# block 1

Block 1, metal 4:
Scale bar: 50 um.
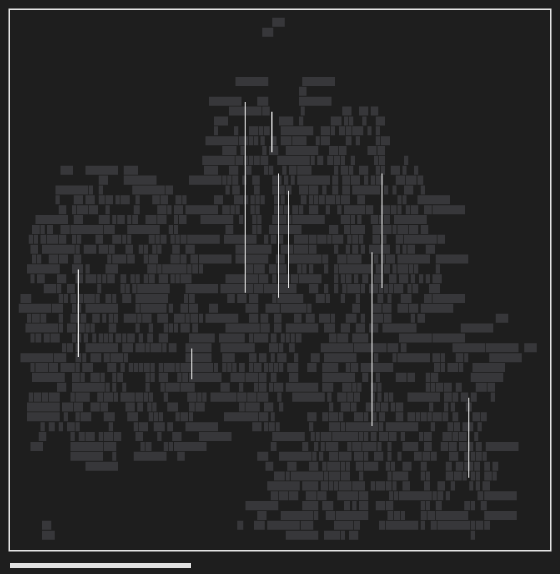
Block 1, met2 routing:
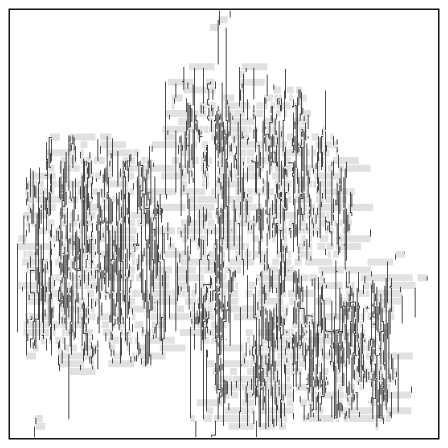
Block 1, clock nets:
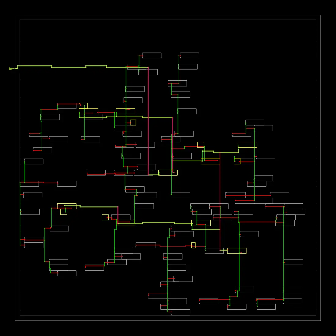
===== src/rtl/button_event_detector.sv =====
// Push-button front end: synchronise, debounce, then report press, release,
// long-hold and auto-repeat events as single-cycle pulses.
module button_event_detector #(
  parameter int DEBOUNCE_CYC = 1_000_000,
  parameter int LONG_CYC     = 100_000_000,
  parameter int REPEAT_CYC   = 20_000_000
) (
  input  logic       clk,
  input  logic       reset,
  input  logic       i_button,
  output logic       o_level,
  output logic       o_press,
  output logic       o_release,
  output logic       o_long,
  output logic       o_repeat,
  output logic [2:0] dbg_state
);

  localparam int MAX_AB  = (DEBOUNCE_CYC > LONG_CYC) ? DEBOUNCE_CYC : LONG_CYC;
  localparam int MAX_CYC = (MAX_AB > REPEAT_CYC) ? MAX_AB : REPEAT_CYC;
  localparam int CW      = $clog2(MAX_CYC + 1);

  localparam logic [CW-1:0] DEB_LAST  = CW'(DEBOUNCE_CYC - 1);
  localparam logic [CW-1:0] LONG_LAST = CW'(LONG_CYC - 1);
  localparam logic [CW-1:0] REP_LAST  = CW'(REPEAT_CYC - 1);
  localparam logic [CW-1:0] CNT_ONE   = CW'(1);

  typedef enum logic [2:0] {
    S_IDLE        = 3'd0,
    S_DEB_PRESS   = 3'd1,
    S_PRESSED     = 3'd2,
    S_HELD        = 3'd3,
    S_DEB_RELEASE = 3'd4
  } state_t;

  state_t        state;
  state_t        state_nxt;
  logic          sync_meta;
  logic          sync;
  logic [CW-1:0] deb_cnt;
  logic [CW-1:0] hold_cnt;
  logic [CW-1:0] rep_cnt;
  logic          ret_held;
  logic          press_nxt;
  logic          release_nxt;
  logic          long_nxt;
  logic          repeat_nxt;

  always_ff @(posedge clk or negedge reset) begin
    if (!reset) begin
      sync_meta <= 1'b0;
      sync      <= 1'b0;
    end else begin
      sync_meta <= i_button;
      sync      <= sync_meta;
    end
  end

  // State register plus the counters and registered event pulses.
  always_ff @(posedge clk or negedge reset) begin
    if (!reset) begin
      state     <= S_IDLE;
      deb_cnt   <= '0;
      hold_cnt  <= '0;
      rep_cnt   <= '0;
      ret_held  <= 1'b0;
      o_press   <= 1'b0;
      o_release <= 1'b0;
      o_long    <= 1'b0;
      o_repeat  <= 1'b0;
    end else begin
      state     <= state_nxt;
      o_press   <= press_nxt;
      o_release <= release_nxt;
      o_long    <= long_nxt;
      o_repeat  <= repeat_nxt;

      if (state_nxt != state) begin
        deb_cnt <= '0;
      end else if (state == S_DEB_PRESS || state == S_DEB_RELEASE) begin
        deb_cnt <= deb_cnt + CNT_ONE;
      end

      if (state == S_IDLE || state == S_DEB_PRESS) begin
        hold_cnt <= '0;
      end else if (state == S_PRESSED && state_nxt != S_HELD) begin
        hold_cnt <= hold_cnt + CNT_ONE;
      end

      // The repeat counter keeps its value across a release bounce so the
      // cadence only slips by the cycles spent in DEB_RELEASE.
      if (state == S_HELD) begin
        rep_cnt <= (rep_cnt == REP_LAST) ? '0 : rep_cnt + CNT_ONE;
      end else if (state != S_DEB_RELEASE) begin
        rep_cnt <= '0;
      end

      if (state_nxt == S_DEB_RELEASE && state != S_DEB_RELEASE) begin
        ret_held <= (state == S_HELD);
      end
    end
  end

  always_comb begin
    state_nxt = state;
    case (state)
      S_IDLE: begin
        if (sync) state_nxt = S_DEB_PRESS;
      end
      S_DEB_PRESS: begin
        if (!sync)                   state_nxt = S_IDLE;
        else if (deb_cnt == DEB_LAST) state_nxt = S_PRESSED;
      end
      S_PRESSED: begin
        // A long hold that completes on the same cycle as a low sample still
        // reports o_long; the release is then debounced from HELD.
        if (hold_cnt == LONG_LAST) state_nxt = S_HELD;
        else if (!sync)            state_nxt = S_DEB_RELEASE;
      end
      S_HELD: begin
        if (!sync) state_nxt = S_DEB_RELEASE;
      end
      S_DEB_RELEASE: begin
        if (sync)                     state_nxt = ret_held ? S_HELD : S_PRESSED;
        else if (deb_cnt == DEB_LAST) state_nxt = S_IDLE;
      end
      default: state_nxt = S_IDLE;
    endcase
  end

  always_comb begin
    press_nxt   = (state == S_DEB_PRESS)   && (state_nxt == S_PRESSED);
    release_nxt = (state == S_DEB_RELEASE) && (state_nxt == S_IDLE);
    long_nxt    = (state == S_PRESSED)     && (state_nxt == S_HELD);
    repeat_nxt  = (state == S_HELD)        && (rep_cnt == REP_LAST);
    o_level     = (state == S_PRESSED) || (state == S_HELD) ||
                  (state == S_DEB_RELEASE);
    dbg_state   = state;
  end

endmodule


===== config.mk =====
export PLATFORM = sky130hd
export DESIGN_NAME = button_event_detector
export DESIGN_NICKNAME = d
export VERILOG_FILES = /design/src/rtl/button_event_detector.sv
export SDC_FILE = /design/constraint.sdc
export NUM_CORES = 1
export LEC_CHECK = 0
export ABC_AREA = 1
export CAP_MARGIN = 10
export CORE_MARGIN = 2
export CORE_UTILIZATION = 29
export CTS_CLUSTER_SIZE = 20
export DETAILED_ROUTE_END_ITERATION = 12
export SLEW_MARGIN = 20
export SYNTH_ARGS = -nofsm -noshare
export SYNTH_HDL_FRONTEND = slang
export SYNTH_SLANG_ARGS = --single-unit

===== constraint.sdc =====
create_clock -name clk -period 1.85 [get_ports clk]
set_clock_uncertainty 0.1 [all_clocks]
set_input_delay 0.2775 -clock clk [delete_from_list [all_inputs] [get_ports clk]]
set_output_delay 0.2775 -clock clk [all_outputs]
set_load 0.02 [all_outputs]

==> summary.txt <==
fresh numbers from the pnr run: status finished with violations, failing checks setup timing, fill count around 2200, # setup viols final 53, Die Width around 150 um, Final Power roughly 4.1 mW, critical path capture point type register, share of flip-flops with an asynchronous set or reset 1.00, delay-heaviest family, CP simple AND/OR/NAND/NOR gates, Die Ht approximately 150 um, Top Registers deb_cnt (27), hold_cnt (27), rep_cnt (27), cell taking the most area after synthesis dfrtp_1, Yosys chip area about 0.0061 sq mm, Hold Path Class in2async, Initial Utilization 0.292, XOR/XNOR share of the synthesized area 0.0690, CP dominant cell by count nand2_4, most frequent cell after synthesis nand2_1, flop share of the area 0.273, combinational gate power 0.283 mW, ratio of cells with drive above 1 in the final layout 0.292, CTS root buf clkbuf_16, Seq share, synth 0.374, DR iter-0 viols about 310, fin nets around 1000, fin worst setup slack -0.0582 ns, sequential power just over 2 mW, Reg area approximately 0.0023 sq mm, Comb area share 0.428, IO buf count 10, Post-Layout Cell Count between 1000 and 1500
About 'metal 4' of block 1:
nets with wire on the layer: 7
share of all routed wire: 1.5%
longest straight run: 52.4 um

About 'met2 routing' of block 1:
nets with wire on the layer: 825
wire length on this layer: 8530 um
longest straight run: 59.8 um
share of all routed wire: 50%
main direction: vertical

About 'clock nets' of block 1:
seq_cells: 91
clk ins delay skew pair: 0.36 ns
clock-net power: 1.81 mW
Sink Count: 91

-- final timing paths --
path	from	end	slack, ns	depth (start not counted)
setup / recovery	hold_cnt[1]	deb_cnt[21]	-0.06	14
hold / removal	reset	sync_meta	0.23	2
setup reg to reg	hold_cnt[1]	deb_cnt[21]	-0.06	14
hold reg to reg	sync_meta	sync	0.30	0
max in group asynchronous	reset	rep_cnt[9]	0.90	3
min in group clk	i_button	sync_meta	0.26	1
-- routing by layer --
metal	part of all wire	global-route usage
met3	0.033	0.0312
met2	0.50	0.278
met4	0.015	0.0367
met5	0	0
met1	0.46	0.205

# block 2

Block 2, met2 routing:
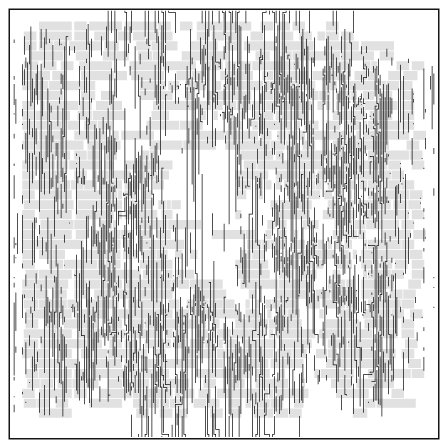
Block 2, routed metal, one color a layer:
Only two layers are drawn.
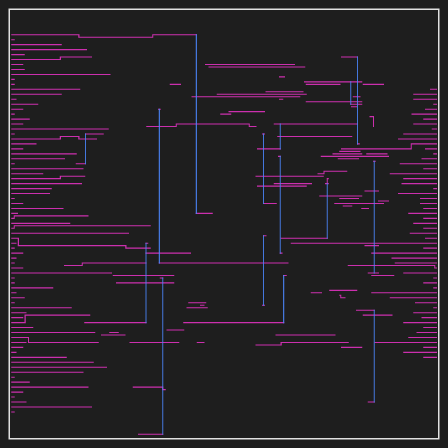
Block 2, cells by drive strength:
Scale bar: 20 um.
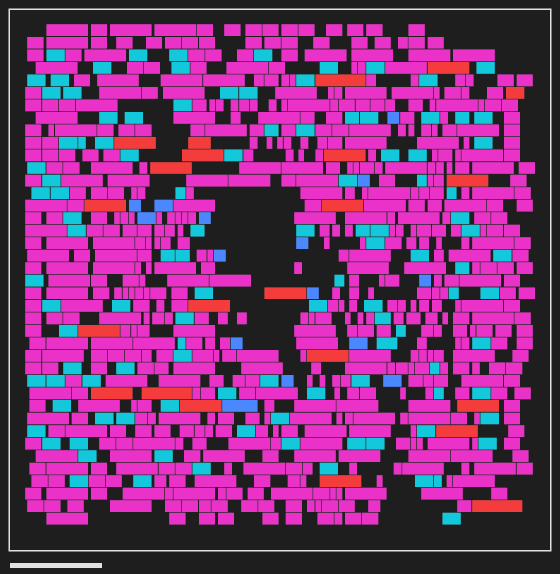
[src/rtl/fetch_pc_unit.sv]
// Instruction-fetch front end: owns the PC, issues one imem request at a time,
// and hands {pc, pc+4, instr} to decode over a valid/ready handshake.

module pc_adder #(
    parameter int WIDTH = 32
) (
    input  logic [WIDTH-1:0] a,
    input  logic [WIDTH-1:0] b,
    output logic [WIDTH-1:0] y
);
    assign y = a + b;
endmodule

module fetch_pc_unit #(
    parameter int                 WIDTH    = 32,
    parameter logic [WIDTH-1:0]   RESET_PC = '0
) (
    input  logic             clk,
    input  logic             rst_n,
    output logic             imem_req,
    output logic [WIDTH-1:0] imem_addr,
    input  logic             imem_ack,
    input  logic [WIDTH-1:0] imem_rdata,
    input  logic             redirect_valid,
    input  logic [WIDTH-1:0] redirect_pc,
    output logic             out_valid,
    input  logic             out_ready,
    output logic [WIDTH-1:0] out_pc,
    output logic [WIDTH-1:0] out_pc_plus4,
    output logic [WIDTH-1:0] out_instr
);
    typedef enum logic [1:0] {
        IDLE = 2'd0,
        REQ  = 2'd1,
        HOLD = 2'd2,
        DROP = 2'd3
    } state_t;

    localparam logic [WIDTH-1:0] ALIGN_MASK = ~WIDTH'(3);
    localparam logic [WIDTH-1:0] RESET_ADDR = RESET_PC & ALIGN_MASK;
    localparam logic [WIDTH-1:0] FOUR       = WIDTH'(4);

    state_t           state_q, state_d;
    logic [WIDTH-1:0] fetch_addr_q, fetch_addr_d;
    logic [WIDTH-1:0] next_pc_q, next_pc_d;
    logic             out_valid_q, out_valid_d;
    logic [WIDTH-1:0] out_pc_q, out_pc_d;
    logic [WIDTH-1:0] out_instr_q, out_instr_d;
    logic [WIDTH-1:0] seq_pc;
    logic [WIDTH-1:0] target;

    pc_adder #(.WIDTH(WIDTH)) u_seq_adder (
        .a (out_pc_q),
        .b (FOUR),
        .y (seq_pc)
    );

    assign target       = redirect_pc & ALIGN_MASK;
    assign imem_req     = (state_q == REQ) || (state_q == DROP);
    assign imem_addr    = fetch_addr_q;
    assign out_valid    = out_valid_q;
    assign out_pc       = out_pc_q;
    assign out_pc_plus4 = seq_pc;
    assign out_instr    = out_instr_q;

    always_comb begin
        state_d      = state_q;
        fetch_addr_d = fetch_addr_q;
        next_pc_d    = next_pc_q;
        out_valid_d  = out_valid_q;
        out_pc_d     = out_pc_q;
        out_instr_d  = out_instr_q;
        unique case (state_q)
            IDLE: begin
                if (redirect_valid) fetch_addr_d = target;
                state_d = REQ;
            end
            REQ: begin
                if (redirect_valid) begin
                    // Data landing with a redirect is stale: refetch at once.
                    if (imem_ack) begin
                        fetch_addr_d = target;
                        state_d      = REQ;
                    end else begin
                        next_pc_d = target;
                        state_d   = DROP;
                    end
                end else if (imem_ack) begin
                    out_instr_d = imem_rdata;
                    out_pc_d    = fetch_addr_q;
                    out_valid_d = 1'b1;
                    state_d     = HOLD;
                end
            end
            HOLD: begin
                if (redirect_valid) begin
                    fetch_addr_d = target;
                    out_valid_d  = 1'b0;
                    state_d      = REQ;
                end else if (out_ready) begin
                    fetch_addr_d = seq_pc;
                    out_valid_d  = 1'b0;
                    state_d      = REQ;
                end
            end
            DROP: begin
                if (redirect_valid) next_pc_d = target;
                if (imem_ack) begin
                    fetch_addr_d = redirect_valid ? target : next_pc_q;
                    state_d      = REQ;
                end
            end
            default: state_d = IDLE;
        endcase
    end

    always_ff @(posedge clk or negedge rst_n) begin
        if (!rst_n) begin
            state_q      <= IDLE;
            fetch_addr_q <= RESET_ADDR;
            next_pc_q    <= RESET_ADDR;
            out_valid_q  <= 1'b0;
            out_pc_q     <= RESET_ADDR;
            out_instr_q  <= '0;
        end else begin
            state_q      <= state_d;
            fetch_addr_q <= fetch_addr_d;
            next_pc_q    <= next_pc_d;
            out_valid_q  <= out_valid_d;
            out_pc_q     <= out_pc_d;
            out_instr_q  <= out_instr_d;
        end
    end
endmodule

[config.mk]
export PLATFORM = sky130hd
export DESIGN_NAME = fetch_pc_unit
export DESIGN_NICKNAME = d
export VERILOG_FILES = /design/src/rtl/fetch_pc_unit.sv
export SDC_FILE = /design/constraint.sdc
export NUM_CORES = 1
export LEC_CHECK = 0
export CORE_MARGIN = 3
export CORE_UTILIZATION = 50
export DETAILED_ROUTE_END_ITERATION = 7
export PLACE_DENSITY = 0.86
export SETUP_SLACK_MARGIN = 0.5
export SKIP_LAST_GASP = 1
export SLEW_MARGIN = 5
export SYNTH_ARGS = -nofsm -noshare
export SYNTH_HDL_FRONTEND = slang
export SYNTH_SLANG_ARGS = --single-unit
[constraint.sdc]
create_clock -name clk -period 5.8 [get_ports clk]
set_input_delay 1.16 -clock clk [delete_from_list [all_inputs] [get_ports clk]]
set_output_delay 1.16 -clock clk [all_outputs]
set_load 0.05 [all_outputs]
==> summary.txt <==
fresh numbers from the pnr run: CP Depth 6, Synthesized registers 131, clk ins delay skew pair between 0.4 and 0.5 ns, Final Max Slew Viols 0, chip area approximately 0.014 sq mm, status complete, no violations, Area contributors post-synth dfrtp_1 (53%), mux2_2 (16%), nand2_1 (3.0%), Post-Layout Cell Count roughly 910, Placeable Area around 0.012 sq mm, pwr dens ~550 mW/mm^2, Layout Utilization 0.736, Data buffer area share 0.230, Worst-Margin Slew roughly 1.2 ns, CP endpoint out_pc_plus4[28], Static Leak 3.65 nW, adder share 0.00202, ANT cells 0, CTS buffer count 17, yosys cell count 547, clkbuf count 24, CTS tree yes, placed cell count roughly 880, Sink Count roughly 130
About 'met2 routing' of block 2:
main direction: vertical
nets with wire on the layer: 747
longest straight run: 49.6 um
wire length on this layer: 8960 um
share of all routed wire: 49%
total number of vias: 5320
routed wire length: 18400 um
met2 Usage GRT: 0.450

About 'routed metal, one color a layer' of block 2:
[blue] M4 | wire length: 349 um
[magenta] M3 | wire length: 2000 um
Overall Global Routing Usage: 0.275
drt wl/cell: 20.1 um

About 'cells by drive strength' of block 2:
[red] x6 and larger | cells: 22
[magenta] x1 and smaller | cells: 599
[blue] x3 and x4 | cells: 15
[cyan] x2 | cells: 110
fin worst setup slack: 1.06 ns
Signal buffers: 206
post-route cell area: 0.00888 sq mm
Layout area overhead: 43.4%

==> flip-flops by register name, indices dropped and copies added, names as in the netlist <==
register / flops
imem_addr: 32
next_pc_q: 32
out_instr: 32
out_pc: 32
state_q: 2
out_valid: 1
==> layer usage <==
layer	vias to the layer above	GRT usage	wire (um)
met5	-	0	0
met4	0	0.115	348
met3	33	0.110	2000
met2	283	0.450	8960
met1	2629	0.322	7100
li1	2375	-	-
==> power by group <==
group	switching, mW	internal (mW)	leakage, nW
Combinational	1.57	0.849	1.81
Sequential	0.283	1.17	1.56
Clock	0.372	0.680	0.278
Total	2.22	2.70	3.65

# block 3

$ cat src/rtl/vehicle_sup_pkg.sv
// Shared types and helpers for the vehicle supervisor: FSM state encoding
// and a width-generic saturating increment.
package vehicle_sup_pkg;

  localparam int unsigned STATE_W = 3;

  typedef enum logic [STATE_W-1:0] {
    IDLE   = 3'd0,
    DRIVE  = 3'd1,
    HALT   = 3'd2,
    NO_GAS = 3'd3,
    DONE   = 3'd4
  } state_e;

  // Increment v, holding at the all-ones value of a w-bit field (w < 64).
  function automatic logic [63:0] sat_inc(input logic [63:0] v, input int unsigned w);
    logic [63:0] max_val;
    max_val = (64'd1 << w) - 64'd1;
    return (v >= max_val) ? v : v + 64'd1;
  endfunction

endpackage

$ cat src/rtl/overheat_debounce.sv
// Single-channel overheat debounce with assert/cool-down hysteresis.
// SHUTDOWN_LATCH_EN: shut-off latches until clr_fault while raw is low.
module overheat_debounce #(
  parameter int unsigned DEBOUNCE_CYC = 4,
  parameter int unsigned COOL_CYC     = 8
) (
  input  logic clk,
  input  logic areset_n,
  input  logic raw,
  input  logic clr_fault,
  output logic shut_off
);

  localparam int unsigned MAX_CYC = (DEBOUNCE_CYC > COOL_CYC) ? DEBOUNCE_CYC : COOL_CYC;
  localparam int unsigned CW      = $clog2(MAX_CYC + 1);

  logic [CW-1:0] cnt;

  // cnt tracks consecutive samples that disagree with the current output.
  always_ff @(posedge clk or negedge areset_n) begin
    if (!areset_n) begin
      cnt      <= '0;
      shut_off <= 1'b0;
    end else if (raw == shut_off) begin
      cnt <= '0;
    end else if (!shut_off) begin
      if (cnt == CW'(DEBOUNCE_CYC - 1)) begin
        shut_off <= 1'b1;
        cnt      <= '0;
      end else begin
        cnt <= cnt + CW'(1);
      end
    end else begin
`ifdef SHUTDOWN_LATCH_EN
      cnt <= '0;
      if (clr_fault) shut_off <= 1'b0;
`else
      if (cnt == CW'(COOL_CYC - 1)) begin
        shut_off <= 1'b0;
        cnt      <= '0;
      end else begin
        cnt <= cnt + CW'(1);
      end
`endif
    end
  end

`ifndef SHUTDOWN_LATCH_EN
  logic unused_clr_fault;
  assign unused_clr_fault = clr_fault;
`endif

endmodule

$ cat src/rtl/vehicle_supervisor.sv
// Vehicle supervisor: per-CPU overheat debounce plus registered drive FSM.
// Optional SHUTDOWN_LATCH_EN makes shut-offs sticky until clr_fault.
module vehicle_supervisor
  import vehicle_sup_pkg::*;
#(
  parameter int unsigned NUM_CPU      = 2,
  parameter int unsigned DEBOUNCE_CYC = 4,
  parameter int unsigned COOL_CYC     = 8,
  parameter int unsigned CNT_W        = 16
) (
  input  logic               clk,
  input  logic               areset_n,
  input  logic [NUM_CPU-1:0] cpu_overheated,
  input  logic               arrived,
  input  logic               gas_tank_empty,
  input  logic               start,
  input  logic               clr_fault,
  output logic [NUM_CPU-1:0] shut_off_computer,
  output logic               shutdown_any,
  output logic               keep_driving,
  output logic [STATE_W-1:0] state,
  output logic [CNT_W-1:0]   drive_cycles
);

  state_e state_q, state_d;

  for (genvar i = 0; i < NUM_CPU; i++) begin : g_deb
    overheat_debounce #(
      .DEBOUNCE_CYC (DEBOUNCE_CYC),
      .COOL_CYC     (COOL_CYC)
    ) u_deb (
      .clk       (clk),
      .areset_n  (areset_n),
      .raw       (cpu_overheated[i]),
      .clr_fault (clr_fault),
      .shut_off  (shut_off_computer[i])
    );
  end

  // OR of the channel flops: changes on the same edge as the channel outputs.
  assign shutdown_any = |shut_off_computer;

  always_ff @(posedge clk or negedge areset_n) begin
    if (!areset_n) state_q <= IDLE;
    else           state_q <= state_d;
  end

  always_comb begin
    state_d = state_q;
    case (state_q)
      IDLE:   if (start && !arrived && !gas_tank_empty && !shutdown_any) state_d = DRIVE;
      DRIVE: begin
        if (arrived)             state_d = DONE;
        else if (gas_tank_empty) state_d = NO_GAS;
        else if (shutdown_any)   state_d = HALT;
      end
      HALT: begin
        if (arrived)             state_d = DONE;
        else if (gas_tank_empty) state_d = NO_GAS;
        else if (!shutdown_any)  state_d = DRIVE;
      end
      NO_GAS: if (!gas_tank_empty) state_d = IDLE;
      DONE:   if (!arrived)        state_d = IDLE;
      default:                     state_d = IDLE;
    endcase
  end

  always_comb begin
    keep_driving = (state_q == DRIVE);
    state        = state_q;
  end

  always_ff @(posedge clk or negedge areset_n) begin
    if (!areset_n) begin
      drive_cycles <= '0;
    end else if (state_q == IDLE && state_d == DRIVE) begin
      drive_cycles <= '0;
    end else if (state_q == DRIVE) begin
      drive_cycles <= CNT_W'(sat_inc(64'(drive_cycles), CNT_W));
    end
  end

endmodule

$ cat config.mk
export PLATFORM = sky130hd
export DESIGN_NAME = vehicle_supervisor
export DESIGN_NICKNAME = d
export VERILOG_FILES = /design/src/rtl/vehicle_sup_pkg.sv /design/src/rtl/overheat_debounce.sv /design/src/rtl/vehicle_supervisor.sv
export SDC_FILE = /design/constraint.sdc
export NUM_CORES = 1
export LEC_CHECK = 0
export CAP_MARGIN = 20
export CELL_PAD_IN_SITES_DETAIL_PLACEMENT = 0
export CELL_PAD_IN_SITES_GLOBAL_PLACEMENT = 1
export CORE_ASPECT_RATIO = 0.7
export CORE_MARGIN = 1.5
export CORE_UTILIZATION = 35
export CTS_CLUSTER_DIAMETER = 120
export DETAILED_ROUTE_END_ITERATION = 10
export PLACE_DENSITY_LB_ADDON = 0.1
export REMOVE_ABC_BUFFERS = 1
export SYNTH_ARGS = -nofsm -noshare
export SYNTH_HDL_FRONTEND = slang
export SYNTH_HIERARCHICAL = 1
export SYNTH_SLANG_ARGS = --single-unit
$ cat constraint.sdc
create_clock -name clk -period 2.2 [get_ports clk]
set_clock_uncertainty 0.05 [all_clocks]
set_input_delay 0.66 -clock clk [delete_from_list [all_inputs] [get_ports clk]]
set_output_delay 0.66 -clock clk [all_outputs]
set_load 0.01 [all_outputs]
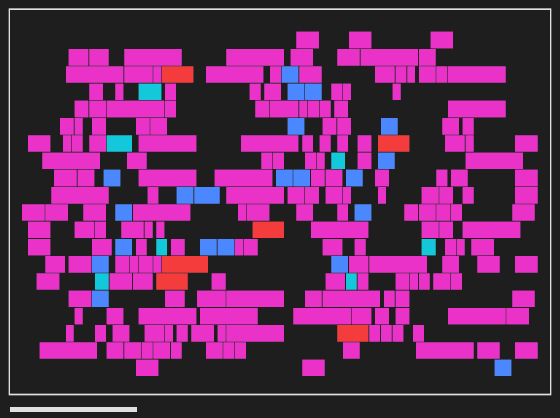
Block 3: cells by drive strength
Scale bar: 20 um.
[blue] x3 and x4 | cells: 21
[magenta] x1 and smaller | cells: 197
[red] x6 and larger | cells: 6
[cyan] x2 | cells: 7

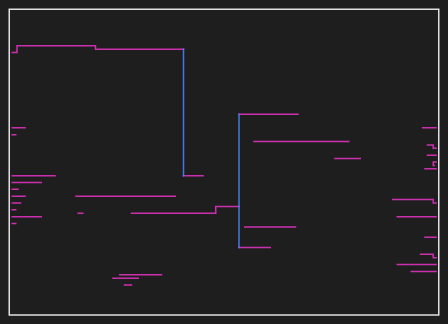
Block 3: routed metal, one color a layer
Only two layers are drawn.
[magenta] M3 | wire length: 226 um
[blue] M4 | wire length: 51.7 um

==> summary.txt <==
fresh numbers from the pnr run: Final Max Slew Viols 0, row cnt 20, adder share 0.0288, dpl hpwl approximately 3100 um, number of enable flip-flop cells 0, failing checks DRC, setup_tns 0 ns, share of flip-flops with an asynchronous set or reset 1.00, top cells by count dfrtp_1 (29), a21oi_1 (19), nand3_1 (10), Synth logic family simple AND/OR/NAND/NOR gates, status finished with violations, Largest Register drive_cycles, met2 Usage GRT 0.291, final worst-path cycle share 0.987, CP Launch Type register, drt drc 3, Primary FF master, synth dfrtp_1, Int Power ~1.3 mW, maximum vdd drop just over 0.4 mV, H-tree levels 2, r2r worst-path depth 4, Post-CTS Hold Buffers 0, Reg area 726 sq um, most frequent cells in the layout dfrtp_1 (29), clkdlybuf4s50_1 (27), a21oi_1 (19), buf_4 (19), nand3_1 (10), cell taking the most area after synthesis dfrtp_1, drt wl/cell about 15 um, ratio of cells with drive above 1 in the final layout 0.147, # resized after CTS 3
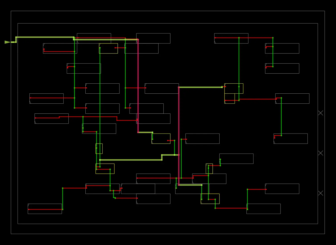
Block 3: clock nets
seq_cells: 29
clock-net power: 0.447 mW
clkbuf count: 5
Sink Count: 29
clk ins delay skew pair: 0.29 ns

[critical path: cells and delay by family (launching register included)]
kind | cells | cell delay, ns
and+or+nand+nor | 2 | 1.06
AOI/OAI and AO/OA | 2 | 0.53
DFF | 1 | 0.40
[through the flow]
step	util	std cells
finish	0.508	286
global route	0.508	286
CTS	0.507	286
detailed placement	0.488	278
global placement	0.488	278
floorplan	-	174
[cell type report]
class                   count  share of cell area
clock inverters             3             0.00779
repair buffers             49               0.201
inverters                   8              0.0134
flip-flops and latches     29               0.323
clock buffers               5              0.0306
multi-input cells         137               0.394
well taps                  55              0.0306

# block 4

Block 4, routed metal, one color a layer:
Only two layers are drawn.
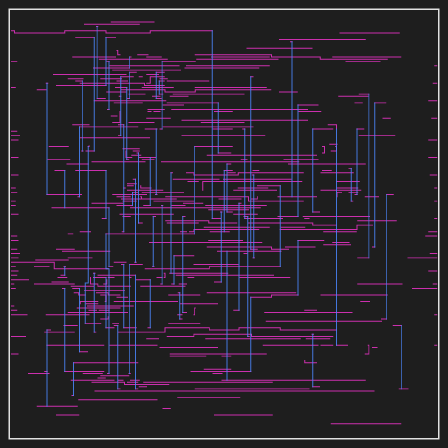
Block 4, met2 routing:
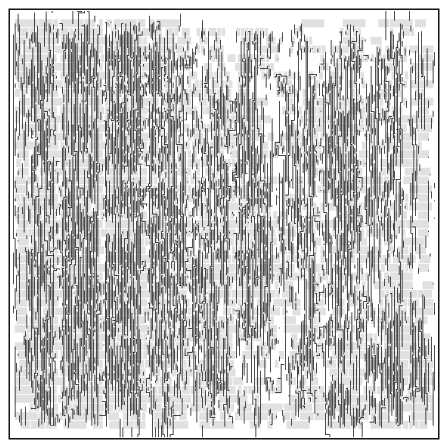
## config.mk

```make
export PLATFORM = sky130hd
export DESIGN_NAME = calc1_port_responder
export DESIGN_NICKNAME = d
export VERILOG_FILES = /design/src/rtl/calc1_port_responder.sv
export SDC_FILE = /design/constraint.sdc
export NUM_CORES = 1
export LEC_CHECK = 0
export ABC_AREA = 1
export CORE_UTILIZATION = 54
export CTS_CLUSTER_DIAMETER = 120
export DETAILED_ROUTE_END_ITERATION = 16
export PLACE_DENSITY_LB_ADDON = 0.15
export SYNTH_ARGS = -nofsm -noshare
export SYNTH_HDL_FRONTEND = slang
export SYNTH_SLANG_ARGS = --single-unit
```

## constraint.sdc

```tcl
create_clock -name c_clk -period 2.24 [get_ports c_clk]
set_input_delay 0.448 -clock c_clk [delete_from_list [all_inputs] [get_ports c_clk]]
set_output_delay 0.448 -clock c_clk [all_outputs]
set_load 0.02 [all_outputs]
```

## src/rtl/calc1_port_responder.sv

```systemverilog
// calc1 single-port responder: two-cycle request capture, response pulse LATENCY cycles after operand2.
// Requests arriving while busy are dropped; CALC1_SHIFT_EN enables the shl/shr commands (5/6).
module calc1_port_responder #(
  parameter int unsigned LATENCY = 3
) (
  input  logic        c_clk,
  input  logic        reset,
  input  logic [0:3]  req_cmd_in,
  input  logic [0:31] req_data_in,
  output logic [0:1]  out_resp,
  output logic [0:31] out_data,
  output logic        busy
);

  typedef enum logic [1:0] {
    IDLE,
    OP2,
    EXEC,
    RESP
  } state_t;

  state_t      state;
  logic [3:0]  cmd;
  logic [31:0] op1;
  logic [31:0] op2;
  logic [3:0]  cnt;

  logic [32:0] sum;
  logic [1:0]  res_resp;
  logic [31:0] res_data;

  always_comb begin
    sum      = {1'b0, op1} + {1'b0, op2};
    res_resp = 2'd3;
    res_data = 32'd0;
    case (cmd)
      4'd1: begin
        if (sum[32]) begin
          res_resp = 2'd2;
        end else begin
          res_resp = 2'd1;
          res_data = sum[31:0];
        end
      end
      4'd2: begin
        if (op2 > op1) begin
          res_resp = 2'd2;
        end else begin
          res_resp = 2'd1;
          res_data = op1 - op2;
        end
      end
`ifdef CALC1_SHIFT_EN
      4'd5: begin
        res_resp = 2'd1;
        res_data = op1 << op2[4:0];
      end
      4'd6: begin
        res_resp = 2'd1;
        res_data = op1 >> op2[4:0];
      end
`endif
      default: begin
        res_resp = 2'd3;
        res_data = 32'd0;
      end
    endcase
  end

  // Result is registered on the EXEC->RESP edge so it is visible for the whole RESP cycle.
  always_ff @(posedge c_clk) begin
    if (reset) begin
      state    <= IDLE;
      cmd      <= 4'd0;
      op1      <= 32'd0;
      op2      <= 32'd0;
      cnt      <= 4'd0;
      out_resp <= 2'd0;
      out_data <= 32'd0;
      busy     <= 1'b0;
    end else begin
      case (state)
        IDLE: begin
          out_resp <= 2'd0;
          out_data <= 32'd0;
          if (req_cmd_in != 4'd0) begin
            cmd   <= req_cmd_in;
            op1   <= req_data_in;
            busy  <= 1'b1;
            state <= OP2;
          end
        end
        OP2: begin
          op2   <= req_data_in;
          cnt   <= 4'(LATENCY - 1);
          state <= EXEC;
        end
        EXEC: begin
          if (cnt != 4'd0) begin
            cnt <= cnt - 4'd1;
          end else begin
            out_resp <= res_resp;
            out_data <= res_data;
            state    <= RESP;
          end
        end
        RESP: begin
          out_resp <= 2'd0;
          out_data <= 32'd0;
          busy     <= 1'b0;
          state    <= IDLE;
        end
        default: state <= IDLE;
      endcase
    end
  end

endmodule
```

==> summary.txt <==
fresh numbers from the pnr run: Sequential Power Share 0.130, DR iter-0 viols between 1000 and 1500, CP Cell Sequence inv_2 -> ha_4 -> buf_4 -> nand2_1 -> nand2_1 -> nand2_1 -> nand2_1 -> nand2_1 -> nand3_2 -> a21oi_4 -> nand2_8 -> nand2_4 -> nor2_1 -> o21ai_1 -> a21oi_1, vias in the first global route roughly 11000, ANT cells 0, AO/OA Area Share 0.126, fill count ~1200, fin worst setup slack -0.314 ns, Crit path required time roughly 2.5 ns, XOR/XNOR share of the synthesized area 0.0282, # setup viols final 30, MaxCap Viol Count 0, failing checks setup timing, status finished with violations, unrepaired setup endpoints after global routing yes, Final Power ~23 mW, Synthesized Nets around 1700, critical path capture point type register, worst hold slack around 0.47 ns
Notes on 'routed metal, one color a layer' of block 4 above:
[blue] M4 | wire length: 1690 um
[magenta] M3 | wire length: 3680 um

Notes on 'met2 routing' of block 4 above:
longest straight run: 63.5 um
main direction: vertical
nets with wire on the layer: 1618
share of all routed wire: 45%
wire length on this layer: 16600 um
routed wire length: 37000 um
met2 Usage GRT: 0.632
total number of vias: 11600

==> path summary, 6_finish.rpt <==
| path | from | endpoint | slack (ns) | cells after the start |
|---|---|---|---|---|
| max | op2[25] | out_data[30] | -0.31 | 15 |
| min | cmd[1] | cmd[1] | 0.47 | 2 |
| max reg2reg | op2[25] | out_data[30] | -0.31 | 15 |
| min reg2reg | cmd[1] | cmd[1] | 0.47 | 2 |
==> registers in the layout, summed over array words and instances (netlist names) <==
register	count
state	2
cnt	4
out_resp	2
out_data	32
cmd	4
op2	32
busy	1
op1	32

# block 5

Block 5, routed metal, one color a layer:
Only two layers are drawn.
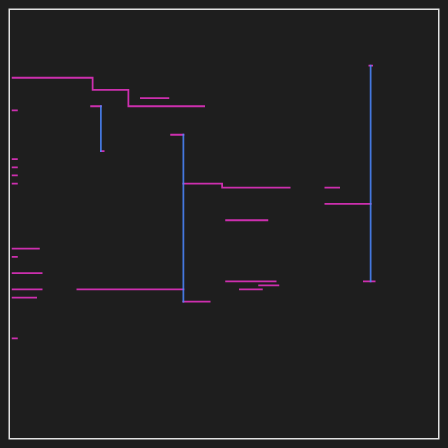
--- src/rtl/floppy_step_ctrl.sv ---
// Floppy head stepper controller: debounced host steps, one-deep step queue, settle timer, track-0 recal.
// Optional STEP_HALF_EN macro selects half-step coil sequencing (intermediate phase held for HALF_DWELL cycles).
module floppy_step_ctrl #(
    parameter int DEBOUNCE_CYC = 8,
    parameter int SETTLE_CYC   = 30000,
    parameter int MAX_TRACK    = 79,
    parameter int TRK_W        = 7,
    parameter int HALF_DWELL   = 5000
) (
    input  logic             clk_i,
    input  logic             rst_i,
    input  logic             drive_sel_n_i,
    input  logic             step_n_i,
    input  logic             dir_n_i,
    input  logic             t00_sens_i,
    output logic [3:0]       step_drv_o,
    output logic             track_0_n_o,
    output logic [TRK_W-1:0] track_o,
    output logic             busy_o,
    output logic             step_ovf_o
);

    localparam int DB_W  = $clog2(DEBOUNCE_CYC + 1);
    localparam int TMR_W = $clog2(SETTLE_CYC + HALF_DWELL + 1);

`ifdef STEP_HALF_EN
    localparam int PH_W = 3;
    typedef enum logic [2:0] {IDLE, MOVE_A, DWELL, MOVE, SETTLE} state_t;
    localparam state_t FIRST_MOVE = MOVE_A;
`else
    localparam int PH_W = 2;
    typedef enum logic [1:0] {IDLE, MOVE, SETTLE} state_t;
    localparam state_t FIRST_MOVE = MOVE;
`endif

    logic [1:0]       step_sync_q, dir_sync_q, sel_sync_q, t00_sync_q;
    logic [DB_W-1:0]  db_cnt_q, db_cnt_d;
    logic [TMR_W-1:0] tmr_q, tmr_d;
    logic [PH_W-1:0]  ph_q, ph_d, ph_step;
    logic [TRK_W-1:0] track_q, track_d;
    state_t           state_q, state_d;
    logic             cur_dir_q, cur_dir_d;
    logic             q_full_q, q_full_d, q_dir_q, q_dir_d;
    logic             ovf_q, ovf_d, t0n_q;
    logic             step_s, step_rise, sel_s, dir_s, t00_s;
    logic             accept, can_move, last_settle;

    always_ff @(posedge clk_i or posedge rst_i) begin
        if (rst_i) begin
            step_sync_q <= 2'b11;
            dir_sync_q  <= 2'b11;
            sel_sync_q  <= 2'b11;
            t00_sync_q  <= 2'b00;
        end else begin
            step_sync_q <= {step_sync_q[0], step_n_i};
            dir_sync_q  <= {dir_sync_q[0], dir_n_i};
            sel_sync_q  <= {sel_sync_q[0], drive_sel_n_i};
            t00_sync_q  <= {t00_sync_q[0], t00_sens_i};
        end
    end

    assign step_s    = step_sync_q[1];
    assign step_rise = step_sync_q[0] & ~step_sync_q[1];
    assign sel_s     = ~sel_sync_q[1];
    assign dir_s     = dir_sync_q[1];
    assign t00_s     = t00_sync_q[1];

    // Terminal count is judged on the next value so the current low cycle counts toward the minimum.
    always_comb begin
        db_cnt_d = db_cnt_q;
        if (step_s || !sel_s)
            db_cnt_d = DB_W'(DEBOUNCE_CYC);
        else if (db_cnt_q != '0)
            db_cnt_d = db_cnt_q - DB_W'(1);
    end

    assign accept      = step_rise & sel_s & (db_cnt_d == '0);
    assign can_move    = cur_dir_q ? (track_q != '0) : (track_q != TRK_W'(MAX_TRACK));
    assign ph_step     = cur_dir_q ? ph_q - PH_W'(1) : ph_q + PH_W'(1);
    assign last_settle = (state_q == SETTLE) && (tmr_q == '0);

    always_comb begin
        state_d   = state_q;
        tmr_d     = tmr_q;
        ph_d      = ph_q;
        track_d   = track_q;
        cur_dir_d = cur_dir_q;
        q_full_d  = q_full_q;
        q_dir_d   = q_dir_q;
        ovf_d     = ovf_q;
        case (state_q)
            IDLE: begin
                if (accept) begin
                    cur_dir_d = dir_s;
                    state_d   = FIRST_MOVE;
                end
            end
`ifdef STEP_HALF_EN
            MOVE_A: begin
                if (can_move) ph_d = ph_step;
                tmr_d   = TMR_W'(HALF_DWELL - 2);
                state_d = DWELL;
            end
            DWELL: begin
                if (tmr_q == '0) state_d = MOVE;
                else             tmr_d   = tmr_q - TMR_W'(1);
            end
`endif
            MOVE: begin
                if (can_move) begin
                    ph_d    = ph_step;
                    track_d = cur_dir_q ? track_q - TRK_W'(1) : track_q + TRK_W'(1);
                end
                if (cur_dir_q && t00_s) track_d = '0;
                tmr_d   = TMR_W'(SETTLE_CYC - 1);
                state_d = SETTLE;
            end
            SETTLE: begin
                if (tmr_q != '0) begin
                    tmr_d = tmr_q - TMR_W'(1);
                end else if (q_full_q) begin
                    cur_dir_d = q_dir_q;
                    q_full_d  = 1'b0;
                    state_d   = FIRST_MOVE;
                end else if (accept) begin
                    cur_dir_d = dir_s;
                    state_d   = FIRST_MOVE;
                end else begin
                    state_d = IDLE;
                end
            end
            default: state_d = IDLE;
        endcase
        // A step arriving while busy refills the slot the final settle cycle just drained.
        if (accept && state_q != IDLE) begin
            if (last_settle) begin
                if (q_full_q) begin
                    q_full_d = 1'b1;
                    q_dir_d  = dir_s;
                end
            end else if (q_full_q) begin
                ovf_d = 1'b1;
            end else begin
                q_full_d = 1'b1;
                q_dir_d  = dir_s;
            end
        end
    end

    always_ff @(posedge clk_i or posedge rst_i) begin
        if (rst_i) begin
            state_q   <= IDLE;
            db_cnt_q  <= DB_W'(DEBOUNCE_CYC);
            tmr_q     <= '0;
            ph_q      <= '0;
            track_q   <= '0;
            cur_dir_q <= 1'b0;
            q_full_q  <= 1'b0;
            q_dir_q   <= 1'b0;
            ovf_q     <= 1'b0;
            t0n_q     <= 1'b1;
        end else begin
            state_q   <= state_d;
            db_cnt_q  <= db_cnt_d;
            tmr_q     <= tmr_d;
            ph_q      <= ph_d;
            track_q   <= track_d;
            cur_dir_q <= cur_dir_d;
            q_full_q  <= q_full_d;
            q_dir_q   <= q_dir_d;
            ovf_q     <= ovf_d;
            t0n_q     <= ~(sel_s & t00_s);
        end
    end

`ifdef STEP_HALF_EN
    always_comb begin
        case (ph_q)
            3'd0:    step_drv_o = 4'b0001;
            3'd1:    step_drv_o = 4'b0011;
            3'd2:    step_drv_o = 4'b0010;
            3'd3:    step_drv_o = 4'b0110;
            3'd4:    step_drv_o = 4'b0100;
            3'd5:    step_drv_o = 4'b1100;
            3'd6:    step_drv_o = 4'b1000;
            default: step_drv_o = 4'b1001;
        endcase
    end
`else
    assign step_drv_o = 4'b0001 << ph_q;
`endif

    assign track_0_n_o = t0n_q;
    assign track_o     = track_q;
    assign busy_o      = (state_q != IDLE);
    assign step_ovf_o  = ovf_q;

endmodule

--- config.mk ---
export PLATFORM = sky130hd
export DESIGN_NAME = floppy_step_ctrl
export DESIGN_NICKNAME = d
export VERILOG_FILES = /design/src/rtl/floppy_step_ctrl.sv
export SDC_FILE = /design/constraint.sdc
export NUM_CORES = 1
export LEC_CHECK = 0
export CAP_MARGIN = 20
export CORE_MARGIN = 4
export CORE_UTILIZATION = 57
export CTS_CLUSTER_DIAMETER = 150
export DETAILED_ROUTE_END_ITERATION = 6
export PLACE_DENSITY = 0.79
export RECOVER_POWER = 25
export SYNTH_ARGS = -nofsm -noshare
export SYNTH_HDL_FRONTEND = slang
export SYNTH_SLANG_ARGS = --single-unit
--- constraint.sdc ---
create_clock -name clk_i -period 2.45 [get_ports clk_i]
set_input_delay 0.735 -clock clk_i [delete_from_list [all_inputs] [get_ports clk_i]]
set_output_delay 0.735 -clock clk_i [all_outputs]
set_load 0.02 [all_outputs]
==> summary.txt <==
fresh numbers from the pnr run: cell count after synthesis between 200 and 250, Final Power 2.24 mW, Post-CTS Hold Buffers 0, Final Max Slew Viols 0, worst hold slack around 0.35 ns, Primary FF master, synth dfrtp_1, Synthesized registers roughly 44, CTS root buf clkbuf_8, post-route cell area about 0.0027 sq mm, Critical Path Max Stage Delay 0.53 ns, Placeable Area roughly 0.0038 sq mm, unrepaired setup endpoints after global routing no, post-route ant nets 0, pre-CTS WS approximately 0.14 ns, XOR/XNOR share of the synthesized area 0.0419, r2r worst-path depth 7, cell taking the most area after synthesis dfrtp_1, pwr dens approximately 830 mW/mm^2, Largest Register tmr_q, status complete, no violations, R2R Path Start tmr_q[0], setup_tns 0 ns, placed cell count between 200 and 300, delay-heaviest family, CP buffers and inverters, Crit-path slowest cell clkdlybuf4s50_1, Sink Count 44
Notes on 'routed metal, one color a layer' of block 5 above:
[magenta] M3 | wire length: 142 um
[blue] M4 | wire length: 71.4 um

[layer usage]
layer,up-vias,GRT usage,share of wire
met5,-,0,0
met4,0,0.0668,0.016
met3,9,0.0463,0.032
met2,36,0.304,0.49
met1,884,0.255,0.47
li1,878,-,-
[area by class of cell]
class                           instances  area (sq um)  area share
Timing Repair Buffer                   27           248      0.0918
Sequential cell                        44          1110       0.412
Inverter                                7          26.3     0.00974
Tap cell                               48          60.1      0.0223
Multi-Input combinational cell        166          1140       0.421
Clock inverter                          3          47.5      0.0176
Clock buffer                            5          68.8      0.0255

# block 6

Block 6, metal 4:
Scale bar: 100 um.
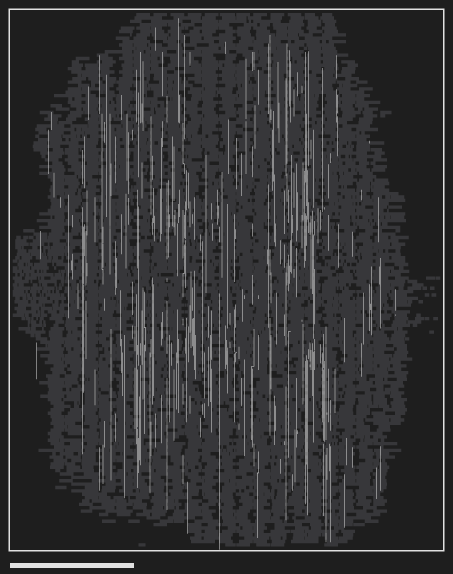
Block 6, clock nets:
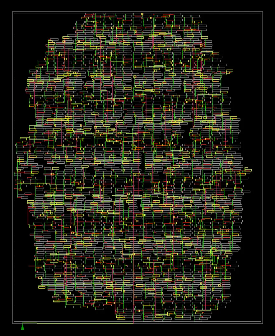
Block 6, routed metal, one color a layer:
Only two layers are drawn.
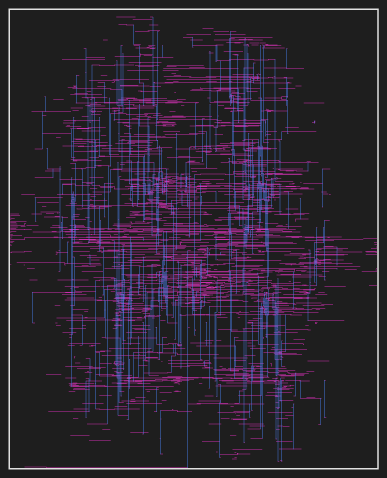
--- src/rtl/sccb_slave.sv ---
// SCCB/I2C-style slave responder backed by a 256x8 register file.
// Decodes 3-phase writes (id, sub-address, data...) and, when the
// SCCB_SLAVE_RD_EN macro is defined, 2-phase reads (id, data...).
// Without SCCB_SLAVE_RD_EN a read id is not acknowledged and sio_d_oe_o
// is only ever asserted during ACK slots.
module sccb_slave #(
   parameter logic [6:0] DEV_ID      = 7'h21,
   parameter int         SYNC_STAGES = 2
) (
   input  logic       sys_clk_i,
   input  logic       sys_rst_i,
   input  logic       sio_c_i,
   input  logic       sio_d_i,
   output logic       sio_d_oe_o,
   output logic       wr_en_o,
   output logic [7:0] wr_addr_o,
   output logic [7:0] wr_data_o,
   output logic       busy_o,
   input  logic [7:0] rd_addr_i,
   output logic [7:0] rd_data_o
);

   typedef enum logic [2:0] {
      S_IDLE, S_DEV_ID, S_SUB_ADDR, S_WR_DATA, S_ACK, S_RD_DATA, S_WAIT_STOP
   } state_t;

   logic [SYNC_STAGES-1:0] c_sync, d_sync;
   logic                   c_q, d_q;
   logic                   scl, sda;
   logic                   scl_rise, scl_fall, start, stop;

   state_t     state, nxt;
   logic [7:0] sh;
   logic [3:0] cnt;
   logic [7:0] ptr;
   logic [7:0] mem [256];
   logic       wr_fire;
   logic [7:0] wr_byte;

   // Synchronizers plus one edge-detect stage; idle bus level is high.
   always_ff @(posedge sys_clk_i or negedge sys_rst_i) begin
      if (!sys_rst_i) begin
         c_sync <= '1;
         d_sync <= '1;
         c_q    <= 1'b1;
         d_q    <= 1'b1;
      end else begin
         c_sync <= {c_sync[SYNC_STAGES-2:0], sio_c_i};
         d_sync <= {d_sync[SYNC_STAGES-2:0], sio_d_i};
         c_q    <= c_sync[SYNC_STAGES-1];
         d_q    <= d_sync[SYNC_STAGES-1];
      end
   end

   assign scl      = c_sync[SYNC_STAGES-1];
   assign sda      = d_sync[SYNC_STAGES-1];
   assign scl_rise = scl & ~c_q;
   assign scl_fall = ~scl & c_q;
   // SDA edges count as START/STOP only while SCL is steadily high.
   assign start    = scl & c_q & ~sda & d_q;
   assign stop     = scl & c_q & sda & ~d_q;

   assign wr_byte  = {sh[6:0], sda};
   assign wr_fire  = (state == S_WR_DATA) && scl_rise && (cnt == 4'd7) && !start && !stop;

   // Register file write port; contents are deliberately not reset.
   always_ff @(posedge sys_clk_i) begin
      if (wr_fire) mem[ptr] <= wr_byte;
   end

   // Fabric read port, one cycle latency.
   always_ff @(posedge sys_clk_i or negedge sys_rst_i) begin
      if (!sys_rst_i) rd_data_o <= 8'h00;
      else            rd_data_o <= mem[rd_addr_i];
   end

   // Bus protocol FSM; START/STOP override any bit-level activity.
   always_ff @(posedge sys_clk_i or negedge sys_rst_i) begin
      if (!sys_rst_i) begin
         state      <= S_IDLE;
         nxt        <= S_IDLE;
         sh         <= 8'h00;
         cnt        <= 4'd0;
         ptr        <= 8'h00;
         sio_d_oe_o <= 1'b0;
         busy_o     <= 1'b0;
         wr_en_o    <= 1'b0;
         wr_addr_o  <= 8'h00;
         wr_data_o  <= 8'h00;
      end else begin
         wr_en_o <= 1'b0;
         if (start) begin
            state      <= S_DEV_ID;
            cnt        <= 4'd0;
            busy_o     <= 1'b1;
            sio_d_oe_o <= 1'b0;
         end else if (stop) begin
            state      <= S_IDLE;
            busy_o     <= 1'b0;
            sio_d_oe_o <= 1'b0;
         end else begin
            case (state)
               S_DEV_ID, S_SUB_ADDR, S_WR_DATA: begin
                  if (scl_rise && cnt < 4'd8) begin
                     sh  <= wr_byte;
                     cnt <= cnt + 4'd1;
                     if (state == S_SUB_ADDR && cnt == 4'd7) ptr <= wr_byte;
                     if (wr_fire) begin
                        wr_en_o   <= 1'b1;
                        wr_addr_o <= ptr;
                        wr_data_o <= wr_byte;
                        ptr       <= ptr + 8'd1;
                     end
                  end else if (scl_fall && cnt == 4'd8) begin
                     if (state != S_DEV_ID) begin
                        sio_d_oe_o <= 1'b1;
                        state      <= S_ACK;
                        nxt        <= S_WR_DATA;
                     end else if (sh[7:1] != DEV_ID) begin
                        state <= S_WAIT_STOP;
                     end else if (!sh[0]) begin
                        sio_d_oe_o <= 1'b1;
                        state      <= S_ACK;
                        nxt        <= S_SUB_ADDR;
                     end else begin
`ifdef SCCB_SLAVE_RD_EN
                        sio_d_oe_o <= 1'b1;
                        state      <= S_ACK;
                        nxt        <= S_RD_DATA;
`else
                        state <= S_WAIT_STOP;
`endif
                     end
                  end
               end
               S_ACK: begin
                  if (scl_fall) begin
                     sio_d_oe_o <= 1'b0;
                     cnt        <= 4'd0;
                     state      <= nxt;
`ifdef SCCB_SLAVE_RD_EN
                     // Read data MSB goes out on the same fall that ends the ACK.
                     if (nxt == S_RD_DATA) begin
                        sio_d_oe_o <= ~mem[ptr][7];
                        sh         <= {mem[ptr][6:0], 1'b0};
                     end
`endif
                  end
               end
`ifdef SCCB_SLAVE_RD_EN
               S_RD_DATA: begin
                  if (scl_rise) begin
                     if (cnt < 4'd8)  cnt <= cnt + 4'd1;
                     else if (!sda) begin
                        ptr <= ptr + 8'd1;
                        cnt <= 4'd0;
                     end else state <= S_WAIT_STOP;
                  end else if (scl_fall) begin
                     // cnt==0 here means the master acked: start the next byte.
                     if (cnt == 4'd0) begin
                        sio_d_oe_o <= ~mem[ptr][7];
                        sh         <= {mem[ptr][6:0], 1'b0};
                     end else if (cnt < 4'd8) begin
                        sio_d_oe_o <= ~sh[7];
                        sh         <= {sh[6:0], 1'b0};
                     end else sio_d_oe_o <= 1'b0;
                  end
               end
`endif
               default: ;
            endcase
         end
      end
   end

endmodule

--- config.mk ---
export PLATFORM = sky130hd
export DESIGN_NAME = sccb_slave
export DESIGN_NICKNAME = d
export VERILOG_FILES = /design/src/rtl/sccb_slave.sv
export SDC_FILE = /design/constraint.sdc
export NUM_CORES = 2
export LEC_CHECK = 0
export ABC_AREA = 0
export CAP_MARGIN = 20
export CORE_ASPECT_RATIO = 1.25
export CORE_MARGIN = 2
export CORE_UTILIZATION = 55
export CTS_CLUSTER_DIAMETER = 30
export DETAILED_ROUTE_END_ITERATION = 7
export PLACE_DENSITY = 0.76
export SETUP_SLACK_MARGIN = 0.4
export SKIP_LAST_GASP = 1
export SYNTH_ARGS = -nofsm -noshare
export SYNTH_HDL_FRONTEND = slang
export SYNTH_SLANG_ARGS = --single-unit
--- constraint.sdc ---
create_clock -name sys_clk_i -period 4 [get_ports sys_clk_i]
set_input_delay 0.6 -clock sys_clk_i [delete_from_list [all_inputs] [get_ports sys_clk_i]]
set_output_delay 0.6 -clock sys_clk_i [all_outputs]
set_load 0.005 [all_outputs]
==> summary.txt <==
fresh numbers from the pnr run: CTS tree yes, AO/OA Area Share 0.0378, # resized after CTS 0, Worst Skew 0.0701 ns, Layout Utilization 0.654, share of flip-flops with an asynchronous set or reset 0.0275, Overall Global Routing Usage 0.282, Vias/cell ~6.6, routing usage on met3 0.0709, Data buffer area share 0.0392, met2 WL post-DR about 100000 um, vias in the first global route around 45000, Rel. slew slack 0.122, row cnt between 150 and 200, clock share of power 0.449, M1 WL a little over 70000 um, Worst EP arrival ~4 ns, Die Ht approximately 430 um, IO buf count 38, sequential power 27.8 mW, Sink Count 2106, status complete, no violations, fill count about 8900, Hold Crit Start sio_d_i, maximum vdd drop just under 1 mV, Hold Violations, Final 0, first-pass iteration count of the detailed router 6, Signal buffers 421, Placeable Area 0.148 sq mm, top area contributor share 0.753, pwr dens ~600 mW/mm^2
Notes on 'metal 4' of block 6 above:
main direction: vertical
share of all routed wire: 6.2%
wire length on this layer: 13200 um
nets with wire on the layer: 222

Notes on 'clock nets' of block 6 above:
clkbuf count: 351
clk ins delay skew pair: 0.94 ns

Notes on 'routed metal, one color a layer' of block 6 above:
[blue] M4 | wire length: 13200 um
[magenta] M3 | wire length: 23.0 mm

-- worst max-delay path: cells and delay by family (launching register included) --
kind	cells	cell delay, ns
buffers and inverters	1	0.19
flip-flops	1	0.58
AND/OR/NAND/NOR	3	2.16
-- stage by stage --
stage | instances | area [sq um]
finish | 6601 | 96700
global route | 6598 | 96700
CTS | 6597 | 96700
detailed placement | 6030 | 86400
global placement | 6030 | 86400
floorplan | 3933 | 81700

# block 7

Block 7, clock nets:
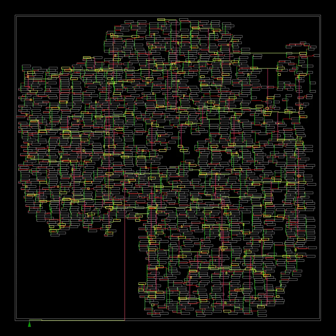
Block 7, metal 4:
Scale bar: 100 um.
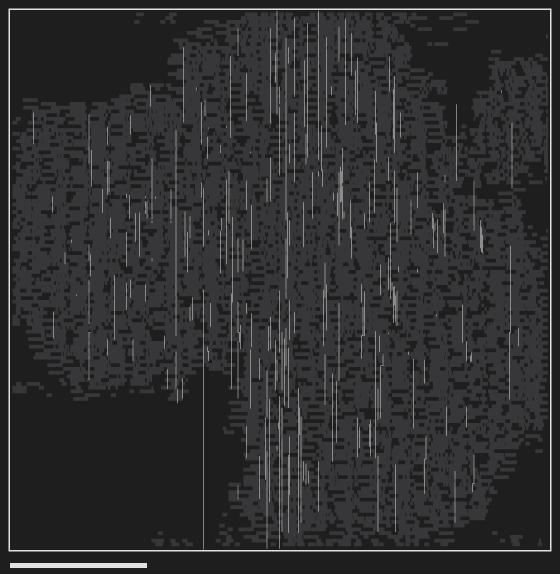
Block 7, met2 routing:
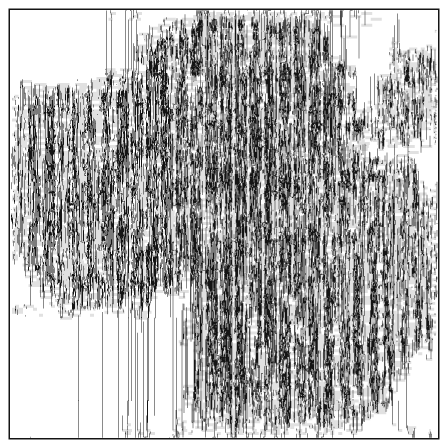
<file path="src/rtl/philv_trace_buffer.sv">
// Retire-trace FIFO for philosophy_v_core: bounded run window, drain, done.
// Optional define PHILV_TRACE_TIMESTAMP_EN stores the capture cycle with each record.
module philv_trace_buffer #(
    parameter int DEPTH      = 16,
    parameter int XLEN       = 32,
    parameter int MAX_CYCLES = 500
) (
    input  logic                   clk,
    input  logic                   rstb,
    input  logic                   cap_valid,
    input  logic [XLEN-1:0]        cap_pc,
    input  logic [XLEN-1:0]        cap_instr,
    input  logic [4:0]             cap_rd,
    input  logic                   cap_we,
    input  logic [XLEN-1:0]        cap_wdata,
    output logic                   run_en,
    output logic                   rd_valid,
    input  logic                   rd_ready,
    output logic [XLEN-1:0]        rd_pc,
    output logic [XLEN-1:0]        rd_instr,
    output logic [XLEN-1:0]        rd_wdata,
    output logic [4:0]             rd_rd,
    output logic                   rd_we,
    output logic [31:0]            rd_cycle,
    output logic [$clog2(DEPTH):0] count,
    output logic                   overflow,
    output logic [15:0]            drop_count,
    output logic                   done
);

    localparam int AW = $clog2(DEPTH);
    localparam int CW = AW + 1;
    localparam logic [CW-1:0] FULL_COUNT = CW'(DEPTH);
    localparam bit LIMITED = (MAX_CYCLES != 0);
    localparam logic [31:0] LAST_CYCLE = LIMITED ? 32'(MAX_CYCLES - 1) : 32'd0;

    typedef enum logic [1:0] {
        ST_RUN   = 2'd0,
        ST_DRAIN = 2'd1,
        ST_DONE  = 2'd2
    } state_t;

    state_t          state_r;
    logic [31:0]     cycle_r;
    logic            run_en_r;
    logic            done_r;

    logic [AW-1:0]   wr_ptr_r;
    logic [AW-1:0]   rd_ptr_r;
    logic [CW-1:0]   count_r;
    logic            rd_valid_r;
    logic            overflow_r;
    logic [15:0]     drop_count_r;

    logic [XLEN-1:0] pc_mem_r    [DEPTH];
    logic [XLEN-1:0] instr_mem_r [DEPTH];
    logic [XLEN-1:0] wdata_mem_r [DEPTH];
    logic [4:0]      rd_mem_r    [DEPTH];
    logic            we_mem_r    [DEPTH];

    logic [XLEN-1:0] rd_pc_r;
    logic [XLEN-1:0] rd_instr_r;
    logic [XLEN-1:0] rd_wdata_r;
    logic [4:0]      rd_rd_r;
    logic            rd_we_r;

    logic            full_s;
    logic            pop_s;
    logic            push_s;
    logic            drop_s;
    logic            bypass_s;
    logic [AW-1:0]   rd_ptr_nxt_s;
    logic [CW-1:0]   count_nxt_s;
    logic [XLEN-1:0] head_pc_s;
    logic [XLEN-1:0] head_instr_s;
    logic [XLEN-1:0] head_wdata_s;
    logic [4:0]      head_rd_s;
    logic            head_we_s;

    // Handshake decode and next-head selection (a push into the slot becoming head bypasses storage).
    always_comb begin
        full_s   = (count_r == FULL_COUNT);
        pop_s    = rd_valid_r & rd_ready;
        push_s   = cap_valid & run_en_r & (~full_s | pop_s);
        drop_s   = cap_valid & run_en_r & full_s & ~pop_s;

        if (pop_s) begin
            rd_ptr_nxt_s = rd_ptr_r + AW'(1);
        end else begin
            rd_ptr_nxt_s = rd_ptr_r;
        end

        case ({push_s, pop_s})
            2'b10:   count_nxt_s = count_r + CW'(1);
            2'b01:   count_nxt_s = count_r - CW'(1);
            default: count_nxt_s = count_r;
        endcase

        bypass_s = push_s & (wr_ptr_r == rd_ptr_nxt_s);

        if (count_nxt_s == CW'(0)) begin
            head_pc_s    = {XLEN{1'b0}};
            head_instr_s = {XLEN{1'b0}};
            head_wdata_s = {XLEN{1'b0}};
            head_rd_s    = 5'd0;
            head_we_s    = 1'b0;
        end else if (bypass_s) begin
            head_pc_s    = cap_pc;
            head_instr_s = cap_instr;
            head_wdata_s = cap_wdata;
            head_rd_s    = cap_rd;
            head_we_s    = cap_we;
        end else begin
            head_pc_s    = pc_mem_r[rd_ptr_nxt_s];
            head_instr_s = instr_mem_r[rd_ptr_nxt_s];
            head_wdata_s = wdata_mem_r[rd_ptr_nxt_s];
            head_rd_s    = rd_mem_r[rd_ptr_nxt_s];
            head_we_s    = we_mem_r[rd_ptr_nxt_s];
        end
    end

    // Record storage, written only on accepted captures.
    always_ff @(posedge clk) begin
        if (push_s) begin
            pc_mem_r[wr_ptr_r]    <= cap_pc;
            instr_mem_r[wr_ptr_r] <= cap_instr;
            wdata_mem_r[wr_ptr_r] <= cap_wdata;
            rd_mem_r[wr_ptr_r]    <= cap_rd;
            we_mem_r[wr_ptr_r]    <= cap_we;
        end
    end

    // FIFO pointers, occupancy, drop accounting and registered head record.
    always_ff @(posedge clk) begin
        if (rstb) begin
            wr_ptr_r     <= AW'(0);
            rd_ptr_r     <= AW'(0);
            count_r      <= CW'(0);
            rd_valid_r   <= 1'b0;
            overflow_r   <= 1'b0;
            drop_count_r <= 16'd0;
            rd_pc_r      <= {XLEN{1'b0}};
            rd_instr_r   <= {XLEN{1'b0}};
            rd_wdata_r   <= {XLEN{1'b0}};
            rd_rd_r      <= 5'd0;
            rd_we_r      <= 1'b0;
        end else begin
            if (push_s) begin
                wr_ptr_r <= wr_ptr_r + AW'(1);
            end
            rd_ptr_r   <= rd_ptr_nxt_s;
            count_r    <= count_nxt_s;
            rd_valid_r <= (count_nxt_s != CW'(0));
            if (drop_s) begin
                overflow_r <= 1'b1;
                if (drop_count_r != 16'hFFFF) begin
                    drop_count_r <= drop_count_r + 16'd1;
                end
            end
            rd_pc_r    <= head_pc_s;
            rd_instr_r <= head_instr_s;
            rd_wdata_r <= head_wdata_s;
            rd_rd_r    <= head_rd_s;
            rd_we_r    <= head_we_s;
        end
    end

    // Run-window FSM with registered run_en/done; cycle counter advances only in RUN.
    always_ff @(posedge clk) begin
        if (rstb) begin
            state_r  <= ST_RUN;
            cycle_r  <= 32'd0;
            run_en_r <= 1'b1;
            done_r   <= 1'b0;
        end else begin
            case (state_r)
                ST_RUN: begin
                    cycle_r <= cycle_r + 32'd1;
                    if (LIMITED && (cycle_r == LAST_CYCLE)) begin
                        state_r  <= ST_DRAIN;
                        run_en_r <= 1'b0;
                    end
                end
                ST_DRAIN: begin
                    if (count_r == CW'(0)) begin
                        state_r <= ST_DONE;
                        done_r  <= 1'b1;
                    end
                end
                ST_DONE: begin
                    state_r <= ST_DONE;
                end
                default: begin
                    // Corrupted encoding: halt the core and let the FIFO drain.
                    state_r  <= ST_DRAIN;
                    run_en_r <= 1'b0;
                    done_r   <= 1'b0;
                end
            endcase
        end
    end

`ifdef PHILV_TRACE_TIMESTAMP_EN
    logic [31:0] stamp_mem_r [DEPTH];
    logic [31:0] rd_cycle_r;
    logic [31:0] head_stamp_s;

    // Head stamp follows the same selection as the other record fields.
    always_comb begin
        if (count_nxt_s == CW'(0)) begin
            head_stamp_s = 32'd0;
        end else if (bypass_s) begin
            head_stamp_s = cycle_r;
        end else begin
            head_stamp_s = stamp_mem_r[rd_ptr_nxt_s];
        end
    end

    // Stamp storage alongside each record.
    always_ff @(posedge clk) begin
        if (push_s) begin
            stamp_mem_r[wr_ptr_r] <= cycle_r;
        end
    end

    // Registered head stamp.
    always_ff @(posedge clk) begin
        if (rstb) begin
            rd_cycle_r <= 32'd0;
        end else begin
            rd_cycle_r <= head_stamp_s;
        end
    end

    assign rd_cycle = rd_cycle_r;
`else
    assign rd_cycle = 32'd0;
`endif

    assign run_en     = run_en_r;
    assign done       = done_r;
    assign rd_valid   = rd_valid_r;
    assign count      = count_r;
    assign overflow   = overflow_r;
    assign drop_count = drop_count_r;
    assign rd_pc      = rd_pc_r;
    assign rd_instr   = rd_instr_r;
    assign rd_wdata   = rd_wdata_r;
    assign rd_rd      = rd_rd_r;
    assign rd_we      = rd_we_r;

endmodule

</file>
<file path="config.mk">
export PLATFORM = sky130hd
export DESIGN_NAME = philv_trace_buffer
export DESIGN_NICKNAME = d
export VERILOG_FILES = /design/src/rtl/philv_trace_buffer.sv
export SDC_FILE = /design/constraint.sdc
export NUM_CORES = 2
export LEC_CHECK = 0
export ABC_AREA = 0
export CAP_MARGIN = 40
export CORE_MARGIN = 1.5
export CORE_UTILIZATION = 50
export CTS_CLUSTER_DIAMETER = 60
export CTS_CLUSTER_SIZE = 16
export DETAILED_ROUTE_END_ITERATION = 16
export GPL_TIMING_DRIVEN = 1
export PLACE_DENSITY = 0.75
export SETUP_SLACK_MARGIN = 0.4
export SLEW_MARGIN = 20
export SYNTH_ARGS = -nofsm -noshare
export SYNTH_HDL_FRONTEND = slang
export SYNTH_SLANG_ARGS = --single-unit
</file>
<file path="constraint.sdc">
create_clock -name clk -period 14.2 [get_ports clk]
set_input_delay 4.26 -clock clk [delete_from_list [all_inputs] [get_ports clk]]
set_output_delay 4.26 -clock clk [all_outputs]
set_load 0.1 [all_outputs]
</file>
==> summary.txt <==
fresh numbers from the pnr run: clock-cell share of area 0.0495, Die Ht between 300 and 400 um, reported net switching power ~5.4 mW, Comb area share 0.247, delay-heaviest family, CP buffers and inverters, first-pass iteration count of the detailed router 7, Static Leak 27.5 nW, CP dominant cell by count buf_4, IO buf count 232, met1 Track Usage GR 0.354, Hold Path Class reg2reg, Final Power approximately 15 mW, CTS tree yes, Reg area 0.0524 sq mm, most frequent cell after synthesis edfxtp_1, Crit-path slowest cell clkdlybuf4s50_1, pre-CTS WS ~4.7 ns, fill count roughly 11000, placed cell count ~7700, ANT cells 14, Longest Clk Path Bufs 3, Crit path required time ~15 ns, Post-Layout Cell Count approximately 8000, number of synthesis warnings 0, met2 WL post-DR roughly 100000 um, top cells by count edfxtp_1 (1632), o21ai_0 (607), nor2_1 (497), WHS Path Cells 2, CP endpoint rd_wdata[3], Worst EP arrival approximately 9 ns, Sequential Power Share 0.416, H-tree levels 4, status complete, no violations
About 'clock nets' of block 7:
clock-net power: 3.86 mW
CTS buffer count: 141
Sink Count: 1801
Worst Skew: 0.0474 ns

About 'metal 4' of block 7:
longest straight run: 189 um
main direction: vertical
total number of vias: 52200
routed wire length: 212000 um

About 'met2 routing' of block 7:
main direction: vertical
wire length on this layer: 102 mm
share of all routed wire: 48%
nets with wire on the layer: 4884
longest straight run: 164 um

logic make-up after synthesis:
kind of cell	share of synthesized area
compound gates	0.166
fa+ha+maj	0.00181
xor+xnor	0.00663
flops	0.687
simple gates	0.0529
mux	0.0517
buf+inv	0.0334
other cells	0.0000492
state kept, by name, summed over array words and instances, names as in the netlist:
name	cells
run_en	1
we_mem_r	16
done	1
rd_we	1
cycle_r	32
rd_mem_r	80
wdata_mem_r	512
state_r	2
rd_valid	1
rd_wdata	32
count	5
pc_mem_r	512
rd_rd	5
rd_ptr_r	4
instr_mem_r	512
rd_pc	32
overflow	1
drop_count	16
rd_instr	32
wr_ptr_r	4

# block 8

Block 8, met2 routing:
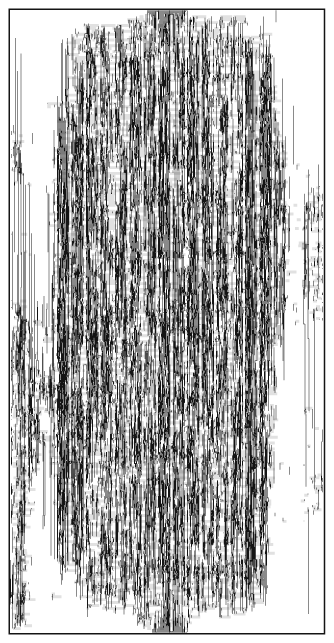
Block 8, routed metal, one color a layer:
Only two layers are drawn.
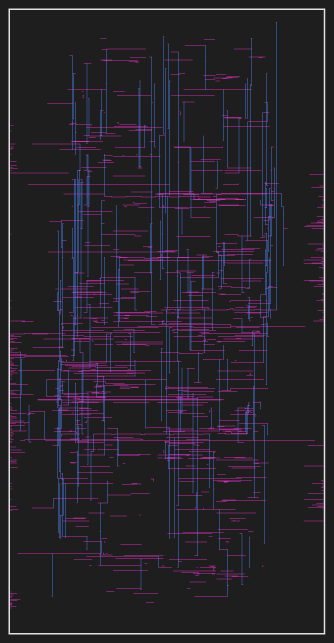
[src/rtl/pipe_pkg.sv]
// Shared pipeline definitions used by MEM/WB, ID, forwarding and write-back logic.
// Holds the WB control-bit indices, the hardwired-zero register number and
// default datapath widths.
package pipe_pkg;

  // Bit positions inside the 2-bit WB control field.
  localparam int unsigned WB_MEMTOREG = 1;
  localparam int unsigned WB_REGWRITE = 0;

  // Architectural register that always reads as zero.
  localparam int unsigned REG_ZERO = 0;

  localparam int unsigned DW_DEF = 32;
  localparam int unsigned AW_DEF = 5;

  typedef enum logic {
    WbSelAlu = 1'b0,
    WbSelMem = 1'b1
  } wb_sel_e;

endpackage

[src/rtl/wb_mux.sv]
// Write-back data select: load data or ALU result.
// Ports:
//   sel_i  - WbSelMem picks mem_i, WbSelAlu picks alu_i
//   alu_i  - ALU result
//   mem_i  - memory read data
//   wd_o   - selected write-back data (combinational)
module wb_mux
  import pipe_pkg::*;
#(
  parameter int unsigned DW = DW_DEF
) (
  input  wb_sel_e       sel_i,
  input  logic [DW-1:0] alu_i,
  input  logic [DW-1:0] mem_i,
  output logic [DW-1:0] wd_o
);

  always_comb begin
    wd_o = (sel_i == WbSelMem) ? mem_i : alu_i;
  end

endmodule

[src/rtl/wb_regfile.sv]
// Write-back stage and architectural register file.
// Selects write-back data, commits it to the register array and serves two
// combinational read ports with same-cycle write bypass. Also tracks a count of
// committed writes and a record of the most recent one.
// Ports:
//   clk, reset      - clock and synchronous active-high reset
//   WB_WB           - [1] MemtoReg, [0] RegWrite
//   ALUOut_WB       - ALU result
//   DataMEM_RD_WB   - load data
//   WN_WB           - destination register
//   RN1/RN2, RD1/RD2 - read ports
//   WD_out          - selected write-back data (to forwarding unit)
//   wb_valid        - current inputs produce an architectural write
//   wb_count        - committed writes since reset (wraps)
//   last_wn/last_wd - destination and data of the latest committed write
module wb_regfile
  import pipe_pkg::*;
#(
  parameter int unsigned DW   = DW_DEF,
  parameter int unsigned AW   = AW_DEF,
  parameter int unsigned CNTW = 32
) (
  input  logic            clk,
  input  logic            reset,
  input  logic [1:0]      WB_WB,
  input  logic [DW-1:0]   ALUOut_WB,
  input  logic [DW-1:0]   DataMEM_RD_WB,
  input  logic [AW-1:0]   WN_WB,
  input  logic [AW-1:0]   RN1,
  input  logic [AW-1:0]   RN2,
  output logic [DW-1:0]   RD1,
  output logic [DW-1:0]   RD2,
  output logic [DW-1:0]   WD_out,
  output logic            wb_valid,
  output logic [CNTW-1:0] wb_count,
  output logic [AW-1:0]   last_wn,
  output logic [DW-1:0]   last_wd
);

  localparam int unsigned NumRegs = 2 ** AW;

  // Register 0 is not stored at all.
  logic [DW-1:0]   regs_q [1:NumRegs-1];
  logic [CNTW-1:0] wb_count_q, wb_count_d;
  logic [AW-1:0]   last_wn_q, last_wn_d;
  logic [DW-1:0]   last_wd_q, last_wd_d;
  logic [DW-1:0]   wd;

  wb_mux #(
    .DW(DW)
  ) u_wb_mux (
    .sel_i(wb_sel_e'(WB_WB[WB_MEMTOREG])),
    .alu_i(ALUOut_WB),
    .mem_i(DataMEM_RD_WB),
    .wd_o (wd)
  );

  always_comb begin
    wb_valid = WB_WB[WB_REGWRITE] & (WN_WB != AW'(REG_ZERO)) & ~reset;
    WD_out   = wd;
  end

  // Bypass only fires on a real write, so it is off during reset and for r0.
  always_comb begin
    RD1 = '0;
    RD2 = '0;
    if (RN1 != AW'(REG_ZERO)) begin
      RD1 = (wb_valid && (RN1 == WN_WB)) ? wd : regs_q[RN1];
    end
    if (RN2 != AW'(REG_ZERO)) begin
      RD2 = (wb_valid && (RN2 == WN_WB)) ? wd : regs_q[RN2];
    end
  end

  always_comb begin
    wb_count_d = wb_count_q;
    last_wn_d  = last_wn_q;
    last_wd_d  = last_wd_q;
    if (wb_valid) begin
      wb_count_d = wb_count_q + CNTW'(1);
      last_wn_d  = WN_WB;
      last_wd_d  = wd;
    end
  end

  always_ff @(posedge clk) begin
    if (reset) begin
      for (int i = 1; i < NumRegs; i++) begin
        regs_q[i] <= '0;
      end
      wb_count_q <= '0;
      last_wn_q  <= '0;
      last_wd_q  <= '0;
    end else begin
      if (wb_valid) begin
        regs_q[WN_WB] <= wd;
      end
      wb_count_q <= wb_count_d;
      last_wn_q  <= last_wn_d;
      last_wd_q  <= last_wd_d;
    end
  end

  always_comb begin
    wb_count = wb_count_q;
    last_wn  = last_wn_q;
    last_wd  = last_wd_q;
  end

endmodule

[config.mk]
export PLATFORM = sky130hd
export DESIGN_NAME = wb_regfile
export DESIGN_NICKNAME = d
export VERILOG_FILES = /design/src/rtl/pipe_pkg.sv /design/src/rtl/wb_mux.sv /design/src/rtl/wb_regfile.sv
export SDC_FILE = /design/constraint.sdc
export NUM_CORES = 2
export LEC_CHECK = 0
export ABC_CLOCK_PERIOD_IN_PS = 7500
export CAP_MARGIN = 25
export CORE_ASPECT_RATIO = 2
export CORE_MARGIN = 2
export CORE_UTILIZATION = 35
export DETAILED_ROUTE_END_ITERATION = 8
export GPL_ROUTABILITY_DRIVEN = 0
export PLACE_DENSITY_LB_ADDON = 0.2
export SLEW_MARGIN = 0
export SYNTH_ARGS = -nofsm -noshare
export SYNTH_HDL_FRONTEND = slang
export SYNTH_HIERARCHICAL = 1
export SYNTH_SLANG_ARGS = --single-unit
[constraint.sdc]
create_clock -name clk -period 7.5 [get_ports clk]
set_input_delay 1.5 -clock clk [delete_from_list [all_inputs] [get_ports clk]]
set_output_delay 1.5 -clock clk [all_outputs]
set_load 0.02 [all_outputs]
==> summary.txt <==
fresh numbers from the pnr run: # resized after CTS 0, Post-Layout Cell Count roughly 6700, MaxCap Viol Count 0, cell count after synthesis between 4000 and 5000, met2 WL post-DR roughly 120000 um, Longest Clk Path Bufs 3, Sequential Power Share 0.484, status complete, no violations, dpl hpwl 132000 um, flip-flop count of the largest register after layout between 1000 and 1500, clkbuf count 127, flop share of the area 0.477, clk ins delay skew pair 0.73 ns, fin nets ~4600, IO buf count between 200 and 250, post-route ant nets 0
Notes on 'met2 routing' of block 8 above:
share of all routed wire: 52%
nets with wire on the layer: 3799
routed wire length: 220000 um
met2 Usage GRT: 0.460
total number of vias: 38900

Notes on 'routed metal, one color a layer' of block 8 above:
[blue] M4 | wire length: 10400 um
[magenta] M3 | wire length: 13300 um

## worst reg2reg max path: cells and delay by family (launching register included)
family	cells	cell delay, ns
and+or+nand+nor	3	0.66
AOI/OAI and AO/OA	2	0.62
DFF	1	0.41
buffers and inverters	1	0.24
adders and majority gates	1	0.20
## final timing paths
path / to / slack [ns]
max: RD1[22] / 0.86
min: last_wd[28] / 0.45
max reg2reg: wb_count[18] / 5.28
min reg2reg: last_wd[28] / 0.45
## through the flow
step                       util  setup WS [ns]
after floorplan               -           2.56
after CTS                 0.401          0.791
final                     0.401          0.855
after detailed placement  0.381          0.794
after global routing      0.401          0.575
after global placement    0.380          0.799

# block 9

$ cat config.mk
export PLATFORM = sky130hd
export DESIGN_NAME = threshold_event_detector
export DESIGN_NICKNAME = d
export VERILOG_FILES = /design/src/rtl/threshold_event_detector.sv
export SDC_FILE = /design/constraint.sdc
export NUM_CORES = 1
export LEC_CHECK = 0
export ABC_AREA = 0
export CAP_MARGIN = 20
export CORE_AREA = 5 5 68 70
export DETAILED_ROUTE_END_ITERATION = 10
export DIE_AREA = 0 0 73 75
export PLACE_DENSITY = 0.84
export SYNTH_ARGS = -nofsm -noshare
export SYNTH_HDL_FRONTEND = slang
export SYNTH_SLANG_ARGS = --single-unit
$ cat constraint.sdc
create_clock -name clock -period 3.4 [get_ports clock]
set_input_delay 0.68 -clock clock [delete_from_list [all_inputs] [get_ports clock]]
set_output_delay 0.68 -clock clock [all_outputs]
set_load 0.02 [all_outputs]
$ cat src/rtl/threshold_event_detector.sv
// threshold_event_detector
//   Debounces the per-sample is_higher flag of a float threshold comparator into
//   a hysteretic alarm. ASSERT_CNT consecutive valid highs raise the alarm, and
//   RELEASE_CNT consecutive valid lows drop it. The block also produces one-cycle
//   rise and fall pulses and a saturating count of alarm rises.
//   Define PEAK_CAPTURE_EN to track the largest sample (IEEE-754 order) seen
//   since the last rise. Without it, peak and peak_valid are tied to zero.
//   Every output is registered. Cycles with sample_valid=0 leave all state unchanged.
module threshold_event_detector #(
   parameter int E_SIZE      = 8,
   parameter int C_SIZE      = 23,
   parameter int ASSERT_CNT  = 4,
   parameter int RELEASE_CNT = 4,
   parameter int CNT_W       = 16
) (
   input  logic                     clock,
   input  logic                     reset_n,
   input  logic                     sample_valid,
   input  logic [C_SIZE+E_SIZE:0]   sample,
   input  logic                     is_higher,
   input  logic                     clear,
   output logic                     alarm,
   output logic                     alarm_rise,
   output logic                     alarm_fall,
   output logic [CNT_W-1:0]         event_count,
   output logic [C_SIZE+E_SIZE:0]   peak,
   output logic                     peak_valid
);

   localparam int MAX_RUN = (ASSERT_CNT > RELEASE_CNT) ? ASSERT_CNT : RELEASE_CNT;
   localparam int RUN_W   = $clog2(MAX_RUN + 1);

   // run_cnt holds the number of qualifying samples seen so far. Reaching the
   // last one means the current sample completes the run.
   localparam logic [RUN_W-1:0] ASSERT_LAST  = RUN_W'(ASSERT_CNT - 1);
   localparam logic [RUN_W-1:0] RELEASE_LAST = RUN_W'(RELEASE_CNT - 1);

   typedef enum logic [1:0] {
      IDLE,
      ARMING,
      ALARM,
      RELEASING
   } state_t;

   state_t           state;
   state_t           state_nxt;
   logic [RUN_W-1:0] run_cnt;
   logic [RUN_W-1:0] run_nxt;
   logic             rise_nxt;
   logic             fall_nxt;

   // Next-state, run counter and edge-event decode for the debounce FSM.
   always_comb begin
      // NOTE: every signal assigned here receives a default first, so no path can infer a latch.
      state_nxt = state;
      run_nxt   = run_cnt;
      rise_nxt  = 1'b0;
      fall_nxt  = 1'b0;
      if (sample_valid) begin
         case (state)
            IDLE: begin
               if (is_higher) begin
                  if (ASSERT_CNT == 1) begin
                     state_nxt = ALARM;
                     run_nxt   = '0;
                     rise_nxt  = 1'b1;
                  end else begin
                     state_nxt = ARMING;
                     run_nxt   = RUN_W'(1);
                  end
               end
            end
            ARMING: begin
               if (is_higher) begin
                  if (run_cnt == ASSERT_LAST) begin
                     state_nxt = ALARM;
                     run_nxt   = '0;
                     rise_nxt  = 1'b1;
                  end else begin
                     run_nxt = run_cnt + 1'b1;
                  end
               end else begin
                  state_nxt = IDLE;
                  run_nxt   = '0;
               end
            end
            ALARM: begin
               if (!is_higher) begin
                  if (RELEASE_CNT == 1) begin
                     state_nxt = IDLE;
                     run_nxt   = '0;
                     fall_nxt  = 1'b1;
                  end else begin
                     state_nxt = RELEASING;
                     run_nxt   = RUN_W'(1);
                  end
               end
            end
            RELEASING: begin
               if (!is_higher) begin
                  if (run_cnt == RELEASE_LAST) begin
                     state_nxt = IDLE;
                     run_nxt   = '0;
                     fall_nxt  = 1'b1;
                  end else begin
                     run_nxt = run_cnt + 1'b1;
                  end
               end else begin
                  state_nxt = ALARM;
                  run_nxt   = '0;
               end
            end
            default: begin
               state_nxt = IDLE;
               run_nxt   = '0;
            end
         endcase
      end
   end

   // State and run counter registers. Clear takes priority over any valid sample.
   always_ff @(posedge clock or negedge reset_n) begin
      // NOTE: sequential state uses non-blocking assignments only, so every register samples pre-edge values.
      if (!reset_n) begin
         state   <= IDLE;
         run_cnt <= '0;
      end else if (clear) begin
         state   <= IDLE;
         run_cnt <= '0;
      end else begin
         state   <= state_nxt;
         run_cnt <= run_nxt;
      end
   end

   // Registered alarm level, edge pulses and saturating rise counter.
   always_ff @(posedge clock or negedge reset_n) begin
      if (!reset_n) begin
         alarm       <= 1'b0;
         alarm_rise  <= 1'b0;
         alarm_fall  <= 1'b0;
         event_count <= '0;
      end else if (clear) begin
         alarm       <= 1'b0;
         alarm_rise  <= 1'b0;
         alarm_fall  <= 1'b0;
         event_count <= '0;
      end else begin
         alarm      <= (state_nxt == ALARM) || (state_nxt == RELEASING);
         alarm_rise <= rise_nxt;
         alarm_fall <= fall_nxt;
         if (rise_nxt && (event_count != {CNT_W{1'b1}})) begin
            event_count <= event_count + 1'b1;
         end
      end
   end

`ifdef PEAK_CAPTURE_EN
   localparam int W = C_SIZE + E_SIZE + 1;

   // IEEE-754 sign-magnitude "a > b". Under this rule +0 is greater than -0, and NaN is treated as an ordinary value.
   function automatic logic float_gt(input logic [W-1:0] a, input logic [W-1:0] b);
      logic a_neg;
      logic b_neg;
      a_neg = a[W-1];
      b_neg = b[W-1];
      if (a_neg != b_neg) begin
         float_gt = b_neg;
      end else if (!a_neg) begin
         float_gt = a[W-2:0] > b[W-2:0];
      end else begin
         float_gt = a[W-2:0] < b[W-2:0];
      end
   endfunction

   logic in_alarm;
   assign in_alarm = (state == ALARM) || (state == RELEASING);

   // Peak tracker. The rising sample seeds the peak. Any larger valid sample seen during the alarm replaces it.
   always_ff @(posedge clock or negedge reset_n) begin
      if (!reset_n) begin
         peak       <= '0;
         peak_valid <= 1'b0;
      end else if (clear) begin
         peak       <= '0;
         peak_valid <= 1'b0;
      end else if (rise_nxt) begin
         peak       <= sample;
         peak_valid <= 1'b1;
      end else if (sample_valid && in_alarm && float_gt(sample, peak)) begin
         peak <= sample;
      end
   end
`else
   // Without peak capture, sample has no consumer.
   logic unused_sample;
   assign unused_sample = ^sample;
   assign peak          = '0;
   assign peak_valid    = 1'b0;
`endif

endmodule
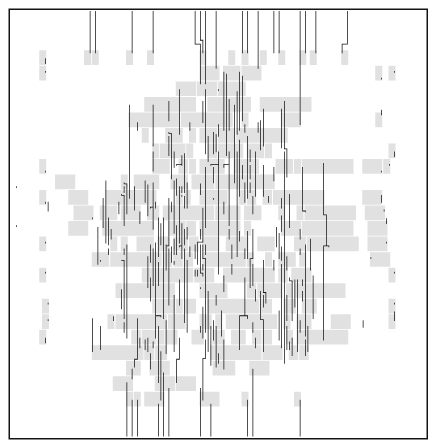
Block 9: met2 routing
wire length on this layer: 1310 um
nets with wire on the layer: 164
met2 Usage GRT: 0.160
routed wire length: 2690 um

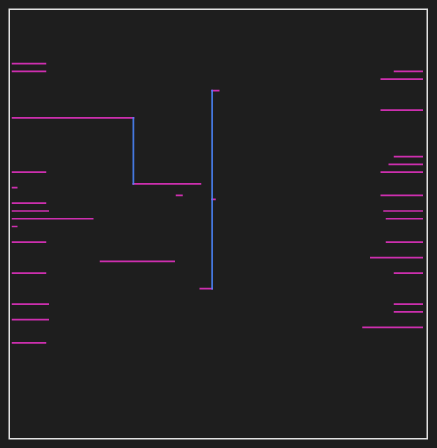
Block 9: routed metal, one color a layer
Only two layers are drawn.
[blue] M4 | wire length: 46.2 um
[magenta] M3 | wire length: 221 um
total number of vias: 1082
drt wl/cell: 11.5 um

==> summary.txt <==
fresh numbers from the pnr run: status complete, no violations, number of synthesis warnings 0, Placeable Area ~0.0039 sq mm, number of enable flip-flop cells 0, critical path capture point type register, routing usage on met3 0.0240, delay-heaviest family, CP simple AND/OR/NAND/NOR gates, Post-Layout Cell Count 233, fill count between 300 and 400, flop share of the area 0.336, Max Clk Rate 398 MHz, IO buf count 23, Longest Clk Path Bufs 2, clock share of power 0.321, Hold Crit Start run_cnt[1], post-route ant nets 0, r2r endpoint event_count[8], top cells by count buf_4 (33), dfrtp_1 (24), nor2_1 (20), maximum vdd drop about 0.11 mV, setup_tns 0 ns, Sink Count 24, R2R Path Start run_cnt[0], pre-CTS WS roughly 0.59 ns, r2r worst-path depth 6, first-pass iteration count of the detailed router 4, CP Class in2reg, clk slew on worst S/H paths about 0.080 ns, DR iter-0 viols between 70 and 80, Final Max Slew Viols 0, row cnt 23, tapcell count ~50, Die Ht about 75 um, Initial Utilization 0.405, Largest Register event_count, Int Power ~0.37 mW, final worst-path cycle share 0.739, Non-CTS inverters 3, cell count after synthesis approximately 160, met3 wire length roughly 220 um, fin worst setup slack a little under 0.9 ns, Seq share, synth 0.379, CP Cell Sequence clkdlybuf4s50_1 -> and4b_1 -> nand2_4 -> a211oi_4 -> and3_1 -> mux2_1, post-route cell area about 0.0018 sq mm, CP endpoint event_count[8], Reg area about 600 sq um, Post-CTS Hold Buffers 0, pwr dens ~290 mW/mm^2, seq_cells 24, Yosys chip area 0.00159 sq mm, GP Congestion around 0.77, DP Area around 0.0017 sq mm, Final Power 0.509 mW, Data buffer area share 0.137, multi-input gate count ~130, Crit path required time between 3 and 4 ns, Area contributors post-synth dfrtp_1 (38%), buf_4 (16%), xnor2_1 (6.6%), initial antenna violation count 0, top area contributor share 0.379, MaxCap Viol Count 0, highest metal used met4, met2 WL post-DR approximately 1300 um, mux share 0.0268, # resized after CTS 0, placed cell count 230, Sequential Power Share 0.566, flip-flop count of the largest register after layout 16, met1 Track Usage GR 0.124, Yosys cell types 39, most frequent cell after synthesis buf_4
==> power by group through the flow <==
stage | combinational, mW | clock, mW | sequential, mW
final | 0.0574 | 0.164 | 0.288
after detailed placement | 0.0569 | 0 | 0.294
after CTS | 0.0570 | 0.169 | 0.288
after floorplan | 0.0713 | 0 | 0.294
after global placement | 0.0564 | 0 | 0.294
after global routing | 0.0631 | 0.177 | 0.289
==> kinds of logic after synthesis <==
family | count (synthesis)
and+or+nand+nor | 63
buffers and inverters | 40
DFF | 24
AOI/OAI and AO/OA | 13
xor gates and xnor gates | 13
muxes | 4
adders and majority gates | 2
other | 1

# block 10

Block 10, clock nets:
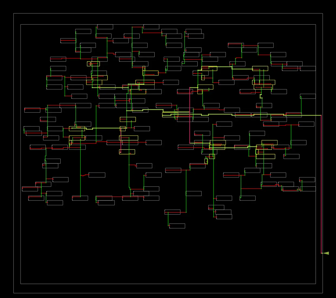
File: src/rtl/peak_decim_ctrl_if.sv
// Handshake/bus bundle for peak_decim_ctrl.
// master = host/trigger + datapath side, slave = the sequencer.
interface peak_decim_ctrl_if #(
  parameter int ADDR_W = 19,
  parameter int DIV_W  = 16
);
  logic              START;
  logic              STOP;
  logic              LA_SOURSE;
  logic [DIV_W-1:0]  DECIM;
  logic [ADDR_W-1:0] LENGTH;
  logic              MIN_MAX_LOAD;
  logic              SRAM_WE;
  logic [ADDR_W-1:0] SRAM_ADDR;
  logic              WR_SEL;
  logic              BUSY;
  logic              DONE;

  modport master (
    output START, STOP, LA_SOURSE, DECIM, LENGTH,
    input  MIN_MAX_LOAD, SRAM_WE, SRAM_ADDR,
    input  WR_SEL, BUSY, DONE
  );

  modport slave (
    input  START, STOP, LA_SOURSE, DECIM, LENGTH,
    output MIN_MAX_LOAD, SRAM_WE, SRAM_ADDR,
    output WR_SEL, BUSY, DONE
  );
endinterface

File: src/rtl/peak_decim_ctrl.sv
// Capture sequencer for the min/max peak-detect datapath.
// Ports: CLK, RESET_N (async low), bus (slave): START/STOP/LA_SOURSE/
// DECIM/LENGTH in; MIN_MAX_LOAD/SRAM_WE/SRAM_ADDR/WR_SEL/BUSY/DONE out.
module peak_decim_ctrl #(
  parameter int ADDR_W = 19,
  parameter int DIV_W  = 16
) (
  input  logic           CLK,
  input  logic           RESET_N,
  peak_decim_ctrl_if.slave bus
);

  localparam int CW = ADDR_W + 2;

  typedef enum logic [1:0] {
    S_IDLE,
    S_RUN,
    S_DONE
  } state_t;

  state_t            state;
  logic [DIV_W-1:0]  lim_q;
  logic [DIV_W-1:0]  cnt;
  logic              peak_q;
  logic [CW-1:0]     len_q;
  logic [CW-1:0]     sched;
  logic [CW-1:0]     wcnt;
  logic [ADDR_W-1:0] aptr;
  logic              ld_d1;
  logic              ld_max;

  logic              load_q;
  logic              we_q;
  logic              sel_q;
  logic [ADDR_W-1:0] addr_q;
  logic              busy_q;
  logic              done_q;

  logic [DIV_W-1:0]  lim_in;
  logic [DIV_W-1:0]  cnt_nx;
  logic [CW-1:0]     len_in;
  logic              load_nx;
  logic              max_nx;
  logic              we_nx;
  logic              last_wr;

  // sched counts writes already committed by issued loads, so a load
  // is only issued while at least one of its writes is still needed.
  always_comb begin
    lim_in = bus.DECIM;
    if (!bus.LA_SOURSE && bus.DECIM == '0)
      lim_in = DIV_W'(1);
    len_in = {2'b00, bus.LENGTH};
    if (bus.LENGTH == '0)
      len_in = CW'(1) << ADDR_W;
    cnt_nx  = (cnt == lim_q) ? '0 : cnt + DIV_W'(1);
    load_nx = (cnt_nx == '0) && (sched < len_q);
    max_nx  = load_q & ld_max;
    we_nx   = max_nx | ld_d1;
    last_wr = we_q && (wcnt == len_q);
  end

  always_ff @(posedge CLK or negedge RESET_N) begin
    if (!RESET_N) begin
      state  <= S_IDLE;
      lim_q  <= '0;
      cnt    <= '0;
      peak_q <= 1'b0;
      len_q  <= '0;
      sched  <= '0;
      wcnt   <= '0;
      aptr   <= '0;
      ld_d1  <= 1'b0;
      ld_max <= 1'b0;
      load_q <= 1'b0;
      we_q   <= 1'b0;
      sel_q  <= 1'b0;
      addr_q <= '0;
      busy_q <= 1'b0;
      done_q <= 1'b0;
    end else begin
      unique case (state)
        S_IDLE: begin
          if (bus.START) begin
            state  <= S_RUN;
            lim_q  <= lim_in;
            peak_q <= !bus.LA_SOURSE;
            len_q  <= len_in;
            // first load goes out with the RUN entry
            cnt    <= '0;
            sched  <= CW'(1);
            wcnt   <= '0;
            aptr   <= '0;
            load_q <= 1'b1;
            ld_max <= 1'b0;
            ld_d1  <= 1'b0;
            we_q   <= 1'b0;
            sel_q  <= 1'b0;
            addr_q <= '0;
            busy_q <= 1'b1;
            done_q <= 1'b0;
          end
        end
        S_RUN: begin
          if (bus.STOP || last_wr) begin
            state  <= bus.STOP ? S_IDLE : S_DONE;
            done_q <= !bus.STOP;
            busy_q <= 1'b0;
            load_q <= 1'b0;
            we_q   <= 1'b0;
            sel_q  <= 1'b0;
            addr_q <= '0;
            ld_d1  <= 1'b0;
            ld_max <= 1'b0;
          end else begin
            cnt    <= cnt_nx;
            load_q <= load_nx;
            if (load_nx) begin
              ld_max <= peak_q;
              sched  <= sched + (peak_q ? CW'(2) : CW'(1));
            end
            // min/sample word two cycles after load,
            // max of previous window one cycle after
            ld_d1 <= load_q;
            we_q  <= we_nx;
            sel_q <= max_nx;
            if (we_nx) begin
              addr_q <= aptr;
              aptr   <= aptr + ADDR_W'(1);
              wcnt   <= wcnt + CW'(1);
            end
          end
        end
        S_DONE: begin
          state  <= S_IDLE;
          done_q <= 1'b0;
        end
        default: state <= S_IDLE;
      endcase
    end
  end

  assign bus.MIN_MAX_LOAD = load_q;
  assign bus.SRAM_WE      = we_q;
  assign bus.SRAM_ADDR    = addr_q;
  assign bus.WR_SEL       = sel_q;
  assign bus.BUSY         = busy_q;
  assign bus.DONE         = done_q;

endmodule

File: src/flat_wrapper.sv
// flat-port wrapper written by rule: the top's interface ports become plain ports
module peak_decim_ctrl_flat 
#(
  parameter int ADDR_W = 19,
  parameter int DIV_W  = 16
)
  (CLK, RESET_N, bus_START, bus_STOP, bus_LA_SOURSE, bus_DECIM, bus_LENGTH, bus_MIN_MAX_LOAD, bus_SRAM_WE, bus_SRAM_ADDR, bus_WR_SEL, bus_BUSY, bus_DONE);
  peak_decim_ctrl_if #(.ADDR_W(ADDR_W), .DIV_W(DIV_W)) bus_i ();
  input  logic CLK;
  input  logic RESET_N;
  input wire logic [$bits(bus_i.START)-1:0] bus_START;
  input wire logic [$bits(bus_i.STOP)-1:0] bus_STOP;
  input wire logic [$bits(bus_i.LA_SOURSE)-1:0] bus_LA_SOURSE;
  input wire logic [$bits(bus_i.DECIM)-1:0] bus_DECIM;
  input wire logic [$bits(bus_i.LENGTH)-1:0] bus_LENGTH;
  output wire logic [$bits(bus_i.MIN_MAX_LOAD)-1:0] bus_MIN_MAX_LOAD;
  output wire logic [$bits(bus_i.SRAM_WE)-1:0] bus_SRAM_WE;
  output wire logic [$bits(bus_i.SRAM_ADDR)-1:0] bus_SRAM_ADDR;
  output wire logic [$bits(bus_i.WR_SEL)-1:0] bus_WR_SEL;
  output wire logic [$bits(bus_i.BUSY)-1:0] bus_BUSY;
  output wire logic [$bits(bus_i.DONE)-1:0] bus_DONE;
  assign bus_i.START = bus_START;
  assign bus_i.STOP = bus_STOP;
  assign bus_i.LA_SOURSE = bus_LA_SOURSE;
  assign bus_i.DECIM = bus_DECIM;
  assign bus_i.LENGTH = bus_LENGTH;
  assign bus_MIN_MAX_LOAD = bus_i.MIN_MAX_LOAD;
  assign bus_SRAM_WE = bus_i.SRAM_WE;
  assign bus_SRAM_ADDR = bus_i.SRAM_ADDR;
  assign bus_WR_SEL = bus_i.WR_SEL;
  assign bus_BUSY = bus_i.BUSY;
  assign bus_DONE = bus_i.DONE;
  peak_decim_ctrl #(.ADDR_W(ADDR_W), .DIV_W(DIV_W)) u_core (.CLK(CLK), .RESET_N(RESET_N), .bus(bus_i));
endmodule
File: config.mk
export PLATFORM = sky130hd
export DESIGN_NAME = peak_decim_ctrl_flat
export DESIGN_NICKNAME = d
export VERILOG_FILES = /design/src/rtl/peak_decim_ctrl_if.sv /design/src/rtl/peak_decim_ctrl.sv /design/src/flat_wrapper.sv
export SDC_FILE = /design/constraint.sdc
export NUM_CORES = 1
export LEC_CHECK = 0
export CAP_MARGIN = 20
export CORE_ASPECT_RATIO = 0.9
export CORE_MARGIN = 4
export CORE_UTILIZATION = 28
export CTS_CLUSTER_DIAMETER = 120
export DETAILED_ROUTE_END_ITERATION = 7
export DONT_BUFFER_PORTS = 1
export PLACE_DENSITY = 0.5
export SETUP_SLACK_MARGIN = 0.3
export SLEW_MARGIN = 20
export SYNTH_ARGS = -nofsm -noshare
export SYNTH_HDL_FRONTEND = slang
export SYNTH_SLANG_ARGS = --single-unit
File: constraint.sdc
create_clock -name CLK -period 3.3 [get_ports CLK]
set_input_delay 0.99 -clock CLK [delete_from_list [all_inputs] [get_ports CLK]]
set_output_delay 0.99 -clock CLK [all_outputs]
set_load 0.02 [all_outputs]
==> summary.txt <==
fresh numbers from the pnr run: share of flip-flops with an asynchronous set or reset 1.00, Comb area share 0.435, Longest Clk Path Bufs 2, CP dominant cell by count buf_4, min cycle time layout between 2 and 3 ns, Top Registers u_core.sched (21), u_core.wcnt (21), u_core.len_q (20), post-route cell area a little under 0.009 sq mm, Mean Syn Cell Area 9.37 sq um, AO/OA Area Share 0.133, Area contributors post-synth dfrtp_1 (47%), nand2_1 (6.7%), xor2_1 (6.6%), DR iter-0 viols about 440, fin nets roughly 880, Worst-Margin Slew 0.695 ns, Rel. slew slack 0.535, worst hold slack between 0.2 and 0.3 ns, mapped cell area around 0.0076 sq mm, XOR/XNOR share of the synthesized area 0.0853, maximum vdd drop 0.333 mV, Yosys cell types between 60 and 70, cell taking the most area after synthesis dfrtp_1, Reg area 0.00356 sq mm, final worst-path cycle share 0.878, pin count of the biggest net entering global routing approximately 140, CTS root buf clkbuf_16, CTS tree yes, MaxCap Viol Count 0, reported net switching power between 1 and 1.5 mW, GP Congestion about 0.81, Placeable Area approximately 0.026 sq mm, status complete, no violations, Max Clk Rate around 350 MHz, cell count after synthesis 811, top cells by count dfrtp_1 (142), nand2_1 (136), nor2_1 (65), top area contributor share 0.468, post-route ant nets 0, Critical Path Max Stage Delay between 0.4 and 0.5 ns, pwr dens approximately 540 mW/mm^2, Top class by area multi-input combinational cells, OpenROAD warnings 28, # resized after CTS 6, fin worst setup slack 0.402 ns, adder share 0.0422, Synthesized registers 142, pre-CTS WS ~0.19 ns, comb. cell area around 0.0038 sq mm, dpl hpwl around 14000 um, most frequent cells in the layout nand2_1 (136), dfrtp_1 (134), nor2_1 (65), GRT overflow 0, Critical path origin u_core.cnt[0], Ports around 64, DP Area 0.00798 sq mm, Initial Utilization 0.288, Post-Layout Cell Count roughly 1200, fill count roughly 2700, chip area 0.0298 sq mm
About 'clock nets' of block 10:
clk ins delay skew pair: 0.42 ns
CTS buffer count: 17
seq_cells: 142
Worst Skew: 0.0109 ns
Sink Count: 142

## how the worst max path moves through the flow
stage	endpoint	slack, ns	cells past startpoint
after global placement	u_core.sched[15]	0.29	9
after detailed placement	u_core.sched[15]	0.19	9
after floorplan	u_core.sched[15]	0.50	9
final	u_core.sched[11]	0.40	12
after CTS	u_core.sched[15]	0.33	10
after global routing	u_core.sched[11]	0.30	12
## routing by layer
metal	track usage	vias to the layer above	share of wire	wire length, um
li1	-	2873	-	-
met2	0.201	119	0.43	8590
met4	0.0327	0	0.0080	160
met1	0.201	2835	0.50	10000
met5	0	-	0	0
met3	0.0381	9	0.060	1200

# block 11

## src/rtl/regarb_pkg.sv

```systemverilog
// Shared types and constants for the register-bank write arbiter.
// Used by the interface, the scoreboard and the arbiter top.
package regarb_pkg;

    localparam int ADDR_W = 3;
    localparam int NUM_REGS = 8;
    localparam int CNT_W = 4;

    localparam logic [ADDR_W-1:0] REG_ZERO = 3'd0;
    localparam logic WS_ALU = 1'b0;
    localparam logic WS_LD = 1'b1;

    typedef enum logic [1:0] {
        GNT_NONE,
        GNT_ALU,
        GNT_LD
    } gnt_e;

endpackage

```

## src/rtl/regbank_wr_arbiter_if.sv

```systemverilog
// Request/grant, scoreboard and bank-control signals of the write arbiter.
// master = issue/decode/writeback side, slave = arbiter.
interface regbank_wr_arbiter_if;
    import regarb_pkg::*;

    logic              alu_valid;
    logic [ADDR_W-1:0] alu_addr;
    logic              alu_ready;
    logic              ld_issue;
    logic [ADDR_W-1:0] ld_issue_addr;
    logic              ld_issue_rdy;
    logic              ld_valid;
    logic [ADDR_W-1:0] ld_addr;
    logic              ld_ready;
    logic [ADDR_W-1:0] rd1_addr;
    logic [ADDR_W-1:0] rd2_addr;
    logic              rd_stall;
    logic [ADDR_W-1:0] Wa;
    logic              Wen;
    logic              WS;

    modport master (
        output alu_valid, alu_addr,
        output ld_issue, ld_issue_addr,
        output ld_valid, ld_addr,
        output rd1_addr, rd2_addr,
        input  alu_ready, ld_issue_rdy, ld_ready,
        input  rd_stall, Wa, Wen, WS
    );

    modport slave (
        input  alu_valid, alu_addr,
        input  ld_issue, ld_issue_addr,
        input  ld_valid, ld_addr,
        input  rd1_addr, rd2_addr,
        output alu_ready, ld_issue_rdy, ld_ready,
        output rd_stall, Wa, Wen, WS
    );

endinterface

```

## src/rtl/regarb_scoreboard.sv

```systemverilog
// Load-in-flight scoreboard: per-register busy bits and outstanding count.
// Produces the load-issue permit and the read-hazard stall.
module regarb_scoreboard
    import regarb_pkg::*;
#(
    parameter int LD_MAX = 4
) (
    input  logic              clk,
    input  logic              rst_n,
    input  logic              ld_issue,
    input  logic [ADDR_W-1:0] ld_issue_addr,
    input  logic              ld_gnt,
    input  logic [ADDR_W-1:0] ld_addr,
    input  logic [ADDR_W-1:0] rd1_addr,
    input  logic [ADDR_W-1:0] rd2_addr,
    output logic              ld_issue_rdy,
    output logic              rd_stall
);

    logic [NUM_REGS-1:0] busy, busy_nxt;
    logic [CNT_W-1:0]    outstanding, out_nxt;
    logic                issue_ok, dec, full, dest_busy;
    logic                rd1_hz, rd2_hz;

    assign full      = (outstanding == CNT_W'(LD_MAX));
    assign dest_busy = (ld_issue_addr != REG_ZERO) && busy[ld_issue_addr];
    assign ld_issue_rdy = !full && !dest_busy;
    assign issue_ok  = ld_issue && ld_issue_rdy;
    assign dec       = ld_gnt && (outstanding != '0);

    assign rd1_hz   = (rd1_addr != REG_ZERO) && busy[rd1_addr];
    assign rd2_hz   = (rd2_addr != REG_ZERO) && busy[rd2_addr];
    assign rd_stall = rd1_hz || rd2_hz;

    // Issue is applied after the grant clear so a same-register pair ends busy.
    always_comb begin
        busy_nxt = busy;
        if (ld_gnt)
            busy_nxt[ld_addr] = 1'b0;
        if (issue_ok && (ld_issue_addr != REG_ZERO))
            busy_nxt[ld_issue_addr] = 1'b1;
    end

    always_comb begin
        out_nxt = outstanding;
        unique case (1'b1)
            issue_ok && !dec: out_nxt = outstanding + 1'b1;
            dec && !issue_ok: out_nxt = outstanding - 1'b1;
            default:          out_nxt = outstanding;
        endcase
    end

    always_ff @(posedge clk or negedge rst_n) begin
        if (!rst_n) begin
            busy        <= '0;
            outstanding <= '0;
        end else begin
            busy        <= busy_nxt;
            outstanding <= out_nxt;
        end
    end

endmodule

```

## src/rtl/regbank_wr_arbiter.sv

```systemverilog
// Write-port arbiter for the 8x16 bank: ALU vs load writeback, plus hazards.
// Starvation guard built only when REGARB_STARVE_EN is defined.
module regbank_wr_arbiter
    import regarb_pkg::*;
#(
    parameter int LD_MAX     = 4,
    parameter int STARVE_MAX = 3
) (
    input  logic                 clk,
    input  logic                 rst_n,
    regbank_wr_arbiter_if.slave  bus
);

    if (LD_MAX < 1 || LD_MAX > 8) begin : g_ld_chk
        $error("LD_MAX out of range");
    end
    if (STARVE_MAX < 1 || STARVE_MAX > 15) begin : g_st_chk
        $error("STARVE_MAX out of range");
    end

    gnt_e gnt;
    logic force_alu, ld_win, alu_win;

`ifdef REGARB_STARVE_EN
    logic [CNT_W-1:0] starve_cnt;

    assign force_alu = (starve_cnt == CNT_W'(STARVE_MAX));

    always_ff @(posedge clk or negedge rst_n) begin
        if (!rst_n)
            starve_cnt <= '0;
        else if (!bus.alu_valid || gnt == GNT_ALU)
            starve_cnt <= '0;
        else if (gnt == GNT_LD && !force_alu)
            starve_cnt <= starve_cnt + 1'b1;
    end
`else
    assign force_alu = 1'b0;
`endif

    assign ld_win  = bus.ld_valid && !(bus.alu_valid && force_alu);
    assign alu_win = bus.alu_valid && !ld_win;

    always_comb begin
        gnt = GNT_NONE;
        unique case (1'b1)
            ld_win:  gnt = GNT_LD;
            alu_win: gnt = GNT_ALU;
            default: gnt = GNT_NONE;
        endcase
    end

    always_comb begin
        bus.alu_ready = 1'b0;
        bus.ld_ready  = 1'b0;
        bus.Wa        = REG_ZERO;
        bus.WS        = WS_ALU;
        unique case (gnt)
            GNT_ALU: begin
                bus.alu_ready = 1'b1;
                bus.Wa        = bus.alu_addr;
            end
            GNT_LD: begin
                bus.ld_ready = 1'b1;
                bus.Wa       = bus.ld_addr;
                bus.WS       = WS_LD;
            end
            default: ;
        endcase
    end

    // r0 requests still complete; only the bank write is suppressed.
    assign bus.Wen = (gnt != GNT_NONE) && (bus.Wa != REG_ZERO);

    regarb_scoreboard #(
        .LD_MAX (LD_MAX)
    ) u_sb (
        .clk           (clk),
        .rst_n         (rst_n),
        .ld_issue      (bus.ld_issue),
        .ld_issue_addr (bus.ld_issue_addr),
        .ld_gnt        (gnt == GNT_LD),
        .ld_addr       (bus.ld_addr),
        .rd1_addr      (bus.rd1_addr),
        .rd2_addr      (bus.rd2_addr),
        .ld_issue_rdy  (bus.ld_issue_rdy),
        .rd_stall      (bus.rd_stall)
    );

endmodule

```

## src/flat_wrapper.sv

```systemverilog
// flat-port wrapper written by rule: the top's interface ports become plain ports
module regbank_wr_arbiter_flat import regarb_pkg::*;
#(
    parameter int LD_MAX     = 4,
    parameter int STARVE_MAX = 3
)
  (clk, rst_n, bus_alu_valid, bus_alu_addr, bus_ld_issue, bus_ld_issue_addr, bus_ld_valid, bus_ld_addr, bus_rd1_addr, bus_rd2_addr, bus_alu_ready, bus_ld_issue_rdy, bus_ld_ready, bus_rd_stall, bus_Wa, bus_Wen, bus_WS);
  regbank_wr_arbiter_if bus_i ();
  input  logic clk;
  input  logic rst_n;
  input wire logic [$bits(bus_i.alu_valid)-1:0] bus_alu_valid;
  input wire logic [$bits(bus_i.alu_addr)-1:0] bus_alu_addr;
  input wire logic [$bits(bus_i.ld_issue)-1:0] bus_ld_issue;
  input wire logic [$bits(bus_i.ld_issue_addr)-1:0] bus_ld_issue_addr;
  input wire logic [$bits(bus_i.ld_valid)-1:0] bus_ld_valid;
  input wire logic [$bits(bus_i.ld_addr)-1:0] bus_ld_addr;
  input wire logic [$bits(bus_i.rd1_addr)-1:0] bus_rd1_addr;
  input wire logic [$bits(bus_i.rd2_addr)-1:0] bus_rd2_addr;
  output wire logic [$bits(bus_i.alu_ready)-1:0] bus_alu_ready;
  output wire logic [$bits(bus_i.ld_issue_rdy)-1:0] bus_ld_issue_rdy;
  output wire logic [$bits(bus_i.ld_ready)-1:0] bus_ld_ready;
  output wire logic [$bits(bus_i.rd_stall)-1:0] bus_rd_stall;
  output wire logic [$bits(bus_i.Wa)-1:0] bus_Wa;
  output wire logic [$bits(bus_i.Wen)-1:0] bus_Wen;
  output wire logic [$bits(bus_i.WS)-1:0] bus_WS;
  assign bus_i.alu_valid = bus_alu_valid;
  assign bus_i.alu_addr = bus_alu_addr;
  assign bus_i.ld_issue = bus_ld_issue;
  assign bus_i.ld_issue_addr = bus_ld_issue_addr;
  assign bus_i.ld_valid = bus_ld_valid;
  assign bus_i.ld_addr = bus_ld_addr;
  assign bus_i.rd1_addr = bus_rd1_addr;
  assign bus_i.rd2_addr = bus_rd2_addr;
  assign bus_alu_ready = bus_i.alu_ready;
  assign bus_ld_issue_rdy = bus_i.ld_issue_rdy;
  assign bus_ld_ready = bus_i.ld_ready;
  assign bus_rd_stall = bus_i.rd_stall;
  assign bus_Wa = bus_i.Wa;
  assign bus_Wen = bus_i.Wen;
  assign bus_WS = bus_i.WS;
  regbank_wr_arbiter #(.LD_MAX(LD_MAX), .STARVE_MAX(STARVE_MAX)) u_core (.clk(clk), .rst_n(rst_n), .bus(bus_i));
endmodule
```

## config.mk

```make
export PLATFORM = sky130hd
export DESIGN_NAME = regbank_wr_arbiter_flat
export DESIGN_NICKNAME = d
export VERILOG_FILES = /design/src/rtl/regarb_pkg.sv /design/src/rtl/regbank_wr_arbiter_if.sv /design/src/rtl/regarb_scoreboard.sv /design/src/rtl/regbank_wr_arbiter.sv /design/src/flat_wrapper.sv
export SDC_FILE = /design/constraint.sdc
export NUM_CORES = 1
export LEC_CHECK = 0
export ABC_AREA = 1
export CAP_MARGIN = 10
export CELL_PAD_IN_SITES_DETAIL_PLACEMENT = 1
export CELL_PAD_IN_SITES_GLOBAL_PLACEMENT = 2
export CORE_UTILIZATION = 25
export DETAILED_ROUTE_END_ITERATION = 16
export PLACE_DENSITY = 0.86
export SLEW_MARGIN = 40
export SYNTH_ARGS = -nofsm -noshare
export SYNTH_HDL_FRONTEND = slang
export SYNTH_SLANG_ARGS = --single-unit
export TNS_END_PERCENT = 5
```

## constraint.sdc

```tcl
create_clock -name clk -period 2.8 [get_ports clk]
set_input_delay 0.28 -clock clk [delete_from_list [all_inputs] [get_ports clk]]
set_output_delay 0.28 -clock clk [all_outputs]
set_load 0.02 [all_outputs]
```

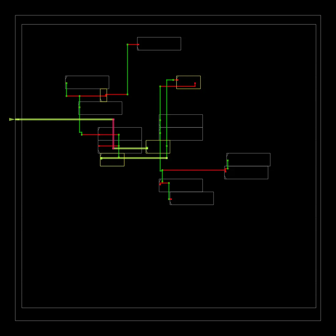
Block 11: clock nets
Sink Count: 11
clkbuf count: 4
Worst Skew: 0.00209 ns

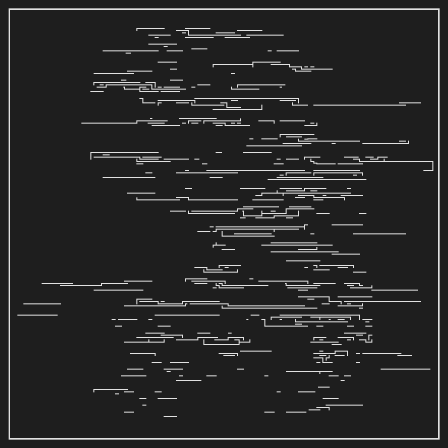
Block 11: metal 1
wire length on this layer: 1150 um
nets with wire on the layer: 167
met1 Track Usage GR: 0.170
total number of vias: 987
routed wire length: 2690 um

==> summary.txt <==
fresh numbers from the pnr run: Crit-path slowest cell clkdlybuf4s50_1, fill count 459, Yosys chip area 976 sq um, GRT overflow 0, pin count of the biggest net entering global routing 12, Hold Violations, Final 0, CP Depth 14, Top class by area multi-input combinational cells, seq_cells 11, Initial Utilization 0.263, CTS tree yes, most frequent cells in the layout clkdlybuf4s50_1 (27), nand2_1 (26), inv_1 (21), first-pass GRT wire length 4690 um, status complete, no violations, MaxCap Viol Count 0, met2 WL post-DR approximately 1400 um, final worst-path cycle share 0.916, clk slew on worst S/H paths ~0.05 ns, Most Used Layer, Global Route met2, CTS root buf clkbuf_8, Final Power about 0.9 mW, Longest Clk Path Bufs 2, setup_tns 0 ns, ratio of cells with drive above 1 in the final layout 0.135, # setup viols final 0, Post-CTS Hold Buffers 0, top area contributor share 0.282, Critical Path Max Stage Delay 0.46 ns, clock share of power 0.179, most frequent cell after synthesis nand2_1, Crit path required time about 2.9 ns, pwr dens 656 mW/mm^2, Placeable Area between 0.003 and 0.004 sq mm, IO buf count 28, Top cell excl fill/tap clkdlybuf4s50_1
-- power by group through the flow --
| stage | registers (mW) | logic [mW] | clock network, mW |
|---|---|---|---|
| after floorplan | 0.265 | 0.309 | 0 |
| after global placement | 0.286 | 0.422 | 0 |
| after detailed placement | 0.288 | 0.437 | 0 |
| after CTS | 0.285 | 0.445 | 0.164 |
| after global routing | 0.296 | 0.505 | 0.171 |
| final | 0.285 | 0.444 | 0.159 |
-- sequential cells by signal (all words and copies together), names as in the netlist --
signal                   flops
u_core.u_sb.busy             7
u_core.u_sb.outstanding      4

# block 12

Block 12, clock nets:
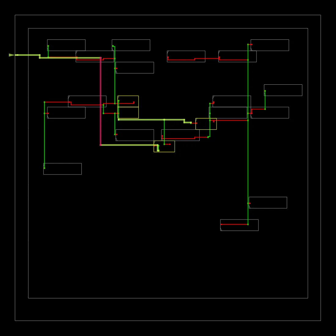
==> src/rtl/timer_pkg.sv <==
// Shared constants for the timer block: flag bit positions and count direction.
package timer_pkg;
   localparam int FLAG_OVF  = 0;
   localparam int FLAG_UDF  = 1;
   localparam int FLAG_CMP  = 2;
   localparam int NUM_FLAGS = 3;

   localparam logic CNT_UP = 1'b0;
   localparam logic CNT_DN = 1'b1;
endpackage

==> src/rtl/timer_tick_gen.sv <==
// Tick source for the timer: pclk prescaler or synchronised clk_in rising edge.
module timer_tick_gen #(
   parameter int DIV_W = 2
) (
   input  logic             pclk,
   input  logic             presetn,
   input  logic             clk_in,
   input  logic             en,
   input  logic             load,
   input  logic             ext_sel,
   input  logic [DIV_W-1:0] div_sel,
   output logic             tick
);
   localparam int PRE_W = 2**DIV_W;

   logic [PRE_W-1:0] pre_cnt;
   logic [PRE_W-1:0] pre_mask;
   logic             sync1, sync2, prev;
   logic             int_tick, ext_tick;

   // mask covers pre_cnt[div_sel:0]; tick when those bits are all ones
   always_comb begin
      pre_mask = '0;
      for (int i = 0; i < PRE_W; i++)
         pre_mask[i] = (i <= int'(div_sel));
   end

   always_ff @(posedge pclk or negedge presetn) begin
      if (!presetn)
         pre_cnt <= '0;
      else if (!en || load || ext_sel)
         pre_cnt <= '0;
      else
         pre_cnt <= pre_cnt + PRE_W'(1);
   end

   // edge history runs regardless of en so raising en never fires a stale edge
   always_ff @(posedge pclk or negedge presetn) begin
      if (!presetn) begin
         sync1 <= 1'b0;
         sync2 <= 1'b0;
         prev  <= 1'b0;
      end else begin
         sync1 <= clk_in;
         sync2 <= sync1;
         prev  <= sync2;
      end
   end

   assign int_tick = en && !ext_sel && ((pre_cnt & pre_mask) == pre_mask);
   assign ext_tick = ext_sel && sync2 && !prev;
   assign tick     = int_tick || ext_tick;
endmodule

==> src/rtl/timer_core.sv <==
// Timer counter with load, up/down count, sticky event flags and maskable irq.
module timer_core
   import timer_pkg::*;
#(
   parameter int WIDTH = 8,
   parameter int DIV_W = 2
) (
   input  logic                 pclk,
   input  logic                 presetn,
   input  logic                 clk_in,
   input  logic                 en,
   input  logic                 ud,
   input  logic                 load,
   input  logic [WIDTH-1:0]     tdr,
   input  logic [WIDTH-1:0]     cmp,
   input  logic                 ext_sel,
   input  logic [DIV_W-1:0]     div_sel,
   input  logic [NUM_FLAGS-1:0] clr_trig,
   input  logic [NUM_FLAGS-1:0] ie,
   output logic [WIDTH-1:0]     cnt,
   output logic                 ovf_trig,
   output logic                 udf_trig,
   output logic                 cmp_trig,
   output logic                 irq
);
   logic                 tick;
   logic                 adv;
   logic [WIDTH-1:0]     cnt_q, cnt_nxt;
   logic [NUM_FLAGS-1:0] flags, flag_set;

   timer_tick_gen #(.DIV_W(DIV_W)) u_tick (
      .pclk    (pclk),
      .presetn (presetn),
      .clk_in  (clk_in),
      .en      (en),
      .load    (load),
      .ext_sel (ext_sel),
      .div_sel (div_sel),
      .tick    (tick)
   );

   // load outranks a coincident tick, so it also suppresses that tick's events
   always_comb begin
      adv     = en && tick && !load;
      cnt_nxt = (ud == CNT_DN) ? cnt_q - WIDTH'(1) : cnt_q + WIDTH'(1);
      flag_set           = '0;
      flag_set[FLAG_OVF] = adv && (ud == CNT_UP) && (&cnt_q);
      flag_set[FLAG_UDF] = adv && (ud == CNT_DN) && (cnt_q == '0);
      flag_set[FLAG_CMP] = adv && (cnt_nxt == cmp);
   end

   always_ff @(posedge pclk or negedge presetn) begin
      if (!presetn) begin
         cnt_q <= '0;
         flags <= '0;
      end else begin
         if (load)
            cnt_q <= tdr;
         else if (adv)
            cnt_q <= cnt_nxt;
         flags <= flag_set | (flags & ~clr_trig);
      end
   end

   assign cnt      = cnt_q;
   assign ovf_trig = flags[FLAG_OVF];
   assign udf_trig = flags[FLAG_UDF];
   assign cmp_trig = flags[FLAG_CMP];
   assign irq      = |(flags & ie);
endmodule

==> config.mk <==
export PLATFORM = sky130hd
export DESIGN_NAME = timer_core
export DESIGN_NICKNAME = d
export VERILOG_FILES = /design/src/rtl/timer_pkg.sv /design/src/rtl/timer_tick_gen.sv /design/src/rtl/timer_core.sv
export SDC_FILE = /design/constraint.sdc
export NUM_CORES = 1
export LEC_CHECK = 0
export CORE_MARGIN = 3
export CORE_UTILIZATION = 30
export DETAILED_ROUTE_END_ITERATION = 10
export HOLD_SLACK_MARGIN = 0.05
export PLACE_DENSITY_LB_ADDON = 0.05
export SLEW_MARGIN = 0
export SYNTH_ARGS = -nofsm -noshare
export SYNTH_HDL_FRONTEND = slang
export SYNTH_SLANG_ARGS = --single-unit
==> constraint.sdc <==
create_clock -name pclk -period 2.4 [get_ports pclk]
set_input_delay 0.48 -clock pclk [delete_from_list [all_inputs] [get_ports pclk]]
set_output_delay 0.48 -clock pclk [all_outputs]
set_load 0.02 [all_outputs]
==> summary.txt <==
fresh numbers from the pnr run: post-route ant nets 0, Primary FF master, synth dfrtp_1, adder share 0.0777, Ports 43, Post-CTS Setup Bufs 1, Worst Skew 0.00642 ns, Simple-Gate Area Share 0.192, R2R Path Start cnt[1], Max Clk Rate approximately 430 MHz, drt drc 0, WHS Endpoint u_tick.sync2, most frequent cells in the layout clkdlybuf4s50_1 (41), buf_4 (33), dfrtp_1 (18), worst hold slack around 0.35 ns, ANT cells 0, Vias/cell between 4 and 5, IO buf count around 42, Final Max Slew Viols 0, Initial Utilization 0.314, crit-path max FO 3, clock-cell share of area 0.0255, most frequent cell after synthesis dfrtp_1, Layout area overhead 55.7%, Area contributors post-synth dfrtp_1 (33%), ha_1 (6.3%), xnor2_1 (5.1%), pre-CTS WS -0.570 ns, clkbuf count 4, Overall Global Routing Usage 0.150, CTS tree yes, dpl hpwl about 3200 um, Post-Layout Cell Count approximately 270, CP Class reg2reg, Comb area share 0.416, r2r worst-path depth 7, CP Cell Sequence ha_1 -> a211oi_2 -> o21bai_2 -> o41ai_4 -> xor2_1 -> or4_1 -> nand3_1, Mean Syn Cell Area about 9.4 sq um, GRT overflow 0, flip-flop count of the largest register after layout 8, Static Leak around 0.93 nW, r2r endpoint cnt[7], flop share of the area 0.209, AO/OA Area Share 0.210, multi-input gate count 117, Crit path required time roughly 2.6 ns, WHS Path Cells 0, # setup viols final 0, Top cell excl fill/tap clkdlybuf4s50_1, OpenROAD warnings 27, top area contributor share 0.325, maximum vdd drop ~0.33 mV, Layout Utilization 0.489, top cells by count dfrtp_1 (18), nand2_1 (13), nor2_1 (10), o21ai_0 (10), xnor2_1 (8), mux share 0.0145, Synthesized Nets between 150 and 200, # resized after CTS 2, number of synthesis warnings 0, fin nets between 200 and 300, status complete, no violations, GP Congestion ~0.84, fin worst setup slack 0.0646 ns, first-pass iteration count of the detailed router 4, Critical path origin cnt[1], Final Power between 1 and 1.5 mW, routing usage on met3 0.0311, initial antenna violation count 0
Notes on 'clock nets' of block 12 above:
Sink Count: 18
CTS buffer count: 3
seq_cells: 18

[worst max-delay path, delay by kind of cell (launching register included)]
family / cells / cell delay [ns]
flip-flops: 1 / 0.40
XOR/XNOR: 1 / 0.16
AND-OR/OR-AND: 3 / 0.90
adder cells (fa/ha/maj): 1 / 0.29
AND/OR/NAND/NOR: 2 / 0.53
[where the power goes]
group          switching (mW)  internal (mW)  total, mW
clock network           0.107          0.146      0.253
registers              0.0221          0.321      0.343
logic                   0.231          0.294      0.525
total                   0.361          0.761       1.12

# block 13

Block 13, metal 4:
Scale bar: 20 um.
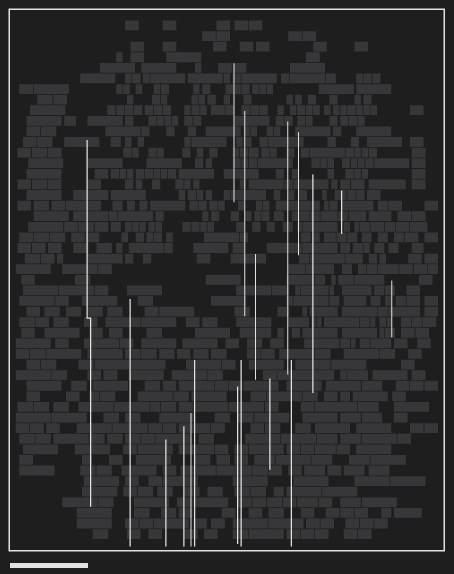
$ cat config.mk
export PLATFORM = sky130hd
export DESIGN_NAME = my_dmux8way16_buf
export DESIGN_NICKNAME = d
export VERILOG_FILES = /design/src/rtl/my_dmux8way16_buf.sv
export SDC_FILE = /design/constraint.sdc
export NUM_CORES = 1
export LEC_CHECK = 0
export CAP_MARGIN = 10
export CORE_ASPECT_RATIO = 1.25
export CORE_MARGIN = 1
export CORE_UTILIZATION = 44
export CTS_BUF_LIST = sky130_fd_sc_hd__clkbuf_4 sky130_fd_sc_hd__clkbuf_8 sky130_fd_sc_hd__clkbuf_16
export DETAILED_ROUTE_END_ITERATION = 10
export PLACE_DENSITY = 0.76
export SYNTH_ARGS = -nofsm -noshare
export SYNTH_HDL_FRONTEND = slang
export SYNTH_SLANG_ARGS = --single-unit
$ cat constraint.sdc
create_clock -name clk -period 4 [get_ports clk]
set_clock_uncertainty 0.2 [all_clocks]
set_input_delay 0.4 -clock clk [delete_from_list [all_inputs] [get_ports clk]]
set_output_delay 0.4 -clock clk [all_outputs]
set_load 0.05 [all_outputs]
$ cat src/rtl/my_dmux8way16_buf.sv
// Buffered 8-way demultiplexer: steers each accepted bus word into one of eight
// holding registers and keeps it flagged valid until that channel's consumer acks it.
module my_dmux8way16_buf #(
    parameter int WIDTH = 16
) (
    input  logic             clk,
    input  logic             reset,
    input  logic             in_valid,
    output logic             in_ready,
    input  logic [WIDTH-1:0] in_data,
    input  logic [2:0]       in_sel,
    output logic [WIDTH-1:0] out0,
    output logic [WIDTH-1:0] out1,
    output logic [WIDTH-1:0] out2,
    output logic [WIDTH-1:0] out3,
    output logic [WIDTH-1:0] out4,
    output logic [WIDTH-1:0] out5,
    output logic [WIDTH-1:0] out6,
    output logic [WIDTH-1:0] out7,
    output logic [7:0]       out_valid,
    input  logic [7:0]       out_ack,
    output logic [3:0]       count
);

    logic [WIDTH-1:0] data_q [8];
    logic [7:0]       load;
    logic [7:0]       valid_d;
    logic [3:0]       count_d;

    // A full channel can still accept when its consumer drains it this same cycle.
    assign in_ready = ~out_valid[in_sel] | out_ack[in_sel];

    always_comb begin
        load = '0;
        if (in_valid && in_ready) begin
            load[in_sel] = 1'b1;
        end
        valid_d = load | (out_valid & ~out_ack);
        count_d = '0;
        for (int i = 0; i < 8; i++) begin
            count_d = count_d + {3'b000, valid_d[i]};
        end
    end

    // Data registers are only written on a load, so an acked word stays visible.
    always_ff @(posedge clk or posedge reset) begin
        if (reset) begin
            for (int i = 0; i < 8; i++) begin
                data_q[i] <= '0;
            end
            out_valid <= '0;
            count     <= '0;
        end else begin
            for (int i = 0; i < 8; i++) begin
                if (load[i]) begin
                    data_q[i] <= in_data;
                end
            end
            out_valid <= valid_d;
            count     <= count_d;
        end
    end

    assign out0 = data_q[0];
    assign out1 = data_q[1];
    assign out2 = data_q[2];
    assign out3 = data_q[3];
    assign out4 = data_q[4];
    assign out5 = data_q[5];
    assign out6 = data_q[6];
    assign out7 = data_q[7];

endmodule

==> summary.txt <==
fresh numbers from the pnr run: status finished with violations, failing checks DRC, Top class by area sequential cells, WHS Endpoint out5[14], worst hold slack ~0.28 ns, multi-input gate count ~340, yosys cell count roughly 550, WHS Path Cells 1, Max Clk Rate approximately 260 MHz, Signal buffers between 200 and 250, Static Leak 3.98 nW, Synthesized registers ~140, ratio of cells with drive above 1 in the final layout 0.228, XOR/XNOR share of the synthesized area 0.00133, mux share 0.183, Final Max Slew Viols 0, Longest Clk Path Bufs 2, pwr dens between 600 and 700 mW/mm^2, clkbuf count 22, highest metal used met4, cell count after synthesis between 500 and 600, drt drc 20, pre-CTS WS -0.588 ns, Mean Syn Cell Area ~12 sq um, unrepaired setup endpoints after global routing no, critical path capture point type register
## Picture notes: 'metal 4' of block 13
share of all routed wire: 4.0%
longest straight run: 64.6 um

[cell usage after synthesis, drive strengths merged, types with 4 or more instances]
master	instances	area share
inv	15	0.0086
a21oi	38	0.029
nand3	33	0.025
fa	4	0.012
o21ai	36	0.027
buf	28	0.025
and3	32	0.030
clkbuf	27	0.016
nand4	33	0.031
mux2	97	0.18
nor2b	35	0.033
dfrtp	140	0.53
[power by group]
group	switching [mW]	leakage, nW	internal, mW	total, mW
sequential	0.236	1.69	1.77	2.00
clock	0.581	0.268	0.887	1.47
combinational	1.72	2.02	0.927	2.65
total	2.54	3.98	3.58	6.12


==> notes/layouts.md <==
Pictures saved along the way, in no particular order.

Clock nets.
panel A
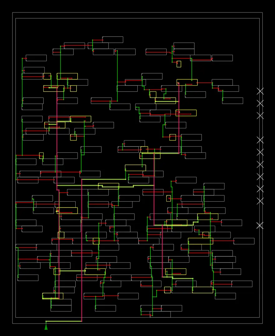
panel B
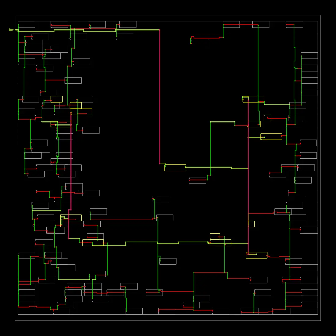
panel C
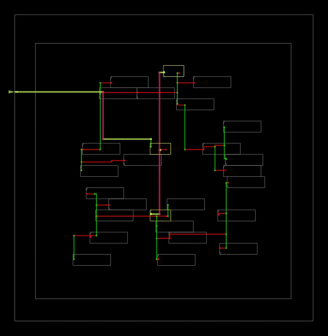
panel D
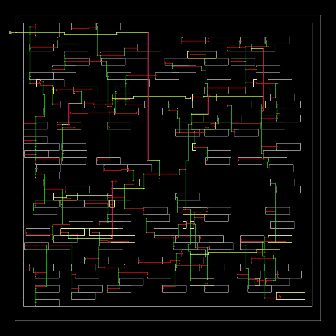
panel E
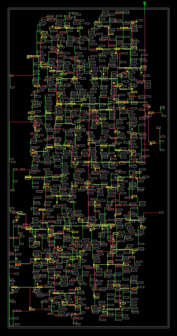
- fewest sequential cells: panel C
- fewest clock buffers: panel C
panel E: block 8
panel A: block 13
panel D: block 2
panel C: block 9
panel B: block 4


==> notes/layouts.md <==
Pictures saved along the way, in no particular order.

Metal 4.
(a)
Scale bar: 20 um.
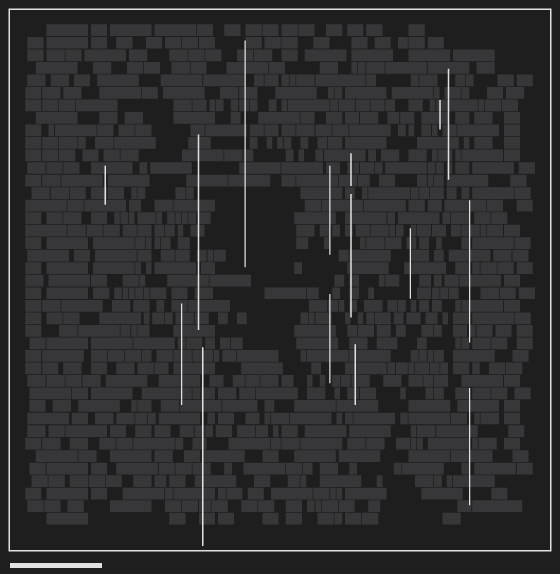
(b)
Scale bar: 100 um.
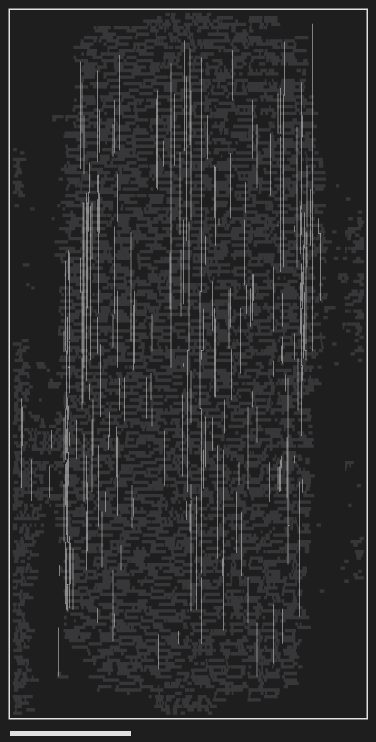
(c)
Scale bar: 50 um.
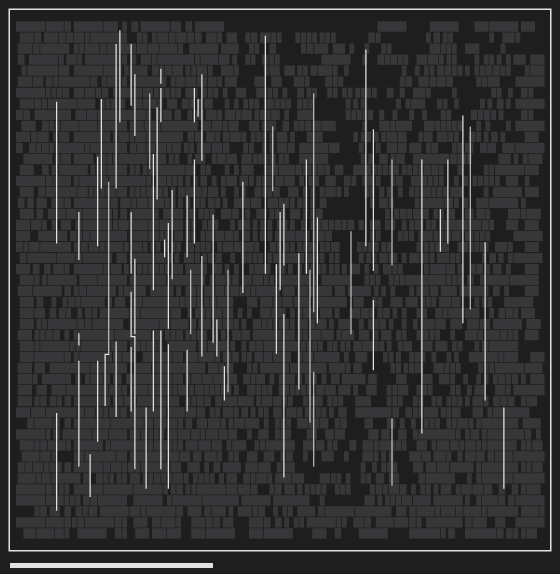
Block 4 is (c).
Block 8 is (b).
Block 2 is (a).
The one with the smallest die is (a).
The one with the largest die is (b).

Key to (c):
main direction: vertical
wire length on this layer: 1690 um

No activity file was given, so power comes from the tool's default toggle rates.
